# ---- block 1 ----
Block 1, cell outlines without signal wires:
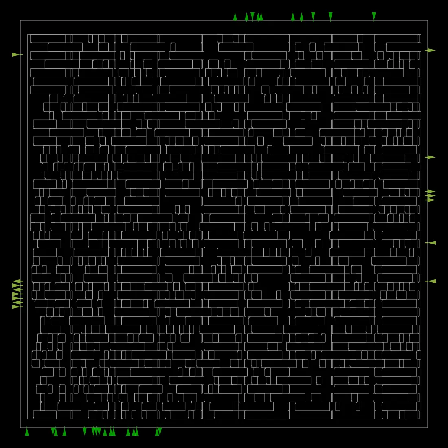
Block 1, cell density map:
The die is cut into 13 by 13 equal tiles; white is low, dark blue is high, 0 to 100% covered.
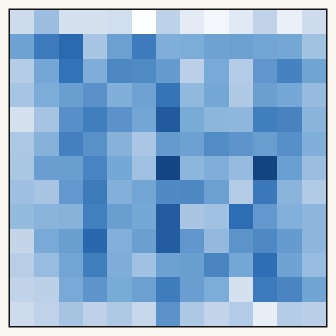
$ cat config.mk
export PLATFORM = sky130hd
export DESIGN_NAME = uart_rx_fifo_ctrl_flat
export DESIGN_NICKNAME = d
export VERILOG_FILES = /design/src/rtl/uart_rx_fifo_ctrl_if.sv /design/src/rtl/uart_rx_fifo_ctrl.sv /design/src/flat_wrapper.sv
export SDC_FILE = /design/constraint.sdc
export NUM_CORES = 1
export LEC_CHECK = 0
export ABC_AREA = 1
export CAP_MARGIN = 20
export CELL_PAD_IN_SITES_DETAIL_PLACEMENT = 2
export CELL_PAD_IN_SITES_GLOBAL_PLACEMENT = 2
export CORE_MARGIN = 2
export CORE_UTILIZATION = 47
export DETAILED_ROUTE_END_ITERATION = 8
export DONT_BUFFER_PORTS = 1
export PLACE_DENSITY_LB_ADDON = 0.05
export SETUP_SLACK_MARGIN = 0.2
export SYNTH_ARGS = -nofsm -noshare
export SYNTH_HDL_FRONTEND = slang
export SYNTH_SLANG_ARGS = --single-unit
$ cat constraint.sdc
create_clock -name CLK -period 4.7 [get_ports CLK]
set_input_delay 0.47 -clock CLK [delete_from_list [all_inputs] [get_ports CLK]]
set_output_delay 0.47 -clock CLK [all_outputs]
set_load 0.01 [all_outputs]
$ cat src/rtl/uart_rx_fifo_ctrl_if.sv
// Bus bundle between the UART RX engine / CPU register side (master) and the
// receive FIFO controller (slave). Widths of LEVEL and RX_THRESH follow DEPTH_LOG2.
interface uart_rx_fifo_ctrl_if #(
  parameter int DEPTH_LOG2 = 4
);
  logic                  BAUD_TICK;
  logic                  RX_STROBE;
  logic [7:0]            RX_DATA;
  logic                  RX_PERR;
  logic                  RX_FERR;
  logic                  RD_EN;
  logic                  CLR_ERR;
  logic [DEPTH_LOG2:0]   RX_THRESH;
  logic [7:0]            RD_DATA;
  logic                  RD_PERR;
  logic                  RD_FERR;
  logic                  RX_RDY;
  logic                  FIFO_FULL;
  logic [DEPTH_LOG2:0]   LEVEL;
  logic                  OVERFLOW;
  logic                  THRESH_IRQ;
  logic                  TIMEOUT_IRQ;

  modport master (
    output BAUD_TICK, RX_STROBE, RX_DATA, RX_PERR, RX_FERR, RD_EN, CLR_ERR, RX_THRESH,
    input  RD_DATA, RD_PERR, RD_FERR, RX_RDY, FIFO_FULL, LEVEL, OVERFLOW, THRESH_IRQ,
           TIMEOUT_IRQ
  );

  modport slave (
    input  BAUD_TICK, RX_STROBE, RX_DATA, RX_PERR, RX_FERR, RD_EN, CLR_ERR, RX_THRESH,
    output RD_DATA, RD_PERR, RD_FERR, RX_RDY, FIFO_FULL, LEVEL, OVERFLOW, THRESH_IRQ,
           TIMEOUT_IRQ
  );
endinterface

$ cat src/rtl/uart_rx_fifo_ctrl.sv
// UART receive FIFO controller.
// Buffers {FERR,PERR,DATA} entries from the RX engine, presents show-ahead head
// data to the CPU, tracks fill level, sticky overflow and a level-threshold irq.
// Optional character-timeout interrupt is built when macro UART_RX_TIMEOUT_EN
// is defined; otherwise TIMEOUT_IRQ is tied low.
module uart_rx_fifo_ctrl #(
  parameter int DEPTH_LOG2    = 4,
  parameter int TIMEOUT_TICKS = 640
) (
  input logic              CLK,
  input logic              RESET,
  uart_rx_fifo_ctrl_if.slave bus
);

  localparam int unsigned              DEPTH      = 1 << DEPTH_LOG2;
  localparam logic [DEPTH_LOG2:0]      FULL_LEVEL = {1'b1, {DEPTH_LOG2{1'b0}}};
  localparam logic [DEPTH_LOG2:0]      LVL_ONE    = (DEPTH_LOG2 + 1)'(1);
  localparam logic [DEPTH_LOG2-1:0]    PTR_ONE    = DEPTH_LOG2'(1);

  logic [9:0]            mem_q [0:DEPTH-1];
  logic [DEPTH_LOG2-1:0] wr_ptr_q, wr_ptr_d;
  logic [DEPTH_LOG2-1:0] rd_ptr_q, rd_ptr_d;
  logic [DEPTH_LOG2:0]   level_q, level_d;
  logic                  overflow_q, overflow_d;
  logic                  thresh_irq_q, thresh_irq_d;

  logic       full_s;
  logic       empty_s;
  logic       push_s;
  logic       pop_s;
  logic       drop_s;
  logic [9:0] head_s;

  // Decode occupancy, qualify push/pop/drop and compute next pointer/level/flag values.
  always_comb begin
    full_s       = (level_q == FULL_LEVEL);
    empty_s      = (level_q == '0);
    pop_s        = bus.RD_EN & ~empty_s;
    // A push into a full FIFO is still accepted when a pop frees a slot the same cycle.
    push_s       = bus.RX_STROBE & (~full_s | pop_s);
    drop_s       = bus.RX_STROBE & full_s & ~pop_s;
    wr_ptr_d     = wr_ptr_q;
    rd_ptr_d     = rd_ptr_q;
    level_d      = level_q;
    overflow_d   = overflow_q;
    thresh_irq_d = 1'b0;

    if (push_s) begin
      wr_ptr_d = wr_ptr_q + PTR_ONE;
    end else begin
      wr_ptr_d = wr_ptr_q;
    end

    if (pop_s) begin
      rd_ptr_d = rd_ptr_q + PTR_ONE;
    end else begin
      rd_ptr_d = rd_ptr_q;
    end

    case ({push_s, pop_s})
      2'b10:   level_d = level_q + LVL_ONE;
      2'b01:   level_d = level_q - LVL_ONE;
      default: level_d = level_q;
    endcase

    // A new drop outranks a simultaneous clear so the loss is never hidden.
    if (drop_s) begin
      overflow_d = 1'b1;
    end else if (bus.CLR_ERR) begin
      overflow_d = 1'b0;
    end else begin
      overflow_d = overflow_q;
    end

    // Registered compare against the current level: lags LEVEL by one cycle.
    if ((bus.RX_THRESH != '0) && (level_q >= bus.RX_THRESH)) begin
      thresh_irq_d = 1'b1;
    end else begin
      thresh_irq_d = 1'b0;
    end
  end

  // Control state register with synchronous reset; storage is left unreset.
  always_ff @(posedge CLK) begin
    if (RESET) begin
      wr_ptr_q     <= '0;
      rd_ptr_q     <= '0;
      level_q      <= '0;
      overflow_q   <= 1'b0;
      thresh_irq_q <= 1'b0;
    end else begin
      wr_ptr_q     <= wr_ptr_d;
      rd_ptr_q     <= rd_ptr_d;
      level_q      <= level_d;
      overflow_q   <= overflow_d;
      thresh_irq_q <= thresh_irq_d;
    end
  end

  // Entry storage write; a strobe in the reset cycle is ignored.
  always_ff @(posedge CLK) begin
    if (push_s && !RESET) begin
      mem_q[wr_ptr_q] <= {bus.RX_FERR, bus.RX_PERR, bus.RX_DATA};
    end
  end

  // Show-ahead head entry, forced to zero while the FIFO is empty.
  always_comb begin
    if (empty_s) begin
      head_s = 10'h000;
    end else begin
      head_s = mem_q[rd_ptr_q];
    end
  end

  assign bus.RD_DATA    = head_s[7:0];
  assign bus.RD_PERR    = head_s[8];
  assign bus.RD_FERR    = head_s[9];
  assign bus.RX_RDY     = ~empty_s;
  assign bus.FIFO_FULL  = full_s;
  assign bus.LEVEL      = level_q;
  assign bus.OVERFLOW   = overflow_q;
  assign bus.THRESH_IRQ = thresh_irq_q;

`ifdef UART_RX_TIMEOUT_EN
  typedef enum logic {
    TO_IDLE  = 1'b0,
    TO_COUNT = 1'b1
  } to_state_e;

  localparam logic [9:0] TO_LAST = 10'(TIMEOUT_TICKS - 1);

  to_state_e  to_state_q, to_state_d;
  logic [9:0] to_cnt_q, to_cnt_d;
  logic       to_irq_q, to_irq_d;
  logic       activity_s;
  logic       fire_s;

  // Timeout FSM: count baud ticks of inactivity while data waits in the FIFO.
  always_comb begin
    to_state_d = to_state_q;
    to_cnt_d   = to_cnt_q;
    fire_s     = 1'b0;
    activity_s = push_s | pop_s;

    case (to_state_q)
      TO_IDLE: begin
        to_cnt_d = 10'd0;
        if (level_q != '0) begin
          to_state_d = TO_COUNT;
        end else begin
          to_state_d = TO_IDLE;
        end
      end
      TO_COUNT: begin
        if (level_q == '0) begin
          to_state_d = TO_IDLE;
          to_cnt_d   = 10'd0;
        end else if (activity_s) begin
          to_cnt_d   = 10'd0;
        end else if (bus.BAUD_TICK) begin
          // Counter saturates at the firing value until activity restarts it.
          if (to_cnt_q == TO_LAST) begin
            fire_s   = 1'b1;
            to_cnt_d = to_cnt_q;
          end else begin
            to_cnt_d = to_cnt_q + 10'd1;
          end
        end else begin
          to_cnt_d = to_cnt_q;
        end
      end
      default: begin
        to_state_d = TO_IDLE;
        to_cnt_d   = 10'd0;
      end
    endcase

    // Any push or pop clears the irq, including one coinciding with the firing tick.
    if (activity_s) begin
      to_irq_d = 1'b0;
    end else if (fire_s) begin
      to_irq_d = 1'b1;
    end else begin
      to_irq_d = to_irq_q;
    end
  end

  // Timeout state, counter and sticky irq registers.
  always_ff @(posedge CLK) begin
    if (RESET) begin
      to_state_q <= TO_IDLE;
      to_cnt_q   <= 10'd0;
      to_irq_q   <= 1'b0;
    end else begin
      to_state_q <= to_state_d;
      to_cnt_q   <= to_cnt_d;
      to_irq_q   <= to_irq_d;
    end
  end

  assign bus.TIMEOUT_IRQ = to_irq_q;
`else
  logic unused_baud_tick_s;
  assign unused_baud_tick_s = bus.BAUD_TICK;
  assign bus.TIMEOUT_IRQ    = 1'b0;
`endif

endmodule
$ cat src/flat_wrapper.sv
// flat-port wrapper written by rule: the top's interface ports become plain ports
module uart_rx_fifo_ctrl_flat 
#(
  parameter int DEPTH_LOG2    = 4,
  parameter int TIMEOUT_TICKS = 640
)
  (CLK, RESET, bus_BAUD_TICK, bus_RX_STROBE, bus_RX_DATA, bus_RX_PERR, bus_RX_FERR, bus_RD_EN, bus_CLR_ERR, bus_RX_THRESH, bus_RD_DATA, bus_RD_PERR, bus_RD_FERR, bus_RX_RDY, bus_FIFO_FULL, bus_LEVEL, bus_OVERFLOW, bus_THRESH_IRQ, bus_TIMEOUT_IRQ);
  uart_rx_fifo_ctrl_if #(.DEPTH_LOG2(DEPTH_LOG2)) bus_i ();
  input logic CLK;
  input logic RESET;
  input wire logic [$bits(bus_i.BAUD_TICK)-1:0] bus_BAUD_TICK;
  input wire logic [$bits(bus_i.RX_STROBE)-1:0] bus_RX_STROBE;
  input wire logic [$bits(bus_i.RX_DATA)-1:0] bus_RX_DATA;
  input wire logic [$bits(bus_i.RX_PERR)-1:0] bus_RX_PERR;
  input wire logic [$bits(bus_i.RX_FERR)-1:0] bus_RX_FERR;
  input wire logic [$bits(bus_i.RD_EN)-1:0] bus_RD_EN;
  input wire logic [$bits(bus_i.CLR_ERR)-1:0] bus_CLR_ERR;
  input wire logic [$bits(bus_i.RX_THRESH)-1:0] bus_RX_THRESH;
  output wire logic [$bits(bus_i.RD_DATA)-1:0] bus_RD_DATA;
  output wire logic [$bits(bus_i.RD_PERR)-1:0] bus_RD_PERR;
  output wire logic [$bits(bus_i.RD_FERR)-1:0] bus_RD_FERR;
  output wire logic [$bits(bus_i.RX_RDY)-1:0] bus_RX_RDY;
  output wire logic [$bits(bus_i.FIFO_FULL)-1:0] bus_FIFO_FULL;
  output wire logic [$bits(bus_i.LEVEL)-1:0] bus_LEVEL;
  output wire logic [$bits(bus_i.OVERFLOW)-1:0] bus_OVERFLOW;
  output wire logic [$bits(bus_i.THRESH_IRQ)-1:0] bus_THRESH_IRQ;
  output wire logic [$bits(bus_i.TIMEOUT_IRQ)-1:0] bus_TIMEOUT_IRQ;
  assign bus_i.BAUD_TICK = bus_BAUD_TICK;
  assign bus_i.RX_STROBE = bus_RX_STROBE;
  assign bus_i.RX_DATA = bus_RX_DATA;
  assign bus_i.RX_PERR = bus_RX_PERR;
  assign bus_i.RX_FERR = bus_RX_FERR;
  assign bus_i.RD_EN = bus_RD_EN;
  assign bus_i.CLR_ERR = bus_CLR_ERR;
  assign bus_i.RX_THRESH = bus_RX_THRESH;
  assign bus_RD_DATA = bus_i.RD_DATA;
  assign bus_RD_PERR = bus_i.RD_PERR;
  assign bus_RD_FERR = bus_i.RD_FERR;
  assign bus_RX_RDY = bus_i.RX_RDY;
  assign bus_FIFO_FULL = bus_i.FIFO_FULL;
  assign bus_LEVEL = bus_i.LEVEL;
  assign bus_OVERFLOW = bus_i.OVERFLOW;
  assign bus_THRESH_IRQ = bus_i.THRESH_IRQ;
  assign bus_TIMEOUT_IRQ = bus_i.TIMEOUT_IRQ;
  uart_rx_fifo_ctrl #(.DEPTH_LOG2(DEPTH_LOG2), .TIMEOUT_TICKS(TIMEOUT_TICKS)) u_core (.CLK(CLK), .RESET(RESET), .bus(bus_i));
endmodule
==> impl_metrics.env <==
# physical design summary
export IMPL_status="completed"
export IMPL_die_y_um=130
export IMPL_fp_row_count=45
export IMPL_edf_count=160
export IMPL_inverters_excl_clock=36
export IMPL_p_leak_nw=2.84
export IMPL_whs_path_depth=1
export IMPL_root_buffer="clkbuf_16"
export IMPL_ys_cells=603
export IMPL_cp_cell_sequence="clkinv_1 > buf_4 > o21ai_1 > o22ai_1 > nor2_1 > nor2_1 > o21ai_1 > a21oi_1"
export IMPL_ctsResizeCount=0
export IMPL_timing_critical_path_from_type="flip-flop"
export IMPL_final_cell_mix="edfxtp_1 (160), nor2_1 (111), o21ai_0 (86)"
export IMPL_cp_max_fo=28
export IMPL_finalSetupTns_ps=0
export IMPL_ys_sh_aoi=0.132
export IMPL_bufAreaShareNonClock=0.0189
export IMPL_cp_arrival_ps=2840
export IMPL_largest_reg_flops=160
export IMPL_numPortBuffers=0
export IMPL_worst_slack_ps=1390
## Picture notes: 'cell outlines without signal wires' of block 1
Tapcell Cnt: 211
Core ar.: 0.0153 mm2
Layout fillers: 1460

## Picture notes: 'cell density map' of block 1
The fullest tile reaches 92%. The mean over all tiles is 48%. 4.7% of the tiles are over 75% full.
Finished Core Util: 0.543
fp_density: 0.484

path summary, 6_finish.rpt:
| check | start | endpoint | slack [ps] |
|---|---|---|---|
| max reg2reg | u_core.bus.LEVEL[1] | u_core.mem_q[0][0] | 1930 |
| min reg2reg | u_core.rd_ptr_q[3] | flip-flop | 490 |
| min | RESET | u_core.bus.OVERFLOW | 100 |
| max | flip-flop | bus_RD_PERR | 1390 |
layer usage:
layer,GRT usage,wire [um],share of wire,up-vias
met4,0.123,746,0.030,0
met5,0,0,0,-
met3,0.0553,1150,0.047,58
met2,0.532,12600,0.51,186
met1,0.395,10100,0.41,2749
li1,-,-,-,2220

# ---- block 2 ----
Block 2, cell density map:
The die is cut into 8 by 8 equal tiles; white is low, dark blue is high, 0 to 100% covered.
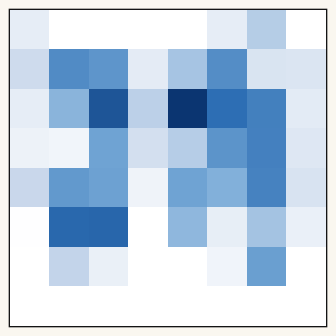
==> src/rtl/gray_to_bin.sv <==
// rtl/gray_to_bin.sv - reflected Gray to binary converter, combinational plus registered path
// Optional Gray step checker enabled by defining GRAY_TO_BIN_STEPCHK_EN.
module gray_to_bin #(
    parameter int WIDTH = 4
) (
    input  logic             clk,
    input  logic             rst,
    input  logic             in_valid,
    input  logic [WIDTH-1:0] g,
    output logic [WIDTH-1:0] b,
    output logic [WIDTH-1:0] b_reg,
    output logic             out_valid,
    output logic             step_err
);

    logic [WIDTH-1:0] bin_d;
    logic [WIDTH-1:0] b_reg_q;
    logic             out_valid_q;

    // Running XOR from the MSB down: each bit is the parity of g[WIDTH-1:i].
    always_comb begin
        logic acc;
        bin_d = '0;
        acc   = 1'b0;
        for (int i = WIDTH - 1; i >= 0; i--) begin
            acc      = acc ^ g[i];
            bin_d[i] = acc;
        end
    end

    assign b = bin_d;

    always_ff @(posedge clk or posedge rst) begin
        if (rst) begin
            b_reg_q     <= '0;
            out_valid_q <= 1'b0;
        end else begin
            out_valid_q <= in_valid;
            if (in_valid) begin
                b_reg_q <= bin_d;
            end
        end
    end

    assign b_reg     = b_reg_q;
    assign out_valid = out_valid_q;

`ifdef GRAY_TO_BIN_STEPCHK_EN
    logic [WIDTH-1:0] g_prev_q;
    logic             have_prev_q;
    logic             step_err_q;
    logic [WIDTH-1:0] diff_d;
    logic             one_step_d;

    // A legal Gray step flips exactly one bit: diff is non-zero and a power of two.
    assign diff_d     = g ^ g_prev_q;
    assign one_step_d = (diff_d != '0) && ((diff_d & (diff_d - WIDTH'(1))) == '0);

    always_ff @(posedge clk or posedge rst) begin
        if (rst) begin
            g_prev_q    <= '0;
            have_prev_q <= 1'b0;
            step_err_q  <= 1'b0;
        end else begin
            step_err_q <= in_valid && have_prev_q && !one_step_d;
            if (in_valid) begin
                g_prev_q    <= g;
                have_prev_q <= 1'b1;
            end
        end
    end

    assign step_err = step_err_q;
`else
    assign step_err = 1'b0;
`endif

endmodule

==> config.mk <==
export PLATFORM = sky130hd
export DESIGN_NAME = gray_to_bin
export DESIGN_NICKNAME = d
export VERILOG_FILES = /design/src/rtl/gray_to_bin.sv
export SDC_FILE = /design/constraint.sdc
export NUM_CORES = 1
export LEC_CHECK = 0
export CAP_MARGIN = 20
export CELL_PAD_IN_SITES_DETAIL_PLACEMENT = 1
export CELL_PAD_IN_SITES_GLOBAL_PLACEMENT = 2
export CORE_MARGIN = 2
export CORE_UTILIZATION = 18
export DETAILED_ROUTE_END_ITERATION = 10
export PLACE_DENSITY = 0.72
export SYNTH_ARGS = -nofsm -noshare
export SYNTH_HDL_FRONTEND = slang
export SYNTH_SLANG_ARGS = --single-unit
==> constraint.sdc <==
create_clock -name clk -period 1.2 [get_ports clk]
set_input_delay 0.18 -clock clk [delete_from_list [all_inputs] [get_ports clk]]
set_output_delay 0.18 -clock clk [all_outputs]
set_load 0.03 [all_outputs]
==> impl_metrics.env <==
# physical design summary
export IMPL_cp_arrival_ps=1110
export IMPL_routed_top_layer="met3"
export IMPL_clk_latency_ps=240
export IMPL_cts_tree="done"
export IMPL_period_minus_slack_ps=1290
export IMPL_slew_viol_final=0
export IMPL_largest_reg_flops=4
export IMPL_syn_area_per_cell_um2=15.4
export IMPL_worst_slack_ps=-88.1
export IMPL_status="finished, violations left"
export IMPL_top_cell="dfrtp_1"
export IMPL_wl_met1_um=183
export IMPL_slowest_delay_ps=420
export IMPL_violations="negative setup slack"
export IMPL_setup_violations=2
About 'cell density map' of block 2:
The emptiest ninth of the die: south. The densest ninth of the die: east. 6.2% of the tiles are over 75% full. The mean over all tiles is 27%.
Core ar.: 0.00128 mm2
Finished Core Util: 0.363
fp_density: 0.192

## cells in the final DEF, fill, tap and decap left out, types with 3 or more instances in the layout
cell | synthesis | layout
buf_4 | 2 | 6
buf_6 | 0 | 5
clkbuf_4 | 0 | 3
clkdlybuf4s50_1 | 0 | 3
dfrtp_1 | 5 | 5
dlygate4sd2_1 | 0 | 3
mux2_2 | 3 | 3
## cells by family after synthesis
group                     share of synthesized area
other                                        0.0152
xor gates and xnor gates                      0.203
muxes                                         0.198
DFF                                           0.508
buffers and inverters                        0.0761

# ---- block 3 ----
Block 3, cell density map:
The die is cut into 9 by 7 equal tiles; white is low, dark blue is high, 0 to 100% covered.
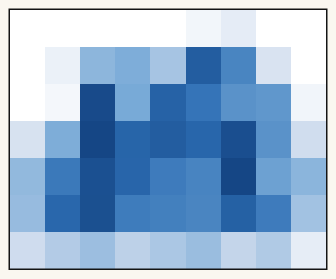
Block 3, placement by cell class:
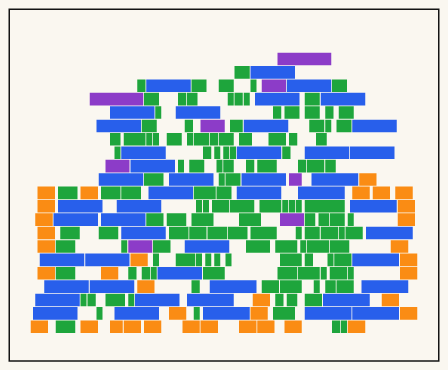
Block 3, sequential cells colored by netlist name:
The bar under the picture is 20 um long. Other sequential cells in the stronger gray, the rest of the logic in the fainter gray.
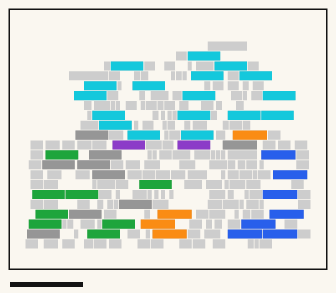
<file path="src/rtl/seg7_hex_scan.sv">
// Four-digit multiplexed hex display driver for two 8-bit register values.
// Shadows the values on a load strobe and scans common-anode digits at DIV clocks per slot.
module seg7_hex_scan #(
    parameter int unsigned DIV = 100000
) (
    input  logic       clk,
    input  logic       rst,
    input  logic [7:0] val_hi,
    input  logic [7:0] val_lo,
    input  logic       load,
    input  logic       blank,
    input  logic [3:0] dp_mask,
    output logic [3:0] an,
    output logic [6:0] seg,
    output logic       dp
);

    localparam int unsigned CW = (DIV > 1) ? $clog2(DIV) : 1;
    localparam logic [CW-1:0] CNT_LAST = CW'(DIV - 1);

    logic [CW-1:0] r_cnt;
    logic [1:0]    r_idx;
    logic [7:0]    r_shadow_hi;
    logic [7:0]    r_shadow_lo;
    logic [3:0]    r_an;
    logic [6:0]    r_seg;
    logic          r_dp;

    logic [3:0]    w_nib;
    logic [6:0]    w_glyph;
    logic [3:0]    w_an;
    logic [6:0]    w_seg;
    logic          w_dp;

    // Prescaler and digit index; idx advances on the same edge the counter wraps
    always_ff @(posedge clk or negedge rst) begin
        if (!rst) begin
            r_cnt <= '0;
            r_idx <= 2'd0;
        end else if (r_cnt == CNT_LAST) begin
            r_cnt <= '0;
            r_idx <= r_idx + 2'd1;
        end else begin
            r_cnt <= r_cnt + CW'(1);
        end
    end

    always_ff @(posedge clk or negedge rst) begin
        if (!rst) begin
            r_shadow_hi <= 8'h00;
            r_shadow_lo <= 8'h00;
        end else if (load) begin
            r_shadow_hi <= val_hi;
            r_shadow_lo <= val_lo;
        end
    end

    always_comb begin
        w_nib = 4'h0;
        case (r_idx)
            2'd0:    w_nib = r_shadow_lo[3:0];
            2'd1:    w_nib = r_shadow_lo[7:4];
            2'd2:    w_nib = r_shadow_hi[3:0];
            default: w_nib = r_shadow_hi[7:4];
        endcase
    end

    // Hex glyphs as {g,f,e,d,c,b,a}, active-low
    always_comb begin
        w_glyph = 7'b1111111;
        case (w_nib)
            4'h0:    w_glyph = 7'b1000000;
            4'h1:    w_glyph = 7'b1111001;
            4'h2:    w_glyph = 7'b0100100;
            4'h3:    w_glyph = 7'b0110000;
            4'h4:    w_glyph = 7'b0011001;
            4'h5:    w_glyph = 7'b0010010;
            4'h6:    w_glyph = 7'b0000010;
            4'h7:    w_glyph = 7'b1111000;
            4'h8:    w_glyph = 7'b0000000;
            4'h9:    w_glyph = 7'b0010000;
            4'hA:    w_glyph = 7'b0001000;
            4'hB:    w_glyph = 7'b0000011;
            4'hC:    w_glyph = 7'b1000110;
            4'hD:    w_glyph = 7'b0100001;
            4'hE:    w_glyph = 7'b0000110;
            default: w_glyph = 7'b0001110;
        endcase
    end

    // Blank turns every segment off too, so nothing glows while anodes are released
    always_comb begin
        w_an  = ~(4'b0001 << r_idx);
        w_seg = w_glyph;
        w_dp  = ~dp_mask[r_idx];
        if (blank) begin
            w_an  = 4'b1111;
            w_seg = 7'b1111111;
            w_dp  = 1'b1;
        end
    end

    always_ff @(posedge clk or negedge rst) begin
        if (!rst) begin
            r_an  <= 4'b1111;
            r_seg <= 7'b1111111;
            r_dp  <= 1'b1;
        end else begin
            r_an  <= w_an;
            r_seg <= w_seg;
            r_dp  <= w_dp;
        end
    end

    assign an  = r_an;
    assign seg = r_seg;
    assign dp  = r_dp;

endmodule

</file>
<file path="config.mk">
export PLATFORM = sky130hd
export DESIGN_NAME = seg7_hex_scan
export DESIGN_NICKNAME = d
export VERILOG_FILES = /design/src/rtl/seg7_hex_scan.sv
export SDC_FILE = /design/constraint.sdc
export NUM_CORES = 1
export LEC_CHECK = 0
export CAP_MARGIN = 15
export CORE_ASPECT_RATIO = 0.8
export CORE_MARGIN = 4
export CORE_UTILIZATION = 45
export CTS_CLUSTER_DIAMETER = 80
export DETAILED_ROUTE_END_ITERATION = 8
export HOLD_SLACK_MARGIN = 0.1
export PLACE_DENSITY = 0.8
export SLEW_MARGIN = 30
export SYNTH_ARGS = -nofsm -noshare
export SYNTH_HDL_FRONTEND = slang
export SYNTH_SLANG_ARGS = --single-unit
</file>
<file path="constraint.sdc">
create_clock -name clk -period 6.15 [get_ports clk]
set_clock_uncertainty 0.1 [all_clocks]
set_input_delay 0.615 -clock clk [delete_from_list [all_inputs] [get_ports clk]]
set_output_delay 0.615 -clock clk [all_outputs]
set_load 0.05 [all_outputs]
</file>
==> impl_metrics.env <==
# physical design summary
export IMPL_comb_share=0.358
export IMPL_grt_use_met1=0.209
export IMPL_status="completed"
export IMPL_crit_end="seg[6]"
export IMPL_top_cells_by_count="dfrtp_1 (35), mux2_2 (16), nand2_1 (15)"
export IMPL_cp_top_family="AND-OR/OR-AND gates"
export IMPL_synth_area_mm2=0.00224
export IMPL_htree_num_levels=2
export IMPL_topCombFamilyByArea="multiplexers"
export IMPL_ys_sh_simple=0.119
export IMPL_slowest_delay_ps=450
export IMPL_grt_pass1_wl_um=7190
export IMPL_area_growth_pct=24.4
export IMPL_synth_adder_area_share=0.0669
export IMPL_netlist_instances=188
## Picture notes: 'cell density map' of block 3
The fullest tile reaches 91%. 16% of the tiles are nearly empty. 22% of the tiles are over 75% full.
Finished Core Util: 0.593
fp_density: 0.477
Core ar.: 0.00471 mm2

## Picture notes: 'placement by cell class' of block 3
Key: green = combinational and other logic [cells 137, share of their area 38%]; orange = other buffers and delay cells [cells 35, share of their area 13%]; blue = flops [cells 47, share of their area 44%]; purple = clock drivers and dummy loads [cells 8, share of their area 5.0%]
Final Instance Area: 0.00279 mm2
std cell rows: 22
sequential share of cell area: 0.427

## Picture notes: 'sequential cells colored by netlist name' of block 3
Key: green = r_shadow_hi [placed flops 8, where south-west]; cyan = r_cnt [placed flops 17]; blue = seg [placed flops 7, where south-east]; purple = r_idx [placed flops 2]; orange = an [placed flops 4, where south]
Seq power: 0.000338 W
register area: 0.00119 mm2

-- through the flow --
stage	util	cells	total power [W]	instance area [um2]
after floorplan	-	188	0.000408	2240
after CTS	0.592	287	0.000719	2790
after global placement	0.562	279	0.000450	2650
final	0.593	287	0.000711	2790
after global routing	0.593	287	0.000743	2790
after detailed placement	0.563	279	0.000452	2650
-- cells in the final DEF (no fill, tap or decap), types with 5 or more instances in the layout --
master,n
nand2_1,15
dfrtp_1,35
o21ai_0,8
clkbuf_8,5
xnor2_1,10
clkdlybuf4s50_1,34
inv_1,11
mux2i_1,5
nor2_1,14
ha_1,12
mux2_2,16
nand3_1,6
dfstp_2,12

# ---- block 4 ----
Block 4, cell density map:
The die is cut into 9 by 9 equal tiles; white is low, dark blue is high, 0 to 100% covered.
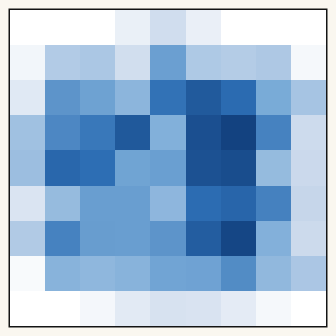
Block 4, sequential cells colored by netlist name:
The bar under the picture is 20 um long. Other sequential cells in the stronger gray, the rest of the logic in the fainter gray.
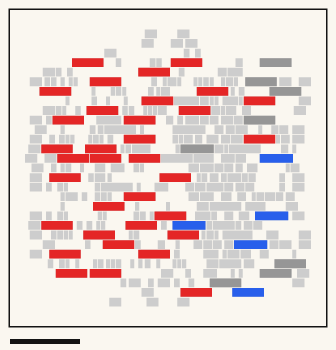
## src/rtl/booth_recoder_pkg.sv

```systemverilog
// Shared types and constants for the radix-4 Booth recoder slice.
package booth_pkg;

  localparam int OP_WIDTH        = 32;
  localparam int SR_WIDTH        = 35;
  localparam int IDX_WIDTH       = 5;
  localparam int GROUPS_SIGNED   = 16;
  localparam int GROUPS_UNSIGNED = 17;

  typedef enum logic [0:0] {
    ST_IDLE = 1'b0,
    ST_EMIT = 1'b1
  } state_e;

  // Booth select flags for one radix-4 digit.
  typedef struct packed {
    logic zero;
    logic one;
    logic double;
    logic reverse;
  } sel_t;

  // Index of the final group for the chosen signedness.
  function automatic logic [IDX_WIDTH-1:0] last_group_idx(input logic is_unsigned);
    logic [IDX_WIDTH-1:0] idx_v;
    if (is_unsigned) begin
      idx_v = IDX_WIDTH'(GROUPS_UNSIGNED - 1);
    end else begin
      idx_v = IDX_WIDTH'(GROUPS_SIGNED - 1);
    end
    return idx_v;
  endfunction

  // Operand image {ext[1:0], multiplier, 0}; the low zero is bit -1 of group 0.
  function automatic logic [SR_WIDTH-1:0] load_operand(input logic [OP_WIDTH-1:0] m,
                                                       input logic is_unsigned);
    logic [1:0] ext_v;
    if (is_unsigned) begin
      ext_v = 2'b00;
    end else begin
      ext_v = {2{m[OP_WIDTH-1]}};
    end
    return {ext_v, m, 1'b0};
  endfunction

endpackage

```

## src/rtl/booth_recoder_if.sv

```systemverilog
// Operand input and recoded-group output bundle of the Booth recoder.
interface booth_recoder_if;
  import booth_pkg::*;

  logic                 in_valid;
  logic                 in_ready;
  logic [OP_WIDTH-1:0]  multiplier;
  logic                 in_unsigned;
  logic                 flush;
  logic                 out_valid;
  logic                 out_ready;
  logic                 partial_zero;
  logic                 partial_one;
  logic                 partial_double;
  logic                 partial_reverse;
  logic [IDX_WIDTH-1:0] group_idx;
  logic                 group_first;
  logic                 group_last;

  // Operand producer / group consumer side.
  modport master (
    output in_valid, multiplier, in_unsigned, flush, out_ready,
    input  in_ready, out_valid, partial_zero, partial_one, partial_double,
           partial_reverse, group_idx, group_first, group_last
  );

  // Recoder side.
  modport slave (
    input  in_valid, multiplier, in_unsigned, flush, out_ready,
    output in_ready, out_valid, partial_zero, partial_one, partial_double,
           partial_reverse, group_idx, group_first, group_last
  );

endinterface

```

## src/rtl/booth_recoder_sel.sv

```systemverilog
// Radix-4 Booth window decoder: (b2i+1, b2i, b2i-1) -> select flags.
module booth_sel
  import booth_pkg::*;
(
  input  logic [2:0] window,
  output sel_t       sel
);

  // Map the 3-bit window onto the digit in {-2,-1,0,+1,+2}.
  always_comb begin
    sel = '0;
    case (window)
      3'b000: sel.zero = 1'b1;
      3'b001,
      3'b010: sel.one = 1'b1;
      3'b011: sel.double = 1'b1;
      3'b100: begin
        sel.double  = 1'b1;
        sel.reverse = 1'b1;
      end
      3'b101,
      3'b110: begin
        sel.one     = 1'b1;
        sel.reverse = 1'b1;
      end
      3'b111: sel.zero = 1'b1;
      default: sel.zero = 1'b1;
    endcase
  end

endmodule

```

## src/rtl/booth_recoder.sv

```systemverilog
// Radix-4 Booth recoder: accepts a 32-bit multiplier and emits one select
// group per output handshake, least significant group first. Select flags,
// group_first and group_last are registered from the next-state values so
// the outputs come straight from flops.
module booth_recoder
  import booth_pkg::*;
(
  input  logic           clk,
  input  logic           rst_n,
  booth_recoder_if.slave bus
);

  state_e               state_r;
  state_e               state_nxt_s;
  logic [SR_WIDTH-1:0]  sh_r;
  logic [SR_WIDTH-1:0]  sh_nxt_s;
  logic [IDX_WIDTH-1:0] idx_r;
  logic [IDX_WIDTH-1:0] idx_nxt_s;
  logic                 uns_r;
  logic                 uns_nxt_s;
  sel_t                 sel_r;
  sel_t                 sel_dec_s;
  logic                 first_r;
  logic                 last_r;
  logic                 emit_nxt_s;
  logic                 out_hs_s;

  assign out_hs_s   = (state_r == ST_EMIT) && bus.out_ready;
  assign emit_nxt_s = (state_nxt_s == ST_EMIT);

  // Decode the window that will be current after this edge.
  booth_sel u_sel (
    .window (sh_nxt_s[2:0]),
    .sel    (sel_dec_s)
  );

  // Next-state, shift-register and group-counter logic.
  always_comb begin
    state_nxt_s = state_r;
    sh_nxt_s    = sh_r;
    idx_nxt_s   = idx_r;
    uns_nxt_s   = uns_r;
    case (state_r)
      ST_IDLE: begin
        if (bus.flush) begin
          state_nxt_s = ST_IDLE;
        end else if (bus.in_valid) begin
          state_nxt_s = ST_EMIT;
          sh_nxt_s    = load_operand(bus.multiplier, bus.in_unsigned);
          idx_nxt_s   = 5'd0;
          uns_nxt_s   = bus.in_unsigned;
        end else begin
          state_nxt_s = ST_IDLE;
        end
      end
      ST_EMIT: begin
        if (bus.flush) begin
          state_nxt_s = ST_IDLE;
          sh_nxt_s    = '0;
          idx_nxt_s   = 5'd0;
        end else if (out_hs_s) begin
          if (idx_r == last_group_idx(uns_r)) begin
            state_nxt_s = ST_IDLE;
            sh_nxt_s    = '0;
            idx_nxt_s   = 5'd0;
          end else begin
            sh_nxt_s  = {2'b00, sh_r[SR_WIDTH-1:2]};
            idx_nxt_s = idx_r + 5'd1;
          end
        end else begin
          state_nxt_s = ST_EMIT;
        end
      end
      default: begin
        state_nxt_s = ST_IDLE;
        sh_nxt_s    = '0;
        idx_nxt_s   = 5'd0;
        uns_nxt_s   = 1'b0;
      end
    endcase
  end

  // State, operand and counter registers.
  always_ff @(posedge clk or negedge rst_n) begin
    if (!rst_n) begin
      state_r <= ST_IDLE;
      sh_r    <= '0;
      idx_r   <= 5'd0;
      uns_r   <= 1'b0;
    end else begin
      state_r <= state_nxt_s;
      sh_r    <= sh_nxt_s;
      idx_r   <= idx_nxt_s;
      uns_r   <= uns_nxt_s;
    end
  end

  // Registered group flags; forced to zero whenever no group is presented.
  always_ff @(posedge clk or negedge rst_n) begin
    if (!rst_n) begin
      sel_r   <= '0;
      first_r <= 1'b0;
      last_r  <= 1'b0;
    end else if (emit_nxt_s) begin
      sel_r   <= sel_dec_s;
      first_r <= (idx_nxt_s == 5'd0);
      last_r  <= (idx_nxt_s == last_group_idx(uns_nxt_s));
    end else begin
      sel_r   <= '0;
      first_r <= 1'b0;
      last_r  <= 1'b0;
    end
  end

  assign bus.in_ready        = (state_r == ST_IDLE);
  assign bus.out_valid       = (state_r == ST_EMIT);
  assign bus.partial_zero    = sel_r.zero;
  assign bus.partial_one     = sel_r.one;
  assign bus.partial_double  = sel_r.double;
  assign bus.partial_reverse = sel_r.reverse;
  assign bus.group_idx       = idx_r;
  assign bus.group_first     = first_r;
  assign bus.group_last      = last_r;

endmodule
```

## src/flat_wrapper.sv

```systemverilog
// flat-port wrapper written by rule: the top's interface ports become plain ports
module booth_recoder_flat import booth_pkg::*;
  (clk, rst_n, bus_in_valid, bus_multiplier, bus_in_unsigned, bus_flush, bus_out_ready, bus_in_ready, bus_out_valid, bus_partial_zero, bus_partial_one, bus_partial_double, bus_partial_reverse, bus_group_idx, bus_group_first, bus_group_last);
  booth_recoder_if bus_i ();
  input  logic clk;
  input  logic rst_n;
  input wire logic [$bits(bus_i.in_valid)-1:0] bus_in_valid;
  input wire logic [$bits(bus_i.multiplier)-1:0] bus_multiplier;
  input wire logic [$bits(bus_i.in_unsigned)-1:0] bus_in_unsigned;
  input wire logic [$bits(bus_i.flush)-1:0] bus_flush;
  input wire logic [$bits(bus_i.out_ready)-1:0] bus_out_ready;
  output wire logic [$bits(bus_i.in_ready)-1:0] bus_in_ready;
  output wire logic [$bits(bus_i.out_valid)-1:0] bus_out_valid;
  output wire logic [$bits(bus_i.partial_zero)-1:0] bus_partial_zero;
  output wire logic [$bits(bus_i.partial_one)-1:0] bus_partial_one;
  output wire logic [$bits(bus_i.partial_double)-1:0] bus_partial_double;
  output wire logic [$bits(bus_i.partial_reverse)-1:0] bus_partial_reverse;
  output wire logic [$bits(bus_i.group_idx)-1:0] bus_group_idx;
  output wire logic [$bits(bus_i.group_first)-1:0] bus_group_first;
  output wire logic [$bits(bus_i.group_last)-1:0] bus_group_last;
  assign bus_i.in_valid = bus_in_valid;
  assign bus_i.multiplier = bus_multiplier;
  assign bus_i.in_unsigned = bus_in_unsigned;
  assign bus_i.flush = bus_flush;
  assign bus_i.out_ready = bus_out_ready;
  assign bus_in_ready = bus_i.in_ready;
  assign bus_out_valid = bus_i.out_valid;
  assign bus_partial_zero = bus_i.partial_zero;
  assign bus_partial_one = bus_i.partial_one;
  assign bus_partial_double = bus_i.partial_double;
  assign bus_partial_reverse = bus_i.partial_reverse;
  assign bus_group_idx = bus_i.group_idx;
  assign bus_group_first = bus_i.group_first;
  assign bus_group_last = bus_i.group_last;
  booth_recoder u_core (.clk(clk), .rst_n(rst_n), .bus(bus_i));
endmodule
```

## config.mk

```make
export PLATFORM = sky130hd
export DESIGN_NAME = booth_recoder_flat
export DESIGN_NICKNAME = d
export VERILOG_FILES = /design/src/rtl/booth_recoder_pkg.sv /design/src/rtl/booth_recoder_if.sv /design/src/rtl/booth_recoder_sel.sv /design/src/rtl/booth_recoder.sv /design/src/flat_wrapper.sv
export SDC_FILE = /design/constraint.sdc
export NUM_CORES = 1
export LEC_CHECK = 0
export CORE_MARGIN = 4
export CORE_UTILIZATION = 35
export CTS_BUF_LIST = sky130_fd_sc_hd__clkbuf_16
export DETAILED_ROUTE_END_ITERATION = 10
export GPL_TIMING_DRIVEN = 0
export HOLD_SLACK_MARGIN = 0.12
export PLACE_DENSITY = 0.57
export RECOVER_POWER = 50
export REMOVE_ABC_BUFFERS = 1
export SYNTH_ARGS = -nofsm -noshare
export SYNTH_HDL_FRONTEND = slang
export SYNTH_SLANG_ARGS = --single-unit
export TNS_END_PERCENT = 100
```

## constraint.sdc

```tcl
create_clock -name clk -period 2.17 [get_ports clk]
set_input_delay 0.434 -clock clk [delete_from_list [all_inputs] [get_ports clk]]
set_output_delay 0.434 -clock clk [all_outputs]
set_load 0.005 [all_outputs]
```

==> impl_metrics.env <==
# physical design summary
export IMPL_root_buffer="clkbuf_16"
export IMPL_htree_num_levels=2
export IMPL_violations="negative setup slack"
export IMPL_rsz0062_at_grt="true"
export IMPL_status="finished, violations left"
export IMPL_io_pins=51
export IMPL_taps=77
export IMPL_dr_wl_met3_um=519
export IMPL_timing_critical_path_from_type="flip-flop"
export IMPL_setup_violations=2
export IMPL_bufAreaShareNonClock=0.228
export IMPL_worst_slack_ps=-48.2
export IMPL_drtAntennaViolNets=0
export IMPL_drtPass1Iterations=4
export IMPL_top_area_frac=0.503
export IMPL_wire_per_inst_um=16.4
## Picture notes: 'cell density map' of block 4
The densest ninth of the die: center. 11% of the tiles are nearly empty. The mean over all tiles is 41%. The emptiest ninth of the die: north-west. 16% of the tiles are over 75% full. The fullest tile reaches 93%.
fp_density: 0.364
Core ar.: 0.00642 mm2
Finished Core Util: 0.527

## Picture notes: 'sequential cells colored by netlist name' of block 4
Key: red = u_core.sh_r [placed flops 34]; blue = u_core.bus.group_idx [placed flops 5]
register area: 0.00118 mm2
Seq power: 0.00107 W
sequential share of cell area: 0.349

## cells by family (layout without fill, tap and decap cells)
group / count (synthesis) / count (layout) / share of synthesized area
adder cells (fa/ha/maj): 2 / 2 / 0.0107
AND-OR/OR-AND: 85 / 87 / 0.218
XOR/XNOR: 1 / 1 / 0.00375
AND/OR/NAND/NOR: 101 / 103 / 0.212
buffers and inverters: 20 / 98 / 0.0433
flip-flops: 47 / 47 / 0.503
multiplexers: 2 / 2 / 0.00910
## power breakdown
| group | internal [W] | switching (W) |
|---|---|---|
| combinational | 0.000237 | 0.000229 |
| clock | 0.000421 | 0.000326 |
| sequential | 0.000995 | 0.0000702 |

# ---- block 5 ----
==> src/rtl/alu_ac_unit.sv <==
`default_nettype none
// ============================================================================
// alu_ac_unit : accumulator ALU with E link flag; optional MUL via ALU_MUL_EN
// Rev 1.0
// ============================================================================
module alu_ac_unit #(
  parameter int WIDTH = 8
) (
  input  logic             clk,
  input  logic             rst_n,
  input  logic             op_valid,
  output logic             op_ready,
  input  logic [3:0]       op_code,
  input  logic             cin,
  input  logic [WIDTH-1:0] dr,
  output logic [WIDTH-1:0] ac,
  output logic             e,
  output logic             done,
  output logic             zero,
  output logic             neg,
  output logic             illegal
);

  localparam logic [3:0] c_OP_NOP = 4'd0;
  localparam logic [3:0] c_OP_AND = 4'd1;
  localparam logic [3:0] c_OP_ADD = 4'd2;
  localparam logic [3:0] c_OP_LDA = 4'd3;
  localparam logic [3:0] c_OP_OR  = 4'd4;
  localparam logic [3:0] c_OP_CMA = 4'd5;
  localparam logic [3:0] c_OP_CLA = 4'd6;
  localparam logic [3:0] c_OP_CLE = 4'd7;
  localparam logic [3:0] c_OP_CME = 4'd8;
  localparam logic [3:0] c_OP_CIR = 4'd9;
  localparam logic [3:0] c_OP_CIL = 4'd10;
  localparam logic [3:0] c_OP_INC = 4'd11;
  localparam logic [3:0] c_OP_MUL = 4'd12;

  logic             w_accept;
  logic [WIDTH:0]   w_sum;
  logic [WIDTH:0]   w_inc;
  logic [WIDTH-1:0] w_ac_nxt;
  logic             w_e_nxt;
  logic             w_illegal;
  logic             w_start_mul;

  assign w_accept = op_valid & op_ready;
  assign zero     = (ac == '0);
  assign neg      = ac[WIDTH-1];

  always_comb begin
    w_sum       = {1'b0, ac} + {1'b0, dr} + {{WIDTH{1'b0}}, cin};
    w_inc       = {1'b0, ac} + {{WIDTH{1'b0}}, 1'b1};
    w_ac_nxt    = ac;
    w_e_nxt     = e;
    w_illegal   = 1'b0;
    w_start_mul = 1'b0;
    case (op_code)
      c_OP_NOP: ;
      c_OP_AND: w_ac_nxt = ac & dr;
      c_OP_ADD: {w_e_nxt, w_ac_nxt} = w_sum;
      c_OP_LDA: w_ac_nxt = dr;
      c_OP_OR:  w_ac_nxt = ac | dr;
      c_OP_CMA: w_ac_nxt = ~ac;
      c_OP_CLA: w_ac_nxt = '0;
      c_OP_CLE: w_e_nxt  = 1'b0;
      c_OP_CME: w_e_nxt  = ~e;
      c_OP_CIR: begin
        w_e_nxt  = ac[0];
        w_ac_nxt = {e, ac[WIDTH-1:1]};
      end
      c_OP_CIL: begin
        w_e_nxt  = ac[WIDTH-1];
        w_ac_nxt = {ac[WIDTH-2:0], e};
      end
      c_OP_INC: {w_e_nxt, w_ac_nxt} = w_inc;
`ifdef ALU_MUL_EN
      c_OP_MUL: w_start_mul = 1'b1;
`else
      c_OP_MUL: w_illegal = 1'b1;
`endif
      default:  w_illegal = 1'b1;
    endcase
  end

`ifdef ALU_MUL_EN
  localparam int CW = $clog2(WIDTH) + 1;

  typedef enum logic [0:0] {
    S_IDLE     = 1'b0,
    S_MUL_BUSY = 1'b1
  } state_t;

  state_t             r_state;
  state_t             w_state_nxt;
  logic [CW-1:0]      r_cnt;
  logic [2*WIDTH-1:0] r_prod;
  logic [WIDTH-1:0]   r_mcand;
  logic [WIDTH:0]     w_mul_add;
  logic [2*WIDTH-1:0] w_prod_nxt;
  logic               w_mul_last;

  // {A,Q} shift-add: Q starts as the multiplier, A accumulates, then shift right
  always_comb begin
    w_mul_add   = {1'b0, r_prod[2*WIDTH-1:WIDTH]} + (r_prod[0] ? {1'b0, r_mcand} : '0);
    w_prod_nxt  = {w_mul_add, r_prod[WIDTH-1:1]};
    w_mul_last  = (r_state == S_MUL_BUSY) && (r_cnt == CW'(WIDTH - 1));
    w_state_nxt = r_state;
    case (r_state)
      S_IDLE:     if (w_accept && w_start_mul) w_state_nxt = S_MUL_BUSY;
      S_MUL_BUSY: if (w_mul_last) w_state_nxt = S_IDLE;
      default:    w_state_nxt = S_IDLE;
    endcase
  end

  always_ff @(posedge clk or negedge rst_n) begin
    if (!rst_n) begin
      r_state <= S_IDLE;
      r_cnt   <= '0;
      r_prod  <= '0;
      r_mcand <= '0;
    end else begin
      r_state <= w_state_nxt;
      if (w_accept && w_start_mul) begin
        r_prod  <= {{WIDTH{1'b0}}, dr};
        r_mcand <= ac;
        r_cnt   <= '0;
      end else if (r_state == S_MUL_BUSY) begin
        r_prod <= w_prod_nxt;
        r_cnt  <= r_cnt + CW'(1);
      end
    end
  end

  assign op_ready = (r_state == S_IDLE);
`else
  assign op_ready = 1'b1;
`endif

  always_ff @(posedge clk or negedge rst_n) begin
    if (!rst_n) begin
      ac      <= '0;
      e       <= 1'b0;
      done    <= 1'b0;
      illegal <= 1'b0;
    end else begin
      done    <= 1'b0;
      illegal <= 1'b0;
      if (w_accept) begin
        ac      <= w_ac_nxt;
        e       <= w_e_nxt;
        illegal <= w_illegal;
        done    <= ~w_start_mul;
      end
`ifdef ALU_MUL_EN
      else if (w_mul_last) begin
        ac   <= w_prod_nxt[WIDTH-1:0];
        e    <= |w_prod_nxt[2*WIDTH-1:WIDTH];
        done <= 1'b1;
      end
`endif
    end
  end

endmodule
`default_nettype wire

==> config.mk <==
export PLATFORM = sky130hd
export DESIGN_NAME = alu_ac_unit
export DESIGN_NICKNAME = d
export VERILOG_FILES = /design/src/rtl/alu_ac_unit.sv
export SDC_FILE = /design/constraint.sdc
export NUM_CORES = 1
export LEC_CHECK = 0
export CELL_PAD_IN_SITES_DETAIL_PLACEMENT = 2
export CELL_PAD_IN_SITES_GLOBAL_PLACEMENT = 2
export CORE_UTILIZATION = 36
export CTS_BUF_LIST = sky130_fd_sc_hd__clkbuf_8
export DETAILED_ROUTE_END_ITERATION = 6
export HOLD_SLACK_MARGIN = 0.08
export PLACE_DENSITY_LB_ADDON = 0.1
export SLEW_MARGIN = 30
export SYNTH_ARGS = -nofsm -noshare
export SYNTH_HDL_FRONTEND = slang
export SYNTH_SLANG_ARGS = --single-unit
==> constraint.sdc <==
create_clock -name clk -period 6.61 [get_ports clk]
set_input_delay 1.322 -clock clk [delete_from_list [all_inputs] [get_ports clk]]
set_output_delay 1.322 -clock clk [all_outputs]
set_load 0.01 [all_outputs]
==> impl_metrics.env <==
# physical design summary
export IMPL_critPathKind="in2reg"
export IMPL_grt_use_met1=0.355
export IMPL_finalCritPeriodShare=0.559
export IMPL_cp_top_family="adder cells"
export IMPL_seqCellArea_um2=275
export IMPL_topCombFamilyByArea="AND-OR/OR-AND gates"
export IMPL_slew_headroom=0.379
export IMPL_power_w=0.000446
export IMPL_final_cell_mix="clkdlybuf4s50_1 (28), ha_1 (18), inv_1 (16)"
export IMPL_ys_seq_frac=0.137
export IMPL_nets=298
export IMPL_drc=0
export IMPL_whs_path_depth=2
export IMPL_post_synth_num_cell_types=71
export IMPL_p_per_area_mw_per_mm2=196
export IMPL_antenna_cells=0
export IMPL_fin_cells=331
export IMPL_ys_warn_count=0
export IMPL_cts_buffers_inserted=3
export IMPL_worst_path_most_repeated_cell="fa_1"
export IMPL_status="completed"
export IMPL_warnings=36
export IMPL_timing_critical_path_from_type="input pin"
export IMPL_die_w_um=76.6
## worst reg2reg max path: stages (launching register included)
cell and delay, ps:
dfrtp_1 510, fa_1 460, fa_1 450, a211oi_1 370
nor2_1 140, nor4_1 200, o21ai_0 140, a41o_1 260
## power groups by stage
stage / clock [W] / sequential, W / combinational, W
final: 0.0000750 / 0.000113 / 0.000258
after global routing: 0.0000782 / 0.000115 / 0.000283
after CTS: 0.0000755 / 0.000113 / 0.000258
after detailed placement: 0 / 0.000114 / 0.000256
after global placement: 0 / 0.000113 / 0.000247
after floorplan: 0 / 0.000104 / 0.000171
Block 5, metal 2:
The bar under the picture is 20 um long.
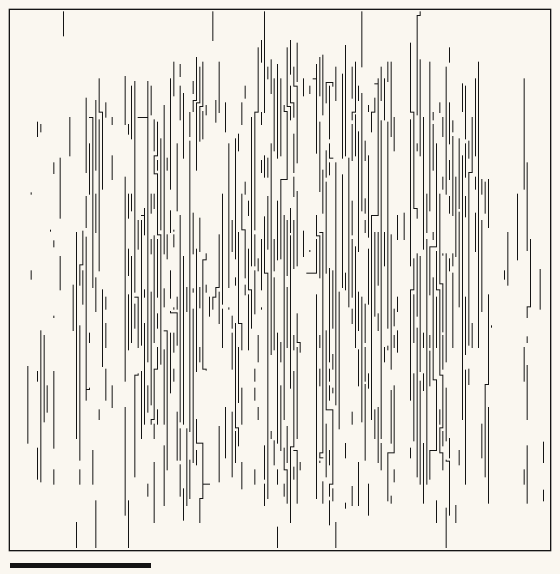
258 nets have wire on it. The layer carries 3600 um of wire. The layer holds 48% of the routed length. The wires run mostly vertical. The longest straight run is 45.0 um.
vias: 2018
WL final: 7540 um
grt met2 use: 0.457


# ---- block 6 ----
Block 6, cell outlines without signal wires:
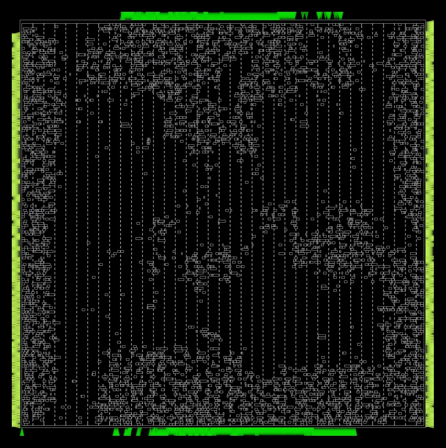
Block 6, placement by cell class:
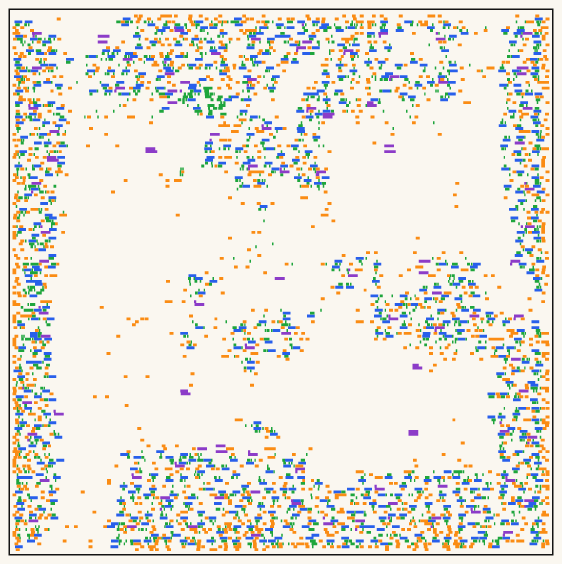
===== src/rtl/solver_seq_pkg.sv =====
// Shared definitions for the solver sequencer: state codes, bus widths and the
// work bundle handed to the block_solver core.
package solver_seq_pkg;

    localparam int MIDSTATE_W  = 256;
    localparam int LEFTOVERS_W = 96;
    localparam int TARGET_W    = 256;
    localparam int NONCE_W     = 32;
    localparam int FOUND_BIT   = 2;

    // Codes are also decoded by the register-file status view.
    typedef enum logic [2:0] {
        SEQ_IDLE      = 3'd0,
        SEQ_LOAD      = 3'd1,
        SEQ_HOLD      = 3'd2,
        SEQ_RUN       = 3'd3,
        SEQ_FOUND     = 3'd4,
        SEQ_EXHAUSTED = 3'd5
    } seq_state_e;

    typedef struct packed {
        logic [MIDSTATE_W-1:0]  midstate;
        logic [LEFTOVERS_W-1:0] leftovers;
        logic [TARGET_W-1:0]    target;
    } work_t;

    function automatic logic is_busy(input logic [2:0] st);
        return (st == SEQ_LOAD) || (st == SEQ_HOLD) || (st == SEQ_RUN);
    endfunction

endpackage


===== src/rtl/solver_sequencer_work_latch.sv =====
// Load-enabled register holding the 608-bit work bundle for the running job.
module work_latch
    import solver_seq_pkg::*;
(
    input  logic  clk,
    input  logic  rst_n,
    input  logic  load,
    input  work_t d,
    output work_t q
);

    // NOTE: this is a plain register bank, not a RAM, so clearing it in reset is
    // cheap and keeps the solver inputs at a known value out of reset.
    always_ff @(posedge clk) begin
        if (!rst_n) begin
            q <= '0;
        end else if (load) begin
            q <= d;
        end
    end

endmodule


===== src/rtl/solver_sequencer.sv =====
// Sequences one mining job on the block_solver: snapshot work, hold the solver
// in reset for RST_CYCLES, run it, and latch the outcome for the register file.
module solver_sequencer
    import solver_seq_pkg::*;
#(
    parameter int          RST_CYCLES = 4,
    parameter logic [31:0] MAX_NONCE  = 32'hFFFF_FFFF
) (
    input  logic                   clk,
    input  logic                   rst_n,
    input  logic                   start,
    input  logic                   abort,
    input  logic [MIDSTATE_W-1:0]  work_midstate,
    input  logic [LEFTOVERS_W-1:0] work_leftovers,
    input  logic [TARGET_W-1:0]    work_target,
    input  logic [2:0]             solver_state,
    input  logic [NONCE_W-1:0]     solver_nonce,
    output logic                   solver_rst_n,
    output logic [MIDSTATE_W-1:0]  solver_midstate,
    output logic [LEFTOVERS_W-1:0] solver_leftovers,
    output logic [TARGET_W-1:0]    solver_target,
    output logic                   busy,
    output logic                   done,
    output logic [2:0]             status,
    output logic [NONCE_W-1:0]     result_nonce
);

    localparam logic [2:0] ST_IDLE      = SEQ_IDLE;
    localparam logic [2:0] ST_LOAD      = SEQ_LOAD;
    localparam logic [2:0] ST_HOLD      = SEQ_HOLD;
    localparam logic [2:0] ST_RUN       = SEQ_RUN;
    localparam logic [2:0] ST_FOUND     = SEQ_FOUND;
    localparam logic [2:0] ST_EXHAUSTED = SEQ_EXHAUSTED;
    localparam logic [3:0] HOLD_LAST    = 4'(RST_CYCLES - 1);

    logic [2:0] state;
    logic [2:0] next_state;
    logic [3:0] hold_cnt;
    logic       found;
    work_t      work_in;
    work_t      work_q;

    // Only the found flag matters to sequencing; the low state bits are ignored.
    logic [1:0] unused_solver_state;
    assign unused_solver_state = solver_state[1:0];
    assign found = solver_state[FOUND_BIT];

    // NOTE: every path assigns next_state, starting from a default, so no latch
    // is inferred for it.
    always_comb begin
        next_state = state;
        if (abort) begin
            next_state = ST_IDLE;
        end else begin
            case (state)
                ST_IDLE:      if (start) next_state = ST_LOAD;
                ST_LOAD:      next_state = start ? ST_LOAD : ST_HOLD;
                ST_HOLD: begin
                    if (start)                  next_state = ST_LOAD;
                    else if (hold_cnt == HOLD_LAST) next_state = ST_RUN;
                end
                ST_RUN: begin
                    if (start)                         next_state = ST_LOAD;
                    else if (found)                    next_state = ST_FOUND;
                    else if (solver_nonce == MAX_NONCE) next_state = ST_EXHAUSTED;
                end
                ST_FOUND, ST_EXHAUSTED: if (start) next_state = ST_LOAD;
                default:      next_state = ST_IDLE;
            endcase
        end
    end

    // Outputs are registered from next_state so they line up with the state change.
    // NOTE: sequential state uses non-blocking assignments so every register
    // samples pre-edge values regardless of statement order.
    always_ff @(posedge clk) begin
        if (!rst_n) begin
            state        <= ST_IDLE;
            hold_cnt     <= '0;
            solver_rst_n <= 1'b0;
            busy         <= 1'b0;
            done         <= 1'b0;
            result_nonce <= '0;
        end else begin
            state        <= next_state;
            solver_rst_n <= (next_state == ST_RUN) || (next_state == ST_FOUND);
            busy         <= is_busy(next_state);
            done         <= (state == ST_RUN) &&
                            ((next_state == ST_FOUND) || (next_state == ST_EXHAUSTED));
            if (state == ST_LOAD)      hold_cnt <= '0;
            else if (state == ST_HOLD) hold_cnt <= hold_cnt + 4'd1;
            if ((state == ST_RUN) && (next_state == ST_FOUND)) result_nonce <= solver_nonce;
        end
    end

    assign status = state;

    assign work_in = '{midstate: work_midstate, leftovers: work_leftovers, target: work_target};

    work_latch u_work_latch (
        .clk   (clk),
        .rst_n (rst_n),
        .load  (state == ST_LOAD),
        .d     (work_in),
        .q     (work_q)
    );

    assign solver_midstate  = work_q.midstate;
    assign solver_leftovers = work_q.leftovers;
    assign solver_target    = work_q.target;

endmodule


===== config.mk =====
export PLATFORM = sky130hd
export DESIGN_NAME = solver_sequencer
export DESIGN_NICKNAME = d
export VERILOG_FILES = /design/src/rtl/solver_seq_pkg.sv /design/src/rtl/solver_sequencer_work_latch.sv /design/src/rtl/solver_sequencer.sv
export SDC_FILE = /design/constraint.sdc
export NUM_CORES = 1
export LEC_CHECK = 0
export CORE_AREA = 2 2 509 511
export CTS_BUF_LIST = sky130_fd_sc_hd__clkbuf_16
export DETAILED_ROUTE_END_ITERATION = 12
export DIE_AREA = 0 0 511 513
export PLACE_DENSITY = 0.32
export SETUP_SLACK_MARGIN = 0.15
export SLEW_MARGIN = 20
export SYNTH_ARGS = -nofsm -noshare
export SYNTH_HDL_FRONTEND = slang
export SYNTH_SLANG_ARGS = --single-unit

===== constraint.sdc =====
create_clock -name clk -period 2.5 [get_ports clk]
set_input_delay 0.25 -clock clk [delete_from_list [all_inputs] [get_ports clk]]
set_output_delay 0.25 -clock clk [all_outputs]
set_load 0.01 [all_outputs]

==> impl_metrics.env <==
# physical design summary
export IMPL_crit_start="u_work_latch.q[198]"
export IMPL_p_per_area_mw_per_mm2=602
export IMPL_skew_ps=26.5
export IMPL_io_pins=1293
export IMPL_cp_cell_sequence="clkdlybuf4s50_1"
export IMPL_power_switching_w=0.00740
export IMPL_largest_reg_flops=608
export IMPL_seqPwrFrac=0.399
export IMPL_mostFrequentLayoutCell="clkdlybuf4s50_1"
export IMPL_finalSetupTns_ps=0
export IMPL_required_ps=2250
export IMPL_power_leader="clock"
export IMPL_grt_total_usage=0.140
export IMPL_warnings=32
export IMPL_max_freq_ghz=0.465
export IMPL_status="completed"
export IMPL_final_cell_mix="clkdlybuf4s50_1 (1288), nand2_1 (1284), dfxtp_1 (648)"
About 'cell outlines without signal wires' of block 6:
Layout fillers: 28700
Tapcell Cnt: 3384

About 'placement by cell class' of block 6:
Key: purple = clock drivers and dummy loads [cells 156, share of their area 6.8%]; green = combinational and other logic [cells 1986, share of their area 25%]; blue = flops [cells 650, share of their area 32%]; orange = other buffers and delay cells [cells 1490, share of their area 37%]
sequential share of cell area: 0.286
Final Instance Area: 0.0455 mm2
std cell rows: 186
Core ar.: 0.256 mm2

[cell type report]
type	instances	area (um2)
antenna	38	95.1
fill	28700	211000
clock buffer	92	2300
tap	3384	4230
sequential	650	13000
multi-input combinational	1984	10100
timing repair buffer	1490	15200
clock inverter	64	508
inverter	2	7.51
[metal layers]
| layer | vias to the layer above | GRT usage | share of wire |
|---|---|---|---|
| li1 | 12000 | - | - |
| met1 | 11800 | 0.147 | 0.37 |
| met2 | 1166 | 0.229 | 0.45 |
| met3 | 364 | 0.0997 | 0.15 |
| met4 | 152 | 0.0280 | 0.021 |
| met5 | - | 0 | 0.0052 |

# ---- block 7 ----
==> config.mk <==
export PLATFORM = sky130hd
export DESIGN_NAME = key_press_gen
export DESIGN_NICKNAME = d
export VERILOG_FILES = /design/src/rtl/key_press_gen.sv
export SDC_FILE = /design/constraint.sdc
export NUM_CORES = 1
export LEC_CHECK = 0
export CORE_MARGIN = 2
export CORE_UTILIZATION = 63
export DETAILED_ROUTE_END_ITERATION = 12
export GPL_TIMING_DRIVEN = 0
export PLACE_DENSITY = 0.83
export SLEW_MARGIN = 25
export SYNTH_ARGS = -nofsm -noshare
export SYNTH_HDL_FRONTEND = slang
export SYNTH_SLANG_ARGS = --single-unit
==> constraint.sdc <==
create_clock -name clk -period 4.3 [get_ports clk]
set_input_delay 0.43 -clock clk [delete_from_list [all_inputs] [get_ports clk]]
set_output_delay 0.43 -clock clk [all_outputs]
set_load 0.1 [all_outputs]
==> src/rtl/key_press_gen.sv <==
// -----------------------------------------------------------------------------
// key_press_gen
//
// Driving end of the push-button key interface. A one-cycle start request in
// IDLE launches a burst of 1..15 clean key presses on key_out. Each press holds
// the line high for HOLD_CYCLES clocks, then releases it for GAP_CYCLES clocks.
// The hold time is sized so downstream debounce / press-flag logic registers
// every press. Typical users: self-test sequencers, board-to-board key
// emulation, or directly the key input of a press detector.
//
// Parameters
//   HOLD_CYCLES : clocks key_out stays high per press (>= 1)
//   GAP_CYCLES  : clocks key_out stays low after each press (>= 1)
//   CNT_W       : phase counter width, must hold max(HOLD,GAP)-1
//
// Ports
//   clk     in   system clock, rising edge
//   clr     in   asynchronous active-high reset; aborts any sequence at once
//   start   in   request pulse, only looked at in IDLE
//   presses in   number of presses (1..15), captured together with start
//   key_out out  generated key level (flop output, glitch free)
//   busy    out  high while a sequence runs (flop output)
//   done    out  one-cycle pulse when the last gap has elapsed (flop output)
// -----------------------------------------------------------------------------
module key_press_gen #(
   parameter int unsigned HOLD_CYCLES = 2500000,
   parameter int unsigned GAP_CYCLES  = 2500000,
   parameter int unsigned CNT_W       = 22
) (
   input  logic       clk,
   input  logic       clr,
   input  logic       start,
   input  logic [3:0] presses,
   output logic       key_out,
   output logic       busy,
   output logic       done
);

   // State encoding kept as plain constants for legacy tool compatibility.
   localparam logic [1:0] ST_IDLE    = 2'd0;
   localparam logic [1:0] ST_PRESS   = 2'd1;
   localparam logic [1:0] ST_RELEASE = 2'd2;

   // Terminal counts, compared against the full counter width.
   localparam logic [CNT_W-1:0] HOLD_LAST = CNT_W'(HOLD_CYCLES - 1);
   localparam logic [CNT_W-1:0] GAP_LAST  = CNT_W'(GAP_CYCLES - 1);

   // ------------------------------------------------------------------------
   // State and datapath registers
   // ------------------------------------------------------------------------
   logic [1:0]       state_q,     state_d;
   logic [CNT_W-1:0] cnt_q,       cnt_d;
   logic [3:0]       remaining_q, remaining_d;
   logic             key_out_q,   key_out_d;
   logic             busy_q,      busy_d;
   logic             done_q,      done_d;

   // ------------------------------------------------------------------------
   // Next-state logic
   // ------------------------------------------------------------------------
   always_comb begin
      // NOTE: every signal assigned here gets a default first, so no path
      // through the case can leave one unassigned and infer a latch.
      state_d     = state_q;
      cnt_d       = cnt_q;
      remaining_d = remaining_q;
      done_d      = 1'b0;

      case (state_q)
         ST_IDLE: begin
            // A zero press count is treated as "nothing to do": no busy and
            // no done, so callers cannot mistake it for a completed burst.
            if (start && (presses != 4'd0)) begin
               state_d     = ST_PRESS;
               cnt_d       = '0;
               remaining_d = presses;
            end
         end

         ST_PRESS: begin
            if (cnt_q == HOLD_LAST) begin
               state_d = ST_RELEASE;
               cnt_d   = '0;
            end else begin
               cnt_d = cnt_q + 1'b1;
            end
         end

         ST_RELEASE: begin
            if (cnt_q == GAP_LAST) begin
               cnt_d = '0;
               if (remaining_q > 4'd1) begin
                  remaining_d = remaining_q - 4'd1;
                  state_d     = ST_PRESS;
               end else begin
                  // Completion lands in IDLE, so a start presented during
                  // the done cycle is accepted with no dead cycle.
                  state_d = ST_IDLE;
                  done_d  = 1'b1;
               end
            end else begin
               cnt_d = cnt_q + 1'b1;
            end
         end

         default: begin
            // Unused encoding: recover to a clean idle.
            state_d     = ST_IDLE;
            cnt_d       = '0;
            remaining_d = '0;
         end
      endcase

      // Outputs are decoded from the next state and registered, so they
      // change on the same edge as the state and never glitch.
      key_out_d = (state_d == ST_PRESS);
      busy_d    = (state_d == ST_PRESS) || (state_d == ST_RELEASE);
   end

   // ------------------------------------------------------------------------
   // Registers
   // ------------------------------------------------------------------------
   // NOTE: sequential state uses non-blocking assignments so every flop
   // samples the pre-edge values regardless of statement order.
   always_ff @(posedge clk or posedge clr) begin
      if (clr) begin
         state_q     <= ST_IDLE;
         cnt_q       <= '0;
         remaining_q <= '0;
         key_out_q   <= 1'b0;
         busy_q      <= 1'b0;
         done_q      <= 1'b0;
      end else begin
         state_q     <= state_d;
         cnt_q       <= cnt_d;
         remaining_q <= remaining_d;
         key_out_q   <= key_out_d;
         busy_q      <= busy_d;
         done_q      <= done_d;
      end
   end

   assign key_out = key_out_q;
   assign busy    = busy_q;
   assign done    = done_q;

endmodule

Block 7, cell density map:
The die is cut into 12 by 12 equal tiles; white is low, dark blue is high, 0 to 100% covered.
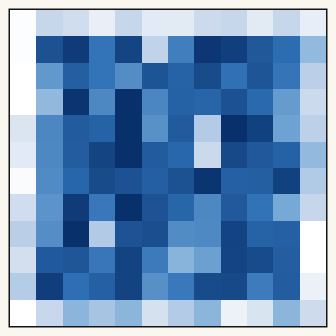
4.9% of the tiles are nearly empty. The fullest tile reaches 100%. The emptiest ninth of the die: north-west. The mean over all tiles is 60%.
Core ar.: 0.00276 mm2
Finished Core Util: 0.747

Block 7, placement by cell class:
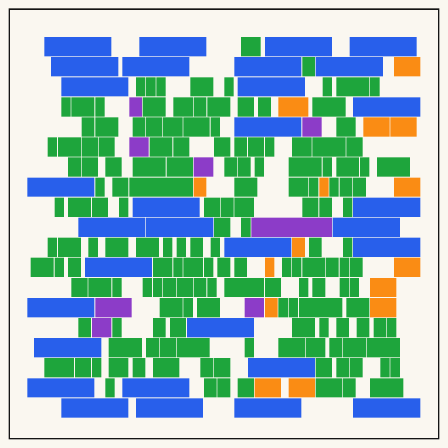
Key: green = combinational and other logic [cells 163, share of their area 51%]; orange = other buffers and delay cells [cells 15, share of their area 6.1%]; purple = clock drivers and dummy loads [cells 8, share of their area 4.3%]; blue = flops [cells 31, share of their area 38%]
std cell rows: 19
Final Instance Area: 0.00206 mm2
sequential share of cell area: 0.377

Block 7, signal wires on met3:
The bar under the picture is 20 um long.
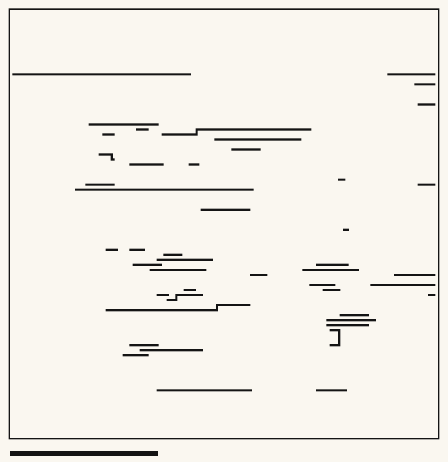
The longest straight run is 23.9 um. The wires run mostly horizontal. The layer holds 6.2% of the routed length. 38 nets have wire on it. The layer carries 265 um of wire.
met3 GRT Util: 0.0670
WL final: 4240 um
vias: 1610

==> impl_metrics.env <==
# physical design summary
export IMPL_die_y_um=58.0
export IMPL_clk_share=0.0419
export IMPL_antenna_found_initial=0
export IMPL_xor_area_frac=0.0572
export IMPL_p_per_area_mw_per_mm2=506
export IMPL_final_cell_mix="dfrtp_1 (31), nor2_1 (20), nand2_1 (18)"
export IMPL_synth_area_mm2=0.00184
export IMPL_finalCritPeriodShare=0.573
export IMPL_top_cells_by_area="dfrtp_1 (42%), ha_1 (5.4%), xor2_1 (4.8%)"
export IMPL_largest_reg_flops=22
export IMPL_netlist_instances=200
export IMPL_async_flop_share=1.00
export IMPL_dpl_hpwl_um=3020
export IMPL_clk_latency_ps=350
export IMPL_post_synth_num_cell_types=51
export IMPL_reg2reg_slack_ps=1840
export IMPL_topCombFamilyByArea="simple AND/OR/NAND/NOR gates"
export IMPL_skew_ps=16.1
export IMPL_numPortBuffers=9
export IMPL_cap_violations=0
export IMPL_ys_sh_simple=0.265
export IMPL_wire_per_inst_um=17.1
export IMPL_logic_area_um2=986
export IMPL_ys_sh_mux=0.0116
export IMPL_max_freq_ghz=0.406
export IMPL_reg_largest_list="cnt_q (22), remaining_q (4), state_q (2)"
export IMPL_nets=231
export IMPL_status="completed"
export IMPL_fp_utilization=0.667
==> report_power, final <==
group / total [W] / switching, W / internal, W
Clock: 0.000247 / 0.000109 / 0.000137
Sequential: 0.000379 / 0.0000424 / 0.000336
Combinational: 0.000416 / 0.000281 / 0.000135
Total: 0.00104 / 0.000433 / 0.000608
==> worst paths after layout <==
kind                                  end            from
setup reg to reg                     busy        cnt_q[0]
hold reg to reg            remaining_q[1]  remaining_q[1]
max in group asynchronous        cnt_q[2]             clr
hold / removal                 state_q[1]             clr
min in group clk           remaining_q[1]  remaining_q[1]
setup / recovery                     busy        cnt_q[0]

# ---- block 8 ----
$ cat src/rtl/bram_port_arbiter.sv
// bram_port_arbiter
//   Shares one BRAM port between requester 0 (AXI BRAM controller) and
//   requester 1 (fabric test engine). Round-robin grant with a per-grant
//   burst limit, registered grants, combinational mux onto the BRAM port,
//   and a tag pipeline matching the BRAM read latency so read data is
//   strobed back to whoever issued the read.
//
// Ports
//   axi_aclk, axi_aresetn        clock, async active-low reset
//   reqN / gntN                  request / registered grant per requester
//   enN, weN, addrN, dinN        access from requester N (en honoured with gnt)
//   doutN, rvalidN               read return to requester N
//   bram_en/we/addr/din, bram_dout   BRAM port
//   viol                         sticky: en seen without a grant
module bram_port_arbiter #(
  parameter int ADDR_W    = 16,
  parameter int DATA_W    = 32,
  parameter int RD_LAT    = 1,
  parameter int MAX_BURST = 16
) (
  input  logic                axi_aclk,
  input  logic                axi_aresetn,
  input  logic                req0,
  input  logic                req1,
  output logic                gnt0,
  output logic                gnt1,
  input  logic                en0,
  input  logic                en1,
  input  logic [DATA_W/8-1:0] we0,
  input  logic [DATA_W/8-1:0] we1,
  input  logic [ADDR_W-1:0]   addr0,
  input  logic [ADDR_W-1:0]   addr1,
  input  logic [DATA_W-1:0]   din0,
  input  logic [DATA_W-1:0]   din1,
  output logic [DATA_W-1:0]   dout0,
  output logic [DATA_W-1:0]   dout1,
  output logic                rvalid0,
  output logic                rvalid1,
  output logic                bram_en,
  output logic [DATA_W/8-1:0] bram_we,
  output logic [ADDR_W-1:0]   bram_addr,
  output logic [DATA_W-1:0]   bram_din,
  input  logic [DATA_W-1:0]   bram_dout,
  output logic                viol
);

  localparam int NB    = DATA_W / 8;
  // one extra headroom value so beat_cnt+1 never wraps at saturation
  localparam int CNT_W = $clog2(MAX_BURST + 2);
  localparam logic [CNT_W-1:0] BURST_LIM = CNT_W'(MAX_BURST);

  typedef enum logic [1:0] {IDLE, OWN0, OWN1} state_t;

  typedef struct packed {
    logic              en;
    logic [NB-1:0]     we;
    logic [ADDR_W-1:0] addr;
    logic [DATA_W-1:0] din;
  } port_req_t;

  port_req_t [1:0]  rq;
  port_req_t        own_rq;
  logic [1:0]       req_v;

  state_t           state, state_nxt, state_oth;
  logic             owner;       // index of current owner (valid in OWN0/OWN1)
  logic             last_owner;
  logic             own_req, oth_req;
  logic             acc;         // owner's en accepted this cycle
  logic             rd_issue;
  logic [CNT_W-1:0] beat_cnt, beat_inc;

  logic [RD_LAT-1:0] vld_pipe;
  logic [RD_LAT-1:0] own_pipe;

  assign rq[0] = {en0, we0, addr0, din0};
  assign rq[1] = {en1, we1, addr1, din1};
  assign req_v = {req1, req0};

  assign owner     = (state == OWN1);
  assign own_req   = req_v[owner];
  assign oth_req   = req_v[~owner];
  assign state_oth = owner ? OWN0 : OWN1;
  assign beat_inc  = beat_cnt + CNT_W'(1);

  // ---------------- state register ----------------
  always_ff @(posedge axi_aclk or negedge axi_aresetn) begin
    if (!axi_aresetn) begin
      state      <= IDLE;
      last_owner <= 1'b1;   // requester 0 wins the first tie
      beat_cnt   <= '0;
    end else begin
      state <= state_nxt;
      if (state_nxt == OWN0 && state != OWN0) last_owner <= 1'b0;
      if (state_nxt == OWN1 && state != OWN1) last_owner <= 1'b1;
      // counter restarts with each grant; saturates so an uncontested
      // owner simply keeps the port
      if (state_nxt != state)                 beat_cnt <= '0;
      else if (acc && beat_cnt < BURST_LIM)   beat_cnt <= beat_inc;
    end
  end

  // ---------------- next-state logic ----------------
  always_comb begin
    state_nxt = state;
    case (state)
      IDLE: begin
        if (req0 && req1)  state_nxt = last_owner ? OWN0 : OWN1;
        else if (req0)     state_nxt = OWN0;
        else if (req1)     state_nxt = OWN1;
      end
      OWN0, OWN1: begin
        if (!own_req)
          state_nxt = oth_req ? state_oth : IDLE;
        else if (oth_req && acc && beat_inc >= BURST_LIM)
          state_nxt = state_oth;
      end
      default: state_nxt = IDLE;
    endcase
  end

  // ---------------- outputs / BRAM mux ----------------
  always_comb begin
    gnt0      = (state == OWN0);
    gnt1      = (state == OWN1);
    own_rq    = rq[owner];
    bram_en   = own_rq.en & (state != IDLE);
    bram_we   = bram_en ? own_rq.we : '0;
    bram_addr = own_rq.addr;
    bram_din  = own_rq.din;
    acc       = bram_en;
    rd_issue  = bram_en & (own_rq.we == '0);
  end

  // ---------------- read tag pipeline ----------------
  // Each slot carries {valid, issuer}; the issuer travels with the read so
  // data lands at the right requester even if the grant moved meanwhile.
  always_ff @(posedge axi_aclk or negedge axi_aresetn) begin
    if (!axi_aresetn) begin
      vld_pipe <= '0;
      own_pipe <= '0;
    end else begin
      vld_pipe[0] <= rd_issue;
      own_pipe[0] <= owner;
      for (int i = 1; i < RD_LAT; i++) begin
        vld_pipe[i] <= vld_pipe[i-1];
        own_pipe[i] <= own_pipe[i-1];
      end
    end
  end

  assign rvalid0 = vld_pipe[RD_LAT-1] & ~own_pipe[RD_LAT-1];
  assign rvalid1 = vld_pipe[RD_LAT-1] &  own_pipe[RD_LAT-1];
  assign dout0   = bram_dout;
  assign dout1   = bram_dout;

  // ---------------- protocol violation ----------------
  always_ff @(posedge axi_aclk or negedge axi_aresetn) begin
    if (!axi_aresetn)                          viol <= 1'b0;
    else if ((en0 && !gnt0) || (en1 && !gnt1)) viol <= 1'b1;
  end

endmodule
$ cat config.mk
export PLATFORM = sky130hd
export DESIGN_NAME = bram_port_arbiter
export DESIGN_NICKNAME = d
export VERILOG_FILES = /design/src/rtl/bram_port_arbiter.sv
export SDC_FILE = /design/constraint.sdc
export NUM_CORES = 1
export LEC_CHECK = 0
export CAP_MARGIN = 20
export CELL_PAD_IN_SITES_DETAIL_PLACEMENT = 0
export CELL_PAD_IN_SITES_GLOBAL_PLACEMENT = 1
export CORE_MARGIN = 4
export CORE_UTILIZATION = 16
export DETAILED_ROUTE_END_ITERATION = 12
export HOLD_SLACK_MARGIN = 0.02
export PLACE_DENSITY = 0.91
export RECOVER_POWER = 25
export SLEW_MARGIN = 25
export SYNTH_ARGS = -nofsm -noshare
export SYNTH_HDL_FRONTEND = slang
export SYNTH_SLANG_ARGS = --single-unit
$ cat constraint.sdc
create_clock -name axi_aclk -period 2.8 [get_ports axi_aclk]
set_clock_uncertainty 0.15 [all_clocks]
set_input_delay 0.42 -clock axi_aclk [delete_from_list [all_inputs] [get_ports axi_aclk]]
set_output_delay 0.42 -clock axi_aclk [all_outputs]
set_load 0.1 [all_outputs]
Block 8, sequential cells colored by netlist name:
The bar under the picture is 20 um long. Other sequential cells in the stronger gray, the rest of the logic in the fainter gray.
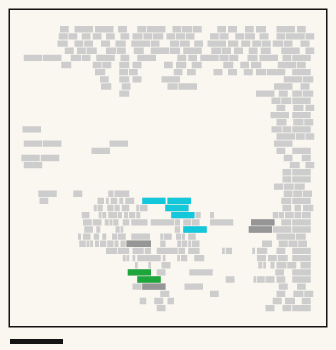
Key: green = state [placed flops 2]; cyan = beat_cnt [placed flops 5]
Another 4 sequential cells are not colored.
sequential share of cell area: 0.0679
Seq power: 0.000235 W

Block 8, cell outlines without signal wires:
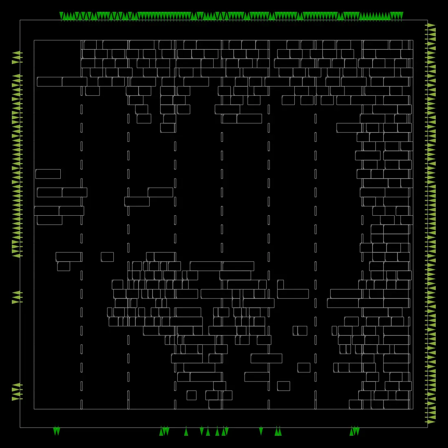
Final Non-Filler Cells: 499
Finished Core Util: 0.335
Tapcell Cnt: 168
count of flip-flops and latches: 11

==> impl_metrics.env <==
# physical design summary
export IMPL_ys_flop_type="dfrtp_1"
export IMPL_numPortBuffers=167
export IMPL_status="completed"
export IMPL_hold_ws_ps=346
export IMPL_setup_violations=0
export IMPL_ys_warn_count=0
export IMPL_comb_multi_input_count=137
export IMPL_hp_class="reg2reg"
export IMPL_dpl_hpwl_um=7120
export IMPL_ys_flops=11
export IMPL_critPathKind="reg2out"
export IMPL_cts_setup_buffers=0
export IMPL_drc=0
export IMPL_p_leak_nw=1.58
export IMPL_cp_max_fo=8
export IMPL_internal_power_w=0.00197
export IMPL_warnings=29
export IMPL_final_cell_mix="clkdlybuf4s50_1 (109), buf_12 (55), mux2_2 (48)"
export IMPL_antenna_cells=0
export IMPL_nNonClkBuffers=171
export IMPL_synth_top_cell_by_area="mux2_2"
export IMPL_cap_violations=0
## path summary, 6_finish.rpt
kind,from,endpoint,slack (ps)
max,state[1],bram_we[3],250
min,viol,viol,350
max reg2reg,state[1],beat_cnt[4],300
min reg2reg,viol,viol,350
max in group asynchronous,axi_aresetn,last_owner,1770
min in group asynchronous,axi_aresetn,viol,370
## worst max-delay path: cells and delay by family (launching register included)
kind	cells	cell delay, ps
buffers and inverters	3	550
AND/OR/NAND/NOR	2	390
flip-flops	1	510
adder cells (fa/ha/maj)	1	280

# ---- block 9 ----
Block 9, cell density map:
The die is cut into 8 by 8 equal tiles; white is low, dark blue is high, 0 to 100% covered.
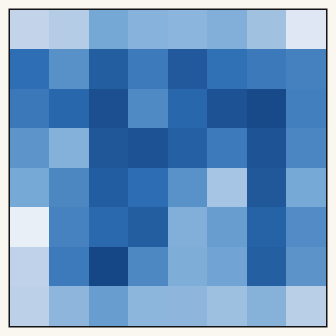
Block 9, sequential cells colored by netlist name:
The bar under the picture is 20 um long. Other sequential cells in the stronger gray, the rest of the logic in the fainter gray.
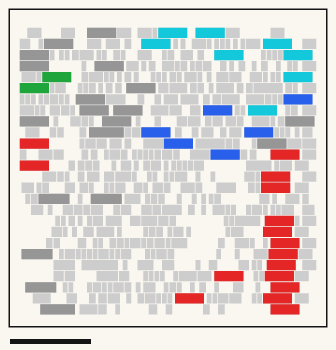
**src/rtl/tpu_ctrl_pkg.sv**
```systemverilog
// -----------------------------------------------------------------------------
// tpu_ctrl_pkg
// Shared definitions for the systolic-array control blocks.
//   drain_state_t  : state encoding of the output-FIFO drain controller
//   count_width()  : width of the drain row counter for a given lane count
//   drain_length() : number of read cycles in one drain (flush or staggered)
// No ports; imported by fifo_drain_control and its sub-modules.
// -----------------------------------------------------------------------------
package tpu_ctrl_pkg;

    typedef enum logic [1:0] {
        IDLE  = 2'd0,
        DRAIN = 2'd1,
        FLUSH = 2'd2
    } drain_state_t;

    // Wide enough to reach 2*fw-1, one past the last staggered read.
    function automatic int count_width(input int fw);
        return $clog2(2 * fw) + 1;
    endfunction

    // Flush drains every lane at once; staggered adds fw-1 cycles of skew.
    function automatic int drain_length(input int fw, input logic stagger);
        return stagger ? (2 * fw - 1) : fw;
    endfunction

endpackage

```
**src/rtl/drain_lane_mask.sv**
```systemverilog
// -----------------------------------------------------------------------------
// drain_lane_mask
// Combinational generator of the per-lane FIFO pop mask for a drain cycle.
// Usable for the load-side stagger as well, since the diagonal is identical.
// Ports:
//   count     [count_width] : current drain row counter
//   stagger   [1]           : 1 = diagonal de-skew, 0 = all lanes together
//   enable    [1]           : forces the mask to zero when low
//   lane_mask [fifo_width]  : one bit per lane, 1 = pop this cycle
// -----------------------------------------------------------------------------
module drain_lane_mask #(
    parameter int fifo_width  = 16,
    parameter int count_width = 6
) (
    input  logic [count_width-1:0] count,
    input  logic                   stagger,
    input  logic                   enable,
    output logic [fifo_width-1:0]  lane_mask
);

    // Staggered: lane i is live for fifo_width cycles starting at count=i.
    always_comb begin
        lane_mask = '0;
        for (int i = 0; i < fifo_width; i++) begin
            if (enable) begin
                if (stagger) begin
                    lane_mask[i] = (int'(count) >= i) && (int'(count) <= i + fifo_width - 1);
                end else begin
                    lane_mask[i] = (int'(count) < fifo_width);
                end
            end
        end
    end

endmodule

```
**src/rtl/fifo_drain_control.sv**
```systemverilog
// -----------------------------------------------------------------------------
// fifo_drain_control
// Drains one result tile from the per-column output FIFOs into the unified
// output buffer, either all lanes together (flush) or with diagonal de-skew.
// Optional feature macro: DRAIN_HALT_EN adds the 'halt' back-pressure input.
// Ports:
//   clk, reset        : clock, synchronous active-high reset
//   active            : start request, sampled only while idle
//   stagger_drain     : drain mode, latched at start
//   base_addr         : first output buffer row, latched at start
//   halt              : (DRAIN_HALT_EN only) pauses reads while draining
//   fifo_rd_en        : per-lane FIFO pop
//   mem_wr_en         : output buffer write strobe (one cycle after the pop)
//   mem_wr_mask       : lanes valid in this write
//   mem_addr          : output buffer row address
//   busy              : high while draining or flushing
//   done              : high while idle
//   done_pulse        : one cycle on return to idle
// -----------------------------------------------------------------------------
module fifo_drain_control
    import tpu_ctrl_pkg::*;
#(
    parameter int fifo_width = 16,
    parameter int addr_width = 8
) (
    input  logic                  clk,
    input  logic                  reset,
    input  logic                  active,
    input  logic                  stagger_drain,
    input  logic [addr_width-1:0] base_addr,
`ifdef DRAIN_HALT_EN
    input  logic                  halt,
`endif
    output logic [fifo_width-1:0] fifo_rd_en,
    output logic                  mem_wr_en,
    output logic [fifo_width-1:0] mem_wr_mask,
    output logic [addr_width-1:0] mem_addr,
    output logic                  busy,
    output logic                  done,
    output logic                  done_pulse
);

    localparam int CW = count_width(fifo_width);

    drain_state_t          state;
    logic [CW-1:0]         count;
    logic [CW-1:0]         wr_idx;
    logic [CW-1:0]         last_count;
    logic                  stag_q;
    logic [addr_width-1:0] base_q;
    logic                  halt_now;
    logic                  read_issue;

`ifdef DRAIN_HALT_EN
    assign halt_now = halt;
`else
    assign halt_now = 1'b0;
`endif

    assign last_count = CW'(drain_length(fifo_width, stag_q) - 1);

    // A read issues on every un-halted DRAIN cycle; the mask only depends on
    // registered state, so a start request never reaches the FIFOs directly.
    assign read_issue = (state == DRAIN) && !halt_now;

    drain_lane_mask #(
        .fifo_width  (fifo_width),
        .count_width (CW)
    ) u_lane_mask (
        .count     (count),
        .stagger   (stag_q),
        .enable    (read_issue),
        .lane_mask (fifo_rd_en)
    );

    // Control FSM plus the write path, which trails the reads by one cycle to
    // match the FIFO read latency. FLUSH exists only to let the last write out.
    always_ff @(posedge clk) begin
        if (reset) begin
            state       <= IDLE;
            count       <= '0;
            wr_idx      <= '0;
            stag_q      <= 1'b0;
            base_q      <= '0;
            mem_wr_en   <= 1'b0;
            mem_wr_mask <= '0;
            mem_addr    <= '0;
            busy        <= 1'b0;
            done        <= 1'b1;
            done_pulse  <= 1'b0;
        end else begin
            mem_wr_mask <= fifo_rd_en;
            mem_wr_en   <= |fifo_rd_en;
            done_pulse  <= 1'b0;

            case (state)
                IDLE: begin
                    if (active) begin
                        state  <= DRAIN;
                        stag_q <= stagger_drain;
                        base_q <= base_addr;
                        count  <= '0;
                        wr_idx <= '0;
                        busy   <= 1'b1;
                        done   <= 1'b0;
                    end
                end
                DRAIN: begin
                    if (read_issue) begin
                        count <= count + CW'(1);
                        if (count == last_count) begin
                            state <= FLUSH;
                        end
                    end
                end
                FLUSH: begin
                    state      <= IDLE;
                    busy       <= 1'b0;
                    done       <= 1'b1;
                    done_pulse <= 1'b1;
                end
                default: begin
                    state <= IDLE;
                    busy  <= 1'b0;
                    done  <= 1'b1;
                end
            endcase

            // fifo_rd_en is zero in IDLE, so this never collides with the
            // wr_idx clear on start.
            if (|fifo_rd_en) begin
                mem_addr <= base_q + addr_width'(wr_idx);
                wr_idx   <= wr_idx + CW'(1);
            end
        end
    end

endmodule
```
**config.mk**
```make
export PLATFORM = sky130hd
export DESIGN_NAME = fifo_drain_control
export DESIGN_NICKNAME = d
export VERILOG_FILES = /design/src/rtl/tpu_ctrl_pkg.sv /design/src/rtl/drain_lane_mask.sv /design/src/rtl/fifo_drain_control.sv
export SDC_FILE = /design/constraint.sdc
export NUM_CORES = 1
export LEC_CHECK = 0
export ABC_AREA = 1
export CORE_MARGIN = 2
export CORE_UTILIZATION = 51
export CTS_CLUSTER_DIAMETER = 100
export CTS_CLUSTER_SIZE = 14
export DETAILED_ROUTE_END_ITERATION = 6
export HOLD_SLACK_MARGIN = 0.15
export PLACE_DENSITY = 0.82
export SYNTH_ARGS = -nofsm -noshare
export SYNTH_HDL_FRONTEND = slang
export SYNTH_SLANG_ARGS = --single-unit
```
**constraint.sdc**
```tcl
create_clock -name clk -period 2.8 [get_ports clk]
set_input_delay 0.84 -clock clk [delete_from_list [all_inputs] [get_ports clk]]
set_output_delay 0.84 -clock clk [all_outputs]
set_load 0.02 [all_outputs]
```
==> impl_metrics.env <==
# physical design summary
export IMPL_status="completed"
export IMPL_comb_share=0.415
export IMPL_largest_reg_flops=16
export IMPL_topCombFamilyByArea="simple AND/OR/NAND/NOR gates"
export IMPL_cp_max_fo=6
export IMPL_fp_row_count=26
export IMPL_vias_per_cell=5.16
export IMPL_comb_multi_input_count=279
export IMPL_final_area_mm2=0.00375
export IMPL_grt_util_met3=0.0407
export IMPL_drtPass1Iterations=5
export IMPL_dpl_cell_area_mm2=0.00361
export IMPL_rsz0062_at_grt="false"
export IMPL_p_leak_nw=1.82
export IMPL_wl_met1_um=3500
export IMPL_max_freq_ghz=0.370
export IMPL_cts_setup_buffers=0
export IMPL_top_cells_by_count="nand2_1 (68), nor2_1 (68), dfxtp_1 (51)"
export IMPL_dpl_hpwl_um=5870
export IMPL_post_synth_num_cell_types=37
export IMPL_power_w=0.00175
export IMPL_io_pins=56
Notes on 'cell density map' of block 9 above:
The fullest tile reaches 91%. 30% of the tiles are over 75% full. The mean over all tiles is 61%.
Core ar.: 0.00517 mm2
Finished Core Util: 0.725
fp_density: 0.536

Notes on 'sequential cells colored by netlist name' of block 9 above:
Key: cyan = mem_addr [placed flops 8]; red = mem_wr_mask [placed flops 16]; blue = wr_idx [placed flops 6]; green = state [placed flops 2]
Seq power: 0.000814 W
sequential share of cell area: 0.276

-- power by group --
part | switching [W] | internal (W) | leakage, nW | total, W
Combinational | 0.000280 | 0.000194 | 1.34 | 0.000473
Sequential | 0.0000354 | 0.000779 | 0.422 | 0.000814
Clock | 0.000278 | 0.000186 | 0.0502 | 0.000464
Total | 0.000593 | 0.00116 | 1.82 | 0.00175
-- worst paths after layout --
path	start	end	depth (start not counted)
hold / removal	done	done	2
hold reg to reg	done	done	2
setup / recovery	count[0]	fifo_rd_en[11]	7
setup reg to reg	count[0]	mem_addr[1]	13

# ---- block 10 ----
Block 10, placement by cell class:
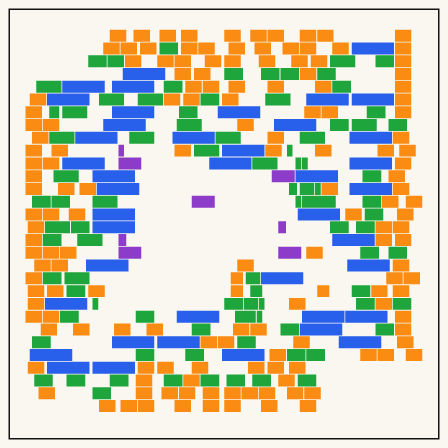
Block 10, cell outlines without signal wires:
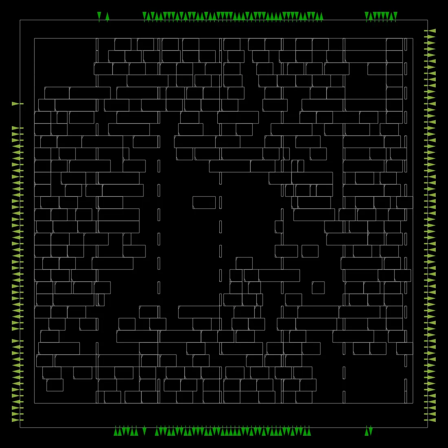
Block 10, signal wires on met3:
The bar under the picture is 20 um long.
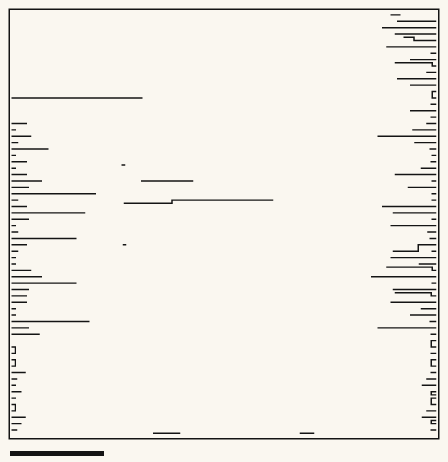
===== src/rtl/mem_wb_stage.sv =====
// rv32i memory-access + writeback stage: req/gnt/rvalid data-memory handshake and W register.
// Optional MEM_WB_PERF_EN adds a saturating stall-cycle counter on output stall_cnt.
module mem_wb_stage #(
   parameter int DPW = 32,
   parameter int ADW = 5
) (
   input  logic           clk,
   input  logic           rst,
   input  logic           validM,
   input  logic           regwriteM,
   input  logic           resultsrcM,
   input  logic           memwriteM,
   input  logic [DPW-1:0] aluresultM,
   input  logic [DPW-1:0] Rd2M,
   input  logic [ADW-1:0] RdM,
   output logic           stallM,
   output logic           dmem_req,
   output logic           dmem_we,
   output logic [DPW-1:0] dmem_addr,
   output logic [DPW-1:0] dmem_wdata,
   input  logic           dmem_gnt,
   input  logic           dmem_rvalid,
   input  logic [DPW-1:0] dmem_rdata,
   output logic           regwriteW,
   output logic [ADW-1:0] RdW,
   output logic [DPW-1:0] resultW,
`ifdef MEM_WB_PERF_EN
   output logic [31:0]    stall_cnt,
`endif
   output logic           misalign_err
);

   typedef enum logic [1:0] {IDLE, REQ, RESP} state_t;

   state_t r_state;

   logic w_memop, w_misal, w_amem, w_done, w_wr_ok;

   assign w_memop = validM & (resultsrcM | memwriteM);
   assign w_misal = aluresultM[1:0] != 2'b00;
   assign w_amem  = w_memop & ~w_misal;
   assign w_done  = (r_state == RESP) & dmem_rvalid;
   assign w_wr_ok = regwriteM & (RdM != '0);

   // Request fields come straight from M; upstream holds them while stalled.
   assign dmem_req   = ~rst & (((r_state == IDLE) & w_amem) | (r_state == REQ));
   assign dmem_we    = memwriteM;
   assign dmem_addr  = aluresultM;
   assign dmem_wdata = Rd2M;
   assign stallM     = w_amem & ~w_done;

   always_ff @(posedge clk or posedge rst) begin
      if (rst) begin
         r_state <= IDLE;
      end else begin
         case (r_state)
            IDLE:    if (w_amem) r_state <= dmem_gnt ? RESP : REQ;
            REQ:     if (dmem_gnt) r_state <= RESP;
            RESP:    if (dmem_rvalid) r_state <= IDLE;
            default: r_state <= IDLE;
         endcase
      end
   end

   // Stalled edges, bubbles, dropped misaligned ops and stores all write a bubble.
   always_ff @(posedge clk or posedge rst) begin
      if (rst) begin
         regwriteW    <= 1'b0;
         RdW          <= '0;
         resultW      <= '0;
         misalign_err <= 1'b0;
      end else begin
         misalign_err <= w_memop & w_misal;
         if (!validM || stallM || (w_memop && w_misal) || (w_done && memwriteM)) begin
            regwriteW <= 1'b0;
         end else begin
            regwriteW <= w_wr_ok;
            RdW       <= RdM;
            resultW   <= w_done ? dmem_rdata : aluresultM;
         end
      end
   end

`ifdef MEM_WB_PERF_EN
   always_ff @(posedge clk or posedge rst) begin
      if (rst)
         stall_cnt <= '0;
      else if (stallM && (stall_cnt != 32'hFFFF_FFFF))
         stall_cnt <= stall_cnt + 32'd1;
   end
`endif

endmodule


===== config.mk =====
export PLATFORM = sky130hd
export DESIGN_NAME = mem_wb_stage
export DESIGN_NICKNAME = d
export VERILOG_FILES = /design/src/rtl/mem_wb_stage.sv
export SDC_FILE = /design/constraint.sdc
export NUM_CORES = 1
export LEC_CHECK = 0
export CORE_MARGIN = 3
export CORE_UTILIZATION = 35
export DETAILED_ROUTE_END_ITERATION = 12
export PLACE_DENSITY = 0.87
export SLEW_MARGIN = 10
export SYNTH_ARGS = -nofsm -noshare
export SYNTH_HDL_FRONTEND = slang
export SYNTH_SLANG_ARGS = --single-unit

===== constraint.sdc =====
create_clock -name clk -period 2.9 [get_ports clk]
set_input_delay 0.435 -clock clk [delete_from_list [all_inputs] [get_ports clk]]
set_output_delay 0.435 -clock clk [all_outputs]
set_load 0.005 [all_outputs]

==> impl_metrics.env <==
# physical design summary
export IMPL_top_cells_by_area="dfrtp_1 (40%), mux2_2 (22%), buf_4 (19%)"
export IMPL_cts_buffer_depth=2
export IMPL_comb_multi_input_count=83
export IMPL_finalCritPeriodShare=0.887
export IMPL_inverters_excl_clock=4
export IMPL_netlist_instances=200
export IMPL_status="completed"
export IMPL_die_area_mm2=0.00831
export IMPL_whs_path_depth=1
export IMPL_comb_share=0.258
export IMPL_setup_violations=0
export IMPL_grt_pass1_wl_um=9780
export IMPL_ys_sh_aoi=0.0178
export IMPL_htree_num_levels=2
export IMPL_clk_latency_ps=280
export IMPL_clk_power_w=0.000356
export IMPL_crit_buf_inv=2
export IMPL_cp_cell_sequence="clkdlybuf4s50_1 > nor2_1 > and3b_1 > o21ai_0 > nor2_1 > clkdlybuf4s50_1"
export IMPL_timing_critical_path_from_type="input pin"
export IMPL_max_freq_ghz=0.389
export IMPL_cap_violations=0
## Picture notes: 'placement by cell class' of block 10
Key: purple = clock drivers and dummy loads [cells 8, share of their area 2.3%]; blue = flops [cells 41, share of their area 28%]; orange = other buffers and delay cells [cells 153, share of their area 42%]; green = combinational and other logic [cells 87, share of their area 27%]
Finished Core Util: 0.540
std cell rows: 30
Final Instance Area: 0.00373 mm2
Core ar.: 0.00691 mm2
sequential share of cell area: 0.275

## Picture notes: 'cell outlines without signal wires' of block 10
count of flip-flops and latches: 41
Tapcell Cnt: 96
Layout fillers: 635
Final Non-Filler Cells: 385

## Picture notes: 'signal wires on met3' of block 10
99 nets have wire on it. The layer carries 547 um of wire. The wires run mostly horizontal. The layer holds 9.0% of the routed length.
WL final: 6110 um
met3 GRT Util: 0.0530
vias: 1731

[cells in the final DEF, fill, tap and decap left out]
master	netlist	routed
clkbuf_8	0	5
nor3b_1	1	1
nor2_4	0	1
mux2_2	50	50
dfrtp_1	41	41
inv_1	4	3
clkbuf_1	2	1
inv_2	0	1
o2111a_2	1	1
nor2_1	4	4
o32ai_1	1	1
o311a_1	1	1
mux2_4	19	19
o21ai_0	1	1
nand3b_4	1	1
and3b_1	1	1
o221ai_1	1	1
or3_1	1	1
buf_4	65	3
clkinv_2	0	2
clkdlybuf4s50_1	0	150

# ---- block 11 ----
### config.mk
export PLATFORM = sky130hd
export DESIGN_NAME = data_aligner
export DESIGN_NICKNAME = d
export VERILOG_FILES = /design/src/rtl/data_aligner.sv
export SDC_FILE = /design/constraint.sdc
export NUM_CORES = 2
export LEC_CHECK = 0
export ABC_CLOCK_PERIOD_IN_PS = 49200
export CORE_MARGIN = 2
export CORE_UTILIZATION = 30
export DETAILED_ROUTE_END_ITERATION = 8
export PLACE_DENSITY = 0.56
export SYNTH_ARGS = -nofsm -noshare
export SYNTH_HDL_FRONTEND = slang
export SYNTH_SLANG_ARGS = --single-unit
### constraint.sdc
create_clock -name clk -period 49.2 [get_ports clk]
set_input_delay 9.84 -clock clk [delete_from_list [all_inputs] [get_ports clk]]
set_output_delay 9.84 -clock clk [all_outputs]
set_load 0.03 [all_outputs]
### src/rtl/data_aligner.sv
// Byte-addressed load/store to word-granular memory port adapter; splits word-straddling accesses into two beats.
// Optional trap on straddling accesses instead of splitting: define DATA_ALIGNER_TRAP_EN.
module data_aligner #(
  parameter int N = 32,
  parameter int V = 256
) (
  input  logic             clk,
  input  logic             rst,
  input  logic             req_valid,
  output logic             req_ready,
  input  logic [N-1:0]     req_addr,
  input  logic             req_vec,
  input  logic             req_read,
  input  logic             req_write,
  input  logic [V-1:0]     req_wdata,
  output logic [N-1:0]     mem_address,
  output logic [V/8-1:0]   mem_byteena,
  output logic [V-1:0]     mem_write_data,
  output logic             mem_rden,
  output logic             mem_wren,
  input  logic [V-1:0]     mem_read_data,
  output logic             done,
  output logic [V-1:0]     load_data,
  output logic             misaligned_err
);

  localparam int B  = V / 8;
  localparam int OW = $clog2(B);
  localparam int WW = 14;

`ifdef DATA_ALIGNER_TRAP_EN
  localparam bit TRAP_EN = 1'b1;
`else
  localparam bit TRAP_EN = 1'b0;
`endif

  localparam logic [2:0] S_IDLE    = 3'd0;
  localparam logic [2:0] S_ISSUE0  = 3'd1;
  localparam logic [2:0] S_ISSUE1  = 3'd2;
  localparam logic [2:0] S_WAIT_RD = 3'd3;
  localparam logic [2:0] S_DONE    = 3'd4;

  logic [2:0]     state;
  logic [2:0]     state_next;
  logic [WW-1:0]  word_q;
  logic [OW-1:0]  off_q;
  logic           vec_q;
  logic           write_q;
  logic           split_q;
  logic [2*B-1:0] mask_q;
  logic [2*V-1:0] data_q;
  logic [V-1:0]   beat0_q;

  logic [OW-1:0]  req_off;
  logic [WW-1:0]  req_word;
  logic [B-1:0]   size_mask;
  logic [2*B-1:0] req_mask;
  logic [V-1:0]   wdata_sized;
  logic [2*V-1:0] req_data;
  logic           req_split;
  logic           accept;
  logic [WW-1:0]  word_next;
  logic [2*V-1:0] merged;
  logic [2*V-1:0] shifted;
  logic [V-1:0]   load_next;
  logic           unused_ok;

  // Place the access in a two-word window so the straddling part lands in the upper word.
  assign req_off     = req_addr[OW-1:0];
  assign req_word    = req_addr[OW+WW-1:OW];
  assign size_mask   = req_vec ? {B{1'b1}} : {{(B-4){1'b0}}, 4'hF};
  assign req_mask    = {{B{1'b0}}, size_mask} << req_off;
  assign wdata_sized = req_vec ? req_wdata : {{(V-32){1'b0}}, req_wdata[31:0]};
  assign req_data    = {{V{1'b0}}, wdata_sized} << {req_off, 3'b000};
  assign req_split   = |req_mask[2*B-1:B];

  assign req_ready = (state == S_IDLE);
  assign accept    = req_valid && req_ready && (req_read || req_write);
  assign word_next = word_q + {{(WW-1){1'b0}}, 1'b1};

  // The last read beat arrives during WAIT_RD; the lower word of a split was captured in ISSUE1.
  assign merged    = split_q ? {mem_read_data, beat0_q} : {{V{1'b0}}, mem_read_data};
  assign shifted   = merged >> {off_q, 3'b000};
  assign load_next = vec_q ? shifted[V-1:0] : {{(V-32){1'b0}}, shifted[31:0]};

  assign unused_ok = &{1'b0, shifted[2*V-1:V], req_addr[N-1:OW+WW]};

  always_comb begin
    state_next = state;
    case (state)
      S_IDLE:    if (accept) state_next = (TRAP_EN && req_split) ? S_DONE : S_ISSUE0;
      S_ISSUE0:  state_next = split_q ? S_ISSUE1 : (write_q ? S_DONE : S_WAIT_RD);
      S_ISSUE1:  state_next = write_q ? S_DONE : S_WAIT_RD;
      S_WAIT_RD: state_next = S_DONE;
      S_DONE:    state_next = S_IDLE;
      default:   state_next = S_IDLE;
    endcase
  end

  always_comb begin
    mem_address    = '0;
    mem_byteena    = '0;
    mem_write_data = '0;
    mem_rden       = 1'b0;
    mem_wren       = 1'b0;
    case (state)
      S_ISSUE0: begin
        mem_address    = {{(N-WW){1'b0}}, word_q};
        mem_byteena    = mask_q[B-1:0];
        mem_write_data = write_q ? data_q[V-1:0] : '0;
        mem_rden       = !write_q;
        mem_wren       = write_q;
      end
      S_ISSUE1: begin
        mem_address    = {{(N-WW){1'b0}}, word_next};
        mem_byteena    = mask_q[2*B-1:B];
        mem_write_data = write_q ? data_q[2*V-1:V] : '0;
        mem_rden       = !write_q;
        mem_wren       = write_q;
      end
      default: ;
    endcase
  end

  assign done = (state == S_DONE);

`ifdef DATA_ALIGNER_TRAP_EN
  assign misaligned_err = (state == S_DONE) && split_q;
`else
  assign misaligned_err = 1'b0;
`endif

  always_ff @(posedge clk or posedge rst) begin
    if (rst) begin
      state     <= S_IDLE;
      word_q    <= '0;
      off_q     <= '0;
      vec_q     <= 1'b0;
      write_q   <= 1'b0;
      split_q   <= 1'b0;
      mask_q    <= '0;
      data_q    <= '0;
      beat0_q   <= '0;
      load_data <= '0;
    end else begin
      state <= state_next;
      if (accept) begin
        word_q  <= req_word;
        off_q   <= req_off;
        vec_q   <= req_vec;
        write_q <= req_write;
        split_q <= req_split;
        mask_q  <= req_mask;
        data_q  <= req_data;
      end
      if (state == S_ISSUE1) beat0_q <= mem_read_data;
      if (state == S_WAIT_RD) load_data <= load_next;
    end
  end

endmodule

Block 11, placement by cell class:
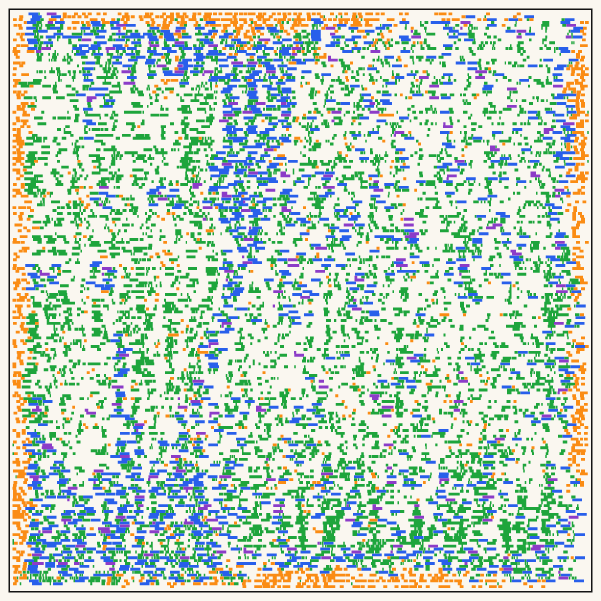
Key: orange = other buffers and delay cells [cells 1468, share of their area 14%]; blue = flops [cells 1104, share of their area 27%]; green = combinational and other logic [cells 7457, share of their area 55%]; purple = clock drivers and dummy loads [cells 276, share of their area 5.2%]
sequential share of cell area: 0.254
std cell rows: 199
Finished Core Util: 0.371

==> impl_metrics.env <==
# physical design summary
export IMPL_top_cells_by_count="nand2_1 (1871), dfrtp_1 (1104), mux2i_1 (859)"
export IMPL_slew_viol_final=32
export IMPL_topCombFamilyByArea="multiplexers"
export IMPL_power_switching_w=0.00549
export IMPL_bufAreaShareNonClock=0.129
export IMPL_wire_per_inst_um=56.1
export IMPL_top_cells_by_area="dfrtp_1 (31%), mux4_2 (12%), mux2i_1 (9.7%)"
export IMPL_rr_startpoint="off_q[2]"
export IMPL_cap_violations=12
export IMPL_final_cell_mix="nand2_1 (1850), dfrtp_1 (1098), clkdlybuf4s50_1 (1092)"
export IMPL_clk_power_w=0.00125
export IMPL_status="finished, violations left"
export IMPL_cts_buffer_depth=4
export IMPL_p_comb_w=0.00627
export IMPL_violations="max-capacitance violations, max-slew violations"
export IMPL_grt_use_met1=0.529
export IMPL_edf_count=0
[worst min-delay path by stage]
stage	from	slack (ps)	to
3_5_place_dp	load_data[198]	460	load_data[198]
4_1_cts	load_data[198]	470	load_data[198]
6_report	load_data[198]	470	load_data[198]
2_1_floorplan	data_q[260]	440	data_q[260]
3_3_place_gp	mask_q[48]	450	mask_q[48]
5_1_grt	beat0_q[101]	490	beat0_q[101]
[worst reg2reg max path, stage by stage, from the launching register on]
cell and delay (ps):
dfrtp_4 720, buf_4 620, buf_4 830, buf_12 570, or2_1 650, buf_4 530
o22ai_1 210, o221ai_1 490, o311ai_0 320, o211ai_1 1170, nand2_1 100

# ---- block 12 ----
Block 12, cell outlines without signal wires:
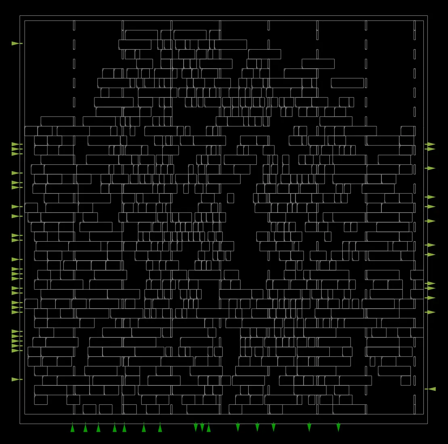
$ cat src/rtl/vca_seq.sv
// Voltage-controlled amplifier: signed sample times unsigned envelope via a serial shift-add multiply.
// Optional envelope smoothing is enabled by defining VCA_SMOOTH_EN.
module vca_seq #(
    parameter int DATA_W = 16,
    parameter int ENV_W  = 16
) (
    input  logic              clk,
    input  logic              rst,
    input  logic              low_clk,
    input  logic [DATA_W-1:0] sample_in,
    input  logic [ENV_W-1:0]  env_in,
    output logic [DATA_W-1:0] signal_out,
    output logic              out_valid,
    output logic              busy,
    output logic              overrun
);

    localparam int ACC_W = DATA_W + ENV_W + 1;
    localparam int CNT_W = $clog2(ENV_W);
    localparam logic [CNT_W-1:0] LAST_ITER = CNT_W'(ENV_W - 1);

    localparam logic [1:0] ST_IDLE = 2'd0;
    localparam logic [1:0] ST_MUL  = 2'd1;
    localparam logic [1:0] ST_DONE = 2'd2;

    logic [1:0]        state;
    logic              low_clk_d;
    logic              armed;
    logic [DATA_W-1:0] smp;
    logic [ENV_W-1:0]  env_op;
    logic [ACC_W-1:0]  acc;
    logic [CNT_W-1:0]  cnt;

    logic              rise;
    logic              start;
    logic [ACC_W-1:0]  smp_ext;
    logic [ACC_W-1:0]  partial;
    logic [ENV_W-1:0]  operand;

    // armed blocks a spurious start when low_clk is already high as reset releases
    assign rise    = low_clk & ~low_clk_d & armed;
    assign start   = rise & (state == ST_IDLE);
    assign smp_ext = {{(ACC_W - DATA_W){smp[DATA_W-1]}}, smp};
    assign partial = smp_ext << cnt;

`ifdef VCA_SMOOTH_EN
    logic [ENV_W-1:0]        env_s;
    logic signed [ENV_W:0]   env_diff;
    logic signed [ENV_W:0]   env_step;
    logic [ENV_W-1:0]        env_next;
    logic                    unused_step;

    always_comb begin
        env_diff = $signed({1'b0, env_in}) - $signed({1'b0, env_s});
        env_step = env_diff >>> 3;
        env_next = env_s + env_step[ENV_W-1:0];
    end
    assign unused_step = env_step[ENV_W];
    assign operand     = env_next;

    always_ff @(posedge clk or negedge rst) begin
        if (!rst) begin
            env_s <= '0;
        end else if (start) begin
            env_s <= env_next;
        end
    end
`else
    assign operand = env_in;
`endif

    always_ff @(posedge clk or negedge rst) begin
        if (!rst) begin
            state      <= ST_IDLE;
            low_clk_d  <= 1'b0;
            armed      <= 1'b0;
            smp        <= '0;
            env_op     <= '0;
            acc        <= '0;
            cnt        <= '0;
            signal_out <= '0;
            out_valid  <= 1'b0;
            busy       <= 1'b0;
            overrun    <= 1'b0;
        end else begin
            low_clk_d <= low_clk;
            out_valid <= 1'b0;
            if (!low_clk) begin
                armed <= 1'b1;
            end
            if (rise && (state != ST_IDLE)) begin
                overrun <= 1'b1;
            end
            case (state)
                ST_IDLE: begin
                    if (start) begin
                        smp    <= sample_in;
                        env_op <= operand;
                        acc    <= '0;
                        cnt    <= '0;
                        busy   <= 1'b1;
                        state  <= ST_MUL;
                    end
                end
                ST_MUL: begin
                    if (env_op[cnt]) begin
                        acc <= acc + partial;
                    end
                    cnt <= cnt + 1'b1;
                    if (cnt == LAST_ITER) begin
                        busy  <= 1'b0;
                        state <= ST_DONE;
                    end
                end
                ST_DONE: begin
                    signal_out <= acc[DATA_W+ENV_W-1:ENV_W];
                    out_valid  <= 1'b1;
                    state      <= ST_IDLE;
                end
                default: state <= ST_IDLE;
            endcase
        end
    end

    logic unused_acc;
    assign unused_acc = ^{acc[ACC_W-1], acc[ENV_W-1:0]};

endmodule

$ cat config.mk
export PLATFORM = sky130hd
export DESIGN_NAME = vca_seq
export DESIGN_NICKNAME = d
export VERILOG_FILES = /design/src/rtl/vca_seq.sv
export SDC_FILE = /design/constraint.sdc
export NUM_CORES = 1
export LEC_CHECK = 0
export CORE_UTILIZATION = 46
export DETAILED_ROUTE_END_ITERATION = 10
export PLACE_DENSITY = 0.66
export SYNTH_ARGS = -nofsm -noshare
export SYNTH_HDL_FRONTEND = slang
export SYNTH_SLANG_ARGS = --single-unit
export TNS_END_PERCENT = 1
$ cat constraint.sdc
create_clock -name clk -period 8.3 [get_ports clk]
set_input_delay 1.66 -clock clk [delete_from_list [all_inputs] [get_ports clk]]
set_output_delay 1.66 -clock clk [all_outputs]
set_load 0.05 [all_outputs]
==> impl_metrics.env <==
# physical design summary
export IMPL_routed_top_layer="met4"
export IMPL_ys_sh_aoi=0.186
export IMPL_finalCritPeriodShare=0.535
export IMPL_cp_top_family="AND-OR/OR-AND gates"
export IMPL_antenna_cells=0
export IMPL_ys_seq_frac=0.383
export IMPL_async_flop_share=1.00
export IMPL_dpl_hpwl_um=9830
export IMPL_top_cells_by_count="dfrtp_1 (91), nand2_1 (57), a21oi_1 (54)"
export IMPL_slew_headroom=0.371
export IMPL_post_synth_num_cell_types=59
export IMPL_critPathKind="reg2reg"
export IMPL_cts_buffer_depth=2
export IMPL_status="completed"
export IMPL_drt_iter0_markers=269
export IMPL_synth_adder_area_share=0.0707
export IMPL_ys_flops=91
export IMPL_topCombFamilyByArea="AND-OR/OR-AND gates"
export IMPL_largest_class="multi-input combinational cells"
export IMPL_grt_use_met1=0.295
export IMPL_final_area_mm2=0.00690
export IMPL_nets=714
export IMPL_area_growth_pct=16.1
export IMPL_required_ps=8520
export IMPL_cp_cell_sequence="inv_1 > a211oi_1 > a21oi_1 > mux2i_1 > mux2i_1 > ha_1 > nand4_1 > nor2_1 > nand4_1 > o311ai_1 > a311oi_2 > xor2_1 > o211ai_1 > o31ai_1"
Notes on 'cell outlines without signal wires' of block 12 above:
Tapcell Cnt: 172
Layout fillers: 1121
std cell rows: 41
Finished Core Util: 0.547

how the worst max path moves through the flow:
stage                          to  cells past startpoint  startpoint
after floorplan           acc[30]                     19      cnt[0]
after CTS                 acc[31]                     14      cnt[1]
after global placement    acc[31]                     15      cnt[1]
after detailed placement  acc[31]                     14      cnt[1]
final                     acc[31]                     14      cnt[1]
after global routing      acc[19]                     14      cnt[1]
registers in the layout, summed over array words and instances, names as in the netlist, 2 cells and up:
name and cells:
signal_out 16, cnt 4, env_op 16, acc 32, smp 16, state 2

# ---- block 13 ----
Block 13, signal wires on met3:
The bar under the picture is 20 um long.
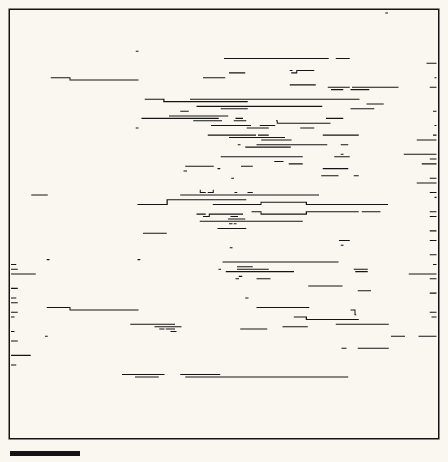
Block 13, placement by cell class:
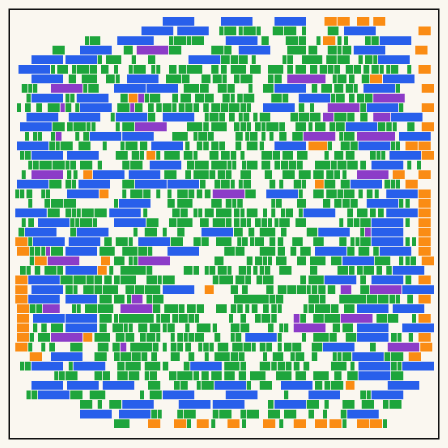
### src/rtl/feet_to_meters_conv_pkg.sv
// Shared constants and state encoding for the feet/meters conversion blocks.
// Conversion constants are Q0.16 (meters->feet uses integer bits too).
package conv_pkg;

    localparam int DEF_DATA_W = 24;
    localparam int DEF_FRAC_W = 8;
    localparam int DEF_K_W    = 16;

    localparam int K_FT2M_Q16 = 19975;   // round(0.3048 * 2^16)
    localparam int K_M2FT_Q16 = 215011;  // round(3.2808 * 2^16), paired block

    typedef enum logic [1:0] {
        IDLE = 2'd0,
        CALC = 2'd1,
        DONE = 2'd2
    } state_t;

endpackage

### src/rtl/feet_to_meters_conv_if.sv
// Operand/result handshake bundle for the feet-to-meters converter.
interface feet_to_meters_conv_if
    import conv_pkg::*;
#(
    parameter int DATA_W = DEF_DATA_W
);
  logic              in_valid;
  logic              in_ready;
  logic [DATA_W-1:0] in_feet;
  logic              out_valid;
  logic              out_ready;
  logic [DATA_W-1:0] out_meters;
  logic              busy;

  modport master (
    output in_valid, in_feet, out_ready,
    input  in_ready, out_valid, out_meters, busy
  );

  modport slave (
    input  in_valid, in_feet, out_ready,
    output in_ready, out_valid, out_meters, busy
  );
endinterface

### src/rtl/feet_to_meters_conv_shift_add_mult.sv
// Sequential unsigned shift-add multiplier, one multiplier bit per clock.
// done/product are combinational on the final step so the caller can latch in the same edge.
module shift_add_mult #(
  parameter int A_W = 24,
  parameter int B_W = 16
) (
  input  logic               clk,
  input  logic               rst,
  input  logic               start,
  input  logic [A_W-1:0]     a,
  input  logic [B_W-1:0]     b,
  output logic               done,
  output logic [A_W+B_W-1:0] product
);
  localparam int P_W   = A_W + B_W;
  localparam int CNT_W = $clog2(B_W + 1);
  localparam logic [CNT_W-1:0] LAST = CNT_W'(B_W - 1);

  logic [P_W-1:0]   mcand_reg;
  logic [B_W-1:0]   mplier_reg;
  logic [P_W-1:0]   acc_reg;
  logic [P_W-1:0]   acc_next;
  logic [CNT_W-1:0] count_reg;
  logic             run_reg;

  assign acc_next = acc_reg + (mplier_reg[0] ? mcand_reg : '0);
  assign done     = run_reg && (count_reg == LAST);
  assign product  = acc_next;

  always_ff @(posedge clk or posedge rst) begin
    if (rst) begin
      mcand_reg  <= '0;
      mplier_reg <= '0;
      acc_reg    <= '0;
      count_reg  <= '0;
      run_reg    <= 1'b0;
    end else if (start) begin
      mcand_reg  <= P_W'(a);
      mplier_reg <= b;
      acc_reg    <= '0;
      count_reg  <= '0;
      run_reg    <= 1'b1;
    end else if (run_reg) begin
      acc_reg    <= acc_next;
      mcand_reg  <= mcand_reg << 1;
      mplier_reg <= mplier_reg >> 1;
      count_reg  <= count_reg + 1'b1;
      if (done)
        run_reg <= 1'b0;
    end
  end
endmodule

### src/rtl/feet_to_meters_conv.sv
// Feet -> meters converter: handshake FSM around a shift-add multiply by 0.3048,
// with round-half-up back to the input fixed-point format.
module feet_to_meters_conv
  import conv_pkg::*;
#(
  parameter int DATA_W = DEF_DATA_W,
  parameter int FRAC_W = DEF_FRAC_W,
  parameter int K_W    = DEF_K_W,
  parameter int K_FT2M = K_FT2M_Q16
) (
  input logic                 clk,
  input logic                 rst,
  feet_to_meters_conv_if.slave bus
);
  localparam int P_W = DATA_W + K_W;
  localparam logic [P_W-1:0] HALF = P_W'(1) << (K_W - 1);

  if (FRAC_W >= DATA_W) begin : g_bad_frac
    $error("FRAC_W must be smaller than DATA_W");
  end

  state_t            state_reg;
  state_t            state_next;
  logic              mult_start;
  logic              mult_done;
  logic [P_W-1:0]    product;
  logic [DATA_W-1:0] rounded;
  logic [DATA_W-1:0] meters_reg;

  shift_add_mult #(
    .A_W (DATA_W),
    .B_W (K_W)
  ) u_mult (
    .clk     (clk),
    .rst     (rst),
    .start   (mult_start),
    .a       (bus.in_feet),
    .b       (K_W'(K_FT2M)),
    .done    (mult_done),
    .product (product)
  );

  // Constant is below 1.0, so the rounded quotient always fits DATA_W.
  assign rounded = DATA_W'((product + HALF) >> K_W);

  always_ff @(posedge clk or posedge rst) begin
    if (rst)
      state_reg <= IDLE;
    else
      state_reg <= state_next;
  end

  always_comb begin
    state_next = state_reg;
    mult_start = 1'b0;
    case (state_reg)
      IDLE: begin
        if (bus.in_valid) begin
          mult_start = 1'b1;
          state_next = CALC;
        end
      end
      CALC: if (mult_done) state_next = DONE;
      DONE: if (bus.out_ready) state_next = IDLE;
      default: state_next = IDLE;
    endcase
  end

  always_ff @(posedge clk or posedge rst) begin
    if (rst)
      meters_reg <= '0;
    else if (state_reg == CALC && mult_done)
      meters_reg <= rounded;
  end

  assign bus.in_ready   = (state_reg == IDLE);
  assign bus.out_valid  = (state_reg == DONE);
  assign bus.busy       = (state_reg != IDLE);
  assign bus.out_meters = meters_reg;
endmodule

### src/flat_wrapper.sv
// flat-port wrapper written by rule: the top's interface ports become plain ports
module feet_to_meters_conv_flat import conv_pkg::*;
#(
  parameter int DATA_W = DEF_DATA_W,
  parameter int FRAC_W = DEF_FRAC_W,
  parameter int K_W    = DEF_K_W,
  parameter int K_FT2M = K_FT2M_Q16
)
  (clk, rst, bus_in_valid, bus_in_feet, bus_out_ready, bus_in_ready, bus_out_valid, bus_out_meters, bus_busy);
  feet_to_meters_conv_if #(.DATA_W(DATA_W)) bus_i ();
  input logic clk;
  input logic rst;
  input wire logic [$bits(bus_i.in_valid)-1:0] bus_in_valid;
  input wire logic [$bits(bus_i.in_feet)-1:0] bus_in_feet;
  input wire logic [$bits(bus_i.out_ready)-1:0] bus_out_ready;
  output wire logic [$bits(bus_i.in_ready)-1:0] bus_in_ready;
  output wire logic [$bits(bus_i.out_valid)-1:0] bus_out_valid;
  output wire logic [$bits(bus_i.out_meters)-1:0] bus_out_meters;
  output wire logic [$bits(bus_i.busy)-1:0] bus_busy;
  assign bus_i.in_valid = bus_in_valid;
  assign bus_i.in_feet = bus_in_feet;
  assign bus_i.out_ready = bus_out_ready;
  assign bus_in_ready = bus_i.in_ready;
  assign bus_out_valid = bus_i.out_valid;
  assign bus_out_meters = bus_i.out_meters;
  assign bus_busy = bus_i.busy;
  feet_to_meters_conv #(.DATA_W(DATA_W), .FRAC_W(FRAC_W), .K_W(K_W), .K_FT2M(K_FT2M)) u_core (.clk(clk), .rst(rst), .bus(bus_i));
endmodule
### config.mk
export PLATFORM = sky130hd
export DESIGN_NAME = feet_to_meters_conv_flat
export DESIGN_NICKNAME = d
export VERILOG_FILES = /design/src/rtl/feet_to_meters_conv_pkg.sv /design/src/rtl/feet_to_meters_conv_if.sv /design/src/rtl/feet_to_meters_conv_shift_add_mult.sv /design/src/rtl/feet_to_meters_conv.sv /design/src/flat_wrapper.sv
export SDC_FILE = /design/constraint.sdc
export NUM_CORES = 1
export LEC_CHECK = 0
export CAP_MARGIN = 20
export CORE_UTILIZATION = 60
export DETAILED_ROUTE_END_ITERATION = 6
export PLACE_DENSITY = 0.8
export REMOVE_ABC_BUFFERS = 1
export SLEW_MARGIN = 5
export SYNTH_ARGS = -nofsm -noshare
export SYNTH_HDL_FRONTEND = slang
export SYNTH_HIERARCHICAL = 1
export SYNTH_SLANG_ARGS = --single-unit
### constraint.sdc
create_clock -name clk -period 5.22 [get_ports clk]
set_input_delay 0.522 -clock clk [delete_from_list [all_inputs] [get_ports clk]]
set_output_delay 0.522 -clock clk [all_outputs]
set_load 0.01 [all_outputs]
==> impl_metrics.env <==
# physical design summary
export IMPL_status="completed"
export IMPL_p_comb_w=0.00260
export IMPL_grt_pass1_wl_um=33300
export IMPL_cp_max_fo=21
export IMPL_powerSeq_w=0.00170
export IMPL_post_place_ws_ps=637
export IMPL_drive_gt1_frac=0.0621
export IMPL_crit_buf_inv=1
export IMPL_grt_pass1_vias=6896
export IMPL_p_leak_nw=4.58
export IMPL_dpl_cell_area_mm2=0.00925
export IMPL_hold_buffers=0
export IMPL_cp_top_family="simple AND/OR/NAND/NOR gates"
export IMPL_power_leader="combinational logic"
export IMPL_antenna_cells=0
export IMPL_crit_start="u_core/u_mult/mplier_reg[0]"
export IMPL_critPathKind="reg2reg"
export IMPL_swShare=0.412
export IMPL_hold_ws_ps=487
export IMPL_max_freq_ghz=0.208
export IMPL_ys_warn_count=6
export IMPL_reg2reg_slack_ps=420
export IMPL_power_w=0.00547
export IMPL_cp_arrival_ps=5140
export IMPL_numPortBuffers=54
## Picture notes: 'signal wires on met3' of block 13
108 nets have wire on it. The wires run mostly horizontal. The layer holds 5.5% of the routed length. The layer carries 1100 um of wire. The longest straight run is 47.8 um.
met3 GRT Util: 0.0613
vias: 7287

## Picture notes: 'placement by cell class' of block 13
Key: blue = flops [cells 128, share of their area 33%]; orange = other buffers and delay cells [cells 65, share of their area 6.6%]; purple = clock drivers and dummy loads [cells 32, share of their area 6.0%]; green = combinational and other logic [cells 805, share of their area 54%]
Final Instance Area: 0.00984 mm2
Core ar.: 0.0139 mm2
Finished Core Util: 0.706

[metal layers]
layer / part of all wire / vias up
met5: 0 / -
met2: 0.46 / 235
met4: 0.029 / 0
met1: 0.46 / 3455
met3: 0.055 / 47
li1: - / 3550
[worst reg2reg max path, cell delays in order (launching register included)]
cell and delay (ps):
dfrtp_1 360, buf_4 210, nand2_1 120, fa_1 450
nor2b_1 230, o211ai_1 200, a21o_1 240, a21o_1 240
a211oi_1 530, nor2b_1 130, xnor2_1 460, nand4_2 290
or4_1 690, or3_1 380, a31oi_1 190


==> layout pictures side by side <==
Cell density map.
picture 1
The die is cut into 12 by 12 equal tiles; white is low, dark blue is high, 0 to 100% covered.
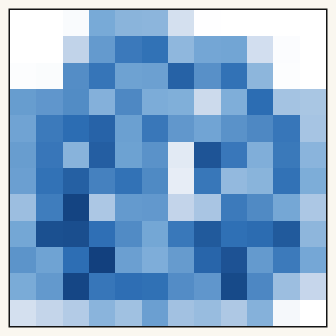
picture 2
The die is cut into 8 by 8 equal tiles; white is low, dark blue is high, 0 to 100% covered.
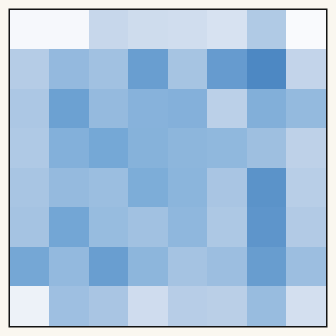
picture 3
The die is cut into 9 by 9 equal tiles; white is low, dark blue is high, 0 to 100% covered.
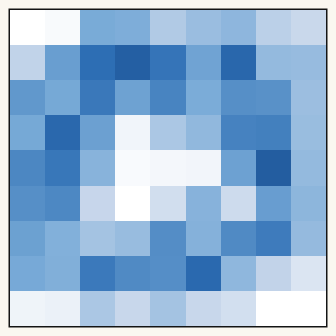
picture 4
The die is cut into 26 by 26 equal tiles; white is low, dark blue is high, 0 to 100% covered.
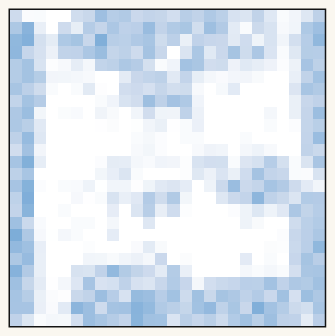
picture 5
The die is cut into 12 by 12 equal tiles; white is low, dark blue is high, 0 to 100% covered.
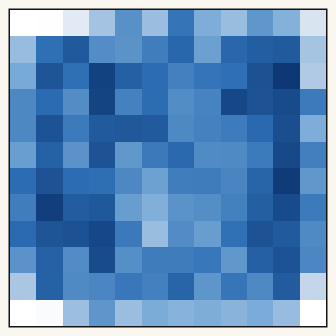
picture 6
The die is cut into 27 by 27 equal tiles; white is low, dark blue is high, 0 to 100% covered.
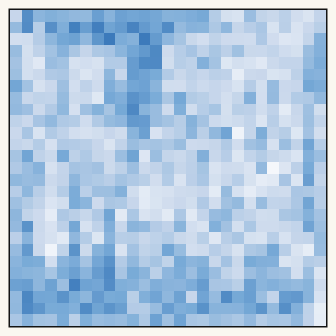
block 6 -> picture 4
block 12 -> picture 1
block 11 -> picture 6
block 13 -> picture 5
block 5 -> picture 2
block 10 -> picture 3

Key to picture 4:
The fullest tile reaches 49%. The mean over all tiles is 16%. The densest ninth of the die: north. 28% of the tiles are nearly empty.


==> gallery <==
Placement by cell class.
shot_01.png
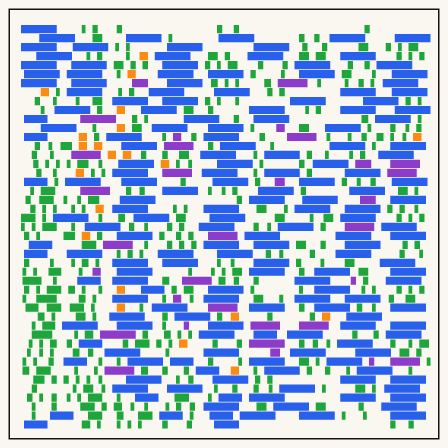
shot_02.png
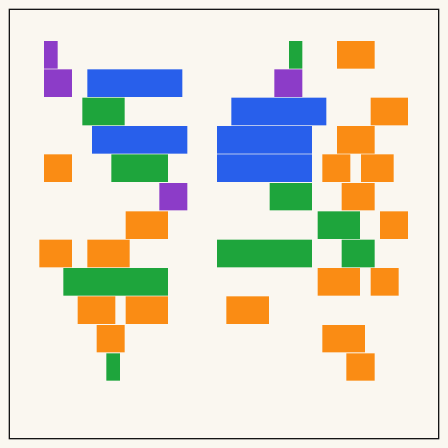
shot_03.png
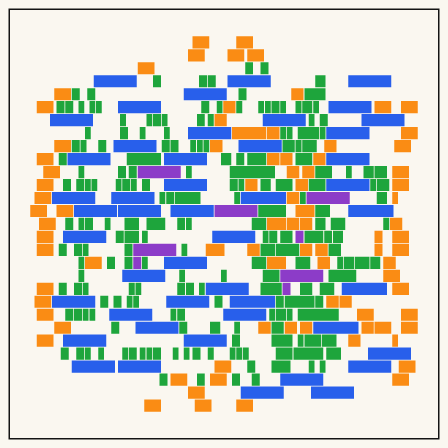
shot_04.png
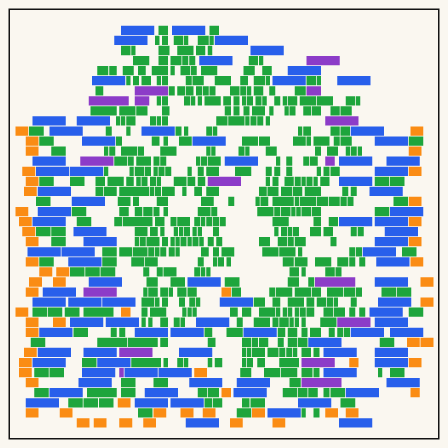
shot_05.png
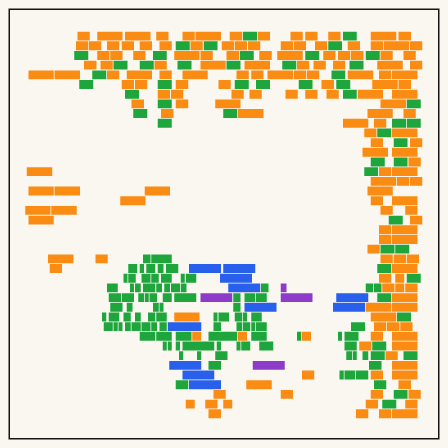
shot_06.png
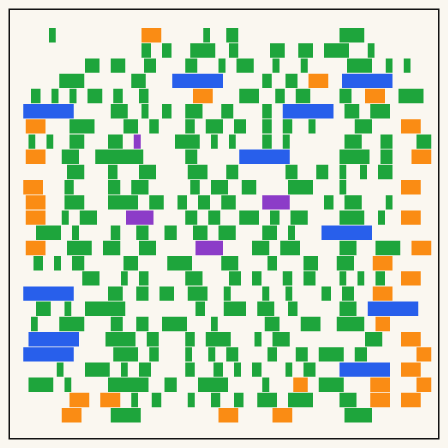
shot_05.png -> block 8
shot_03.png -> block 4
shot_04.png -> block 12
shot_06.png -> block 5
shot_02.png -> block 2
shot_01.png -> block 1
Of these, most sequential cells: shot_01.png
Of these, fewest cells: shot_02.png

Key to shot_03.png:
Key: purple = clock drivers and dummy loads [cells 8, share of their area 4.3%]; blue = flops [cells 47, share of their area 36%]; orange = other buffers and delay cells [cells 85, share of their area 23%]; green = combinational and other logic [cells 200, share of their area 36%]

Power and IR drop assume default switching activity.
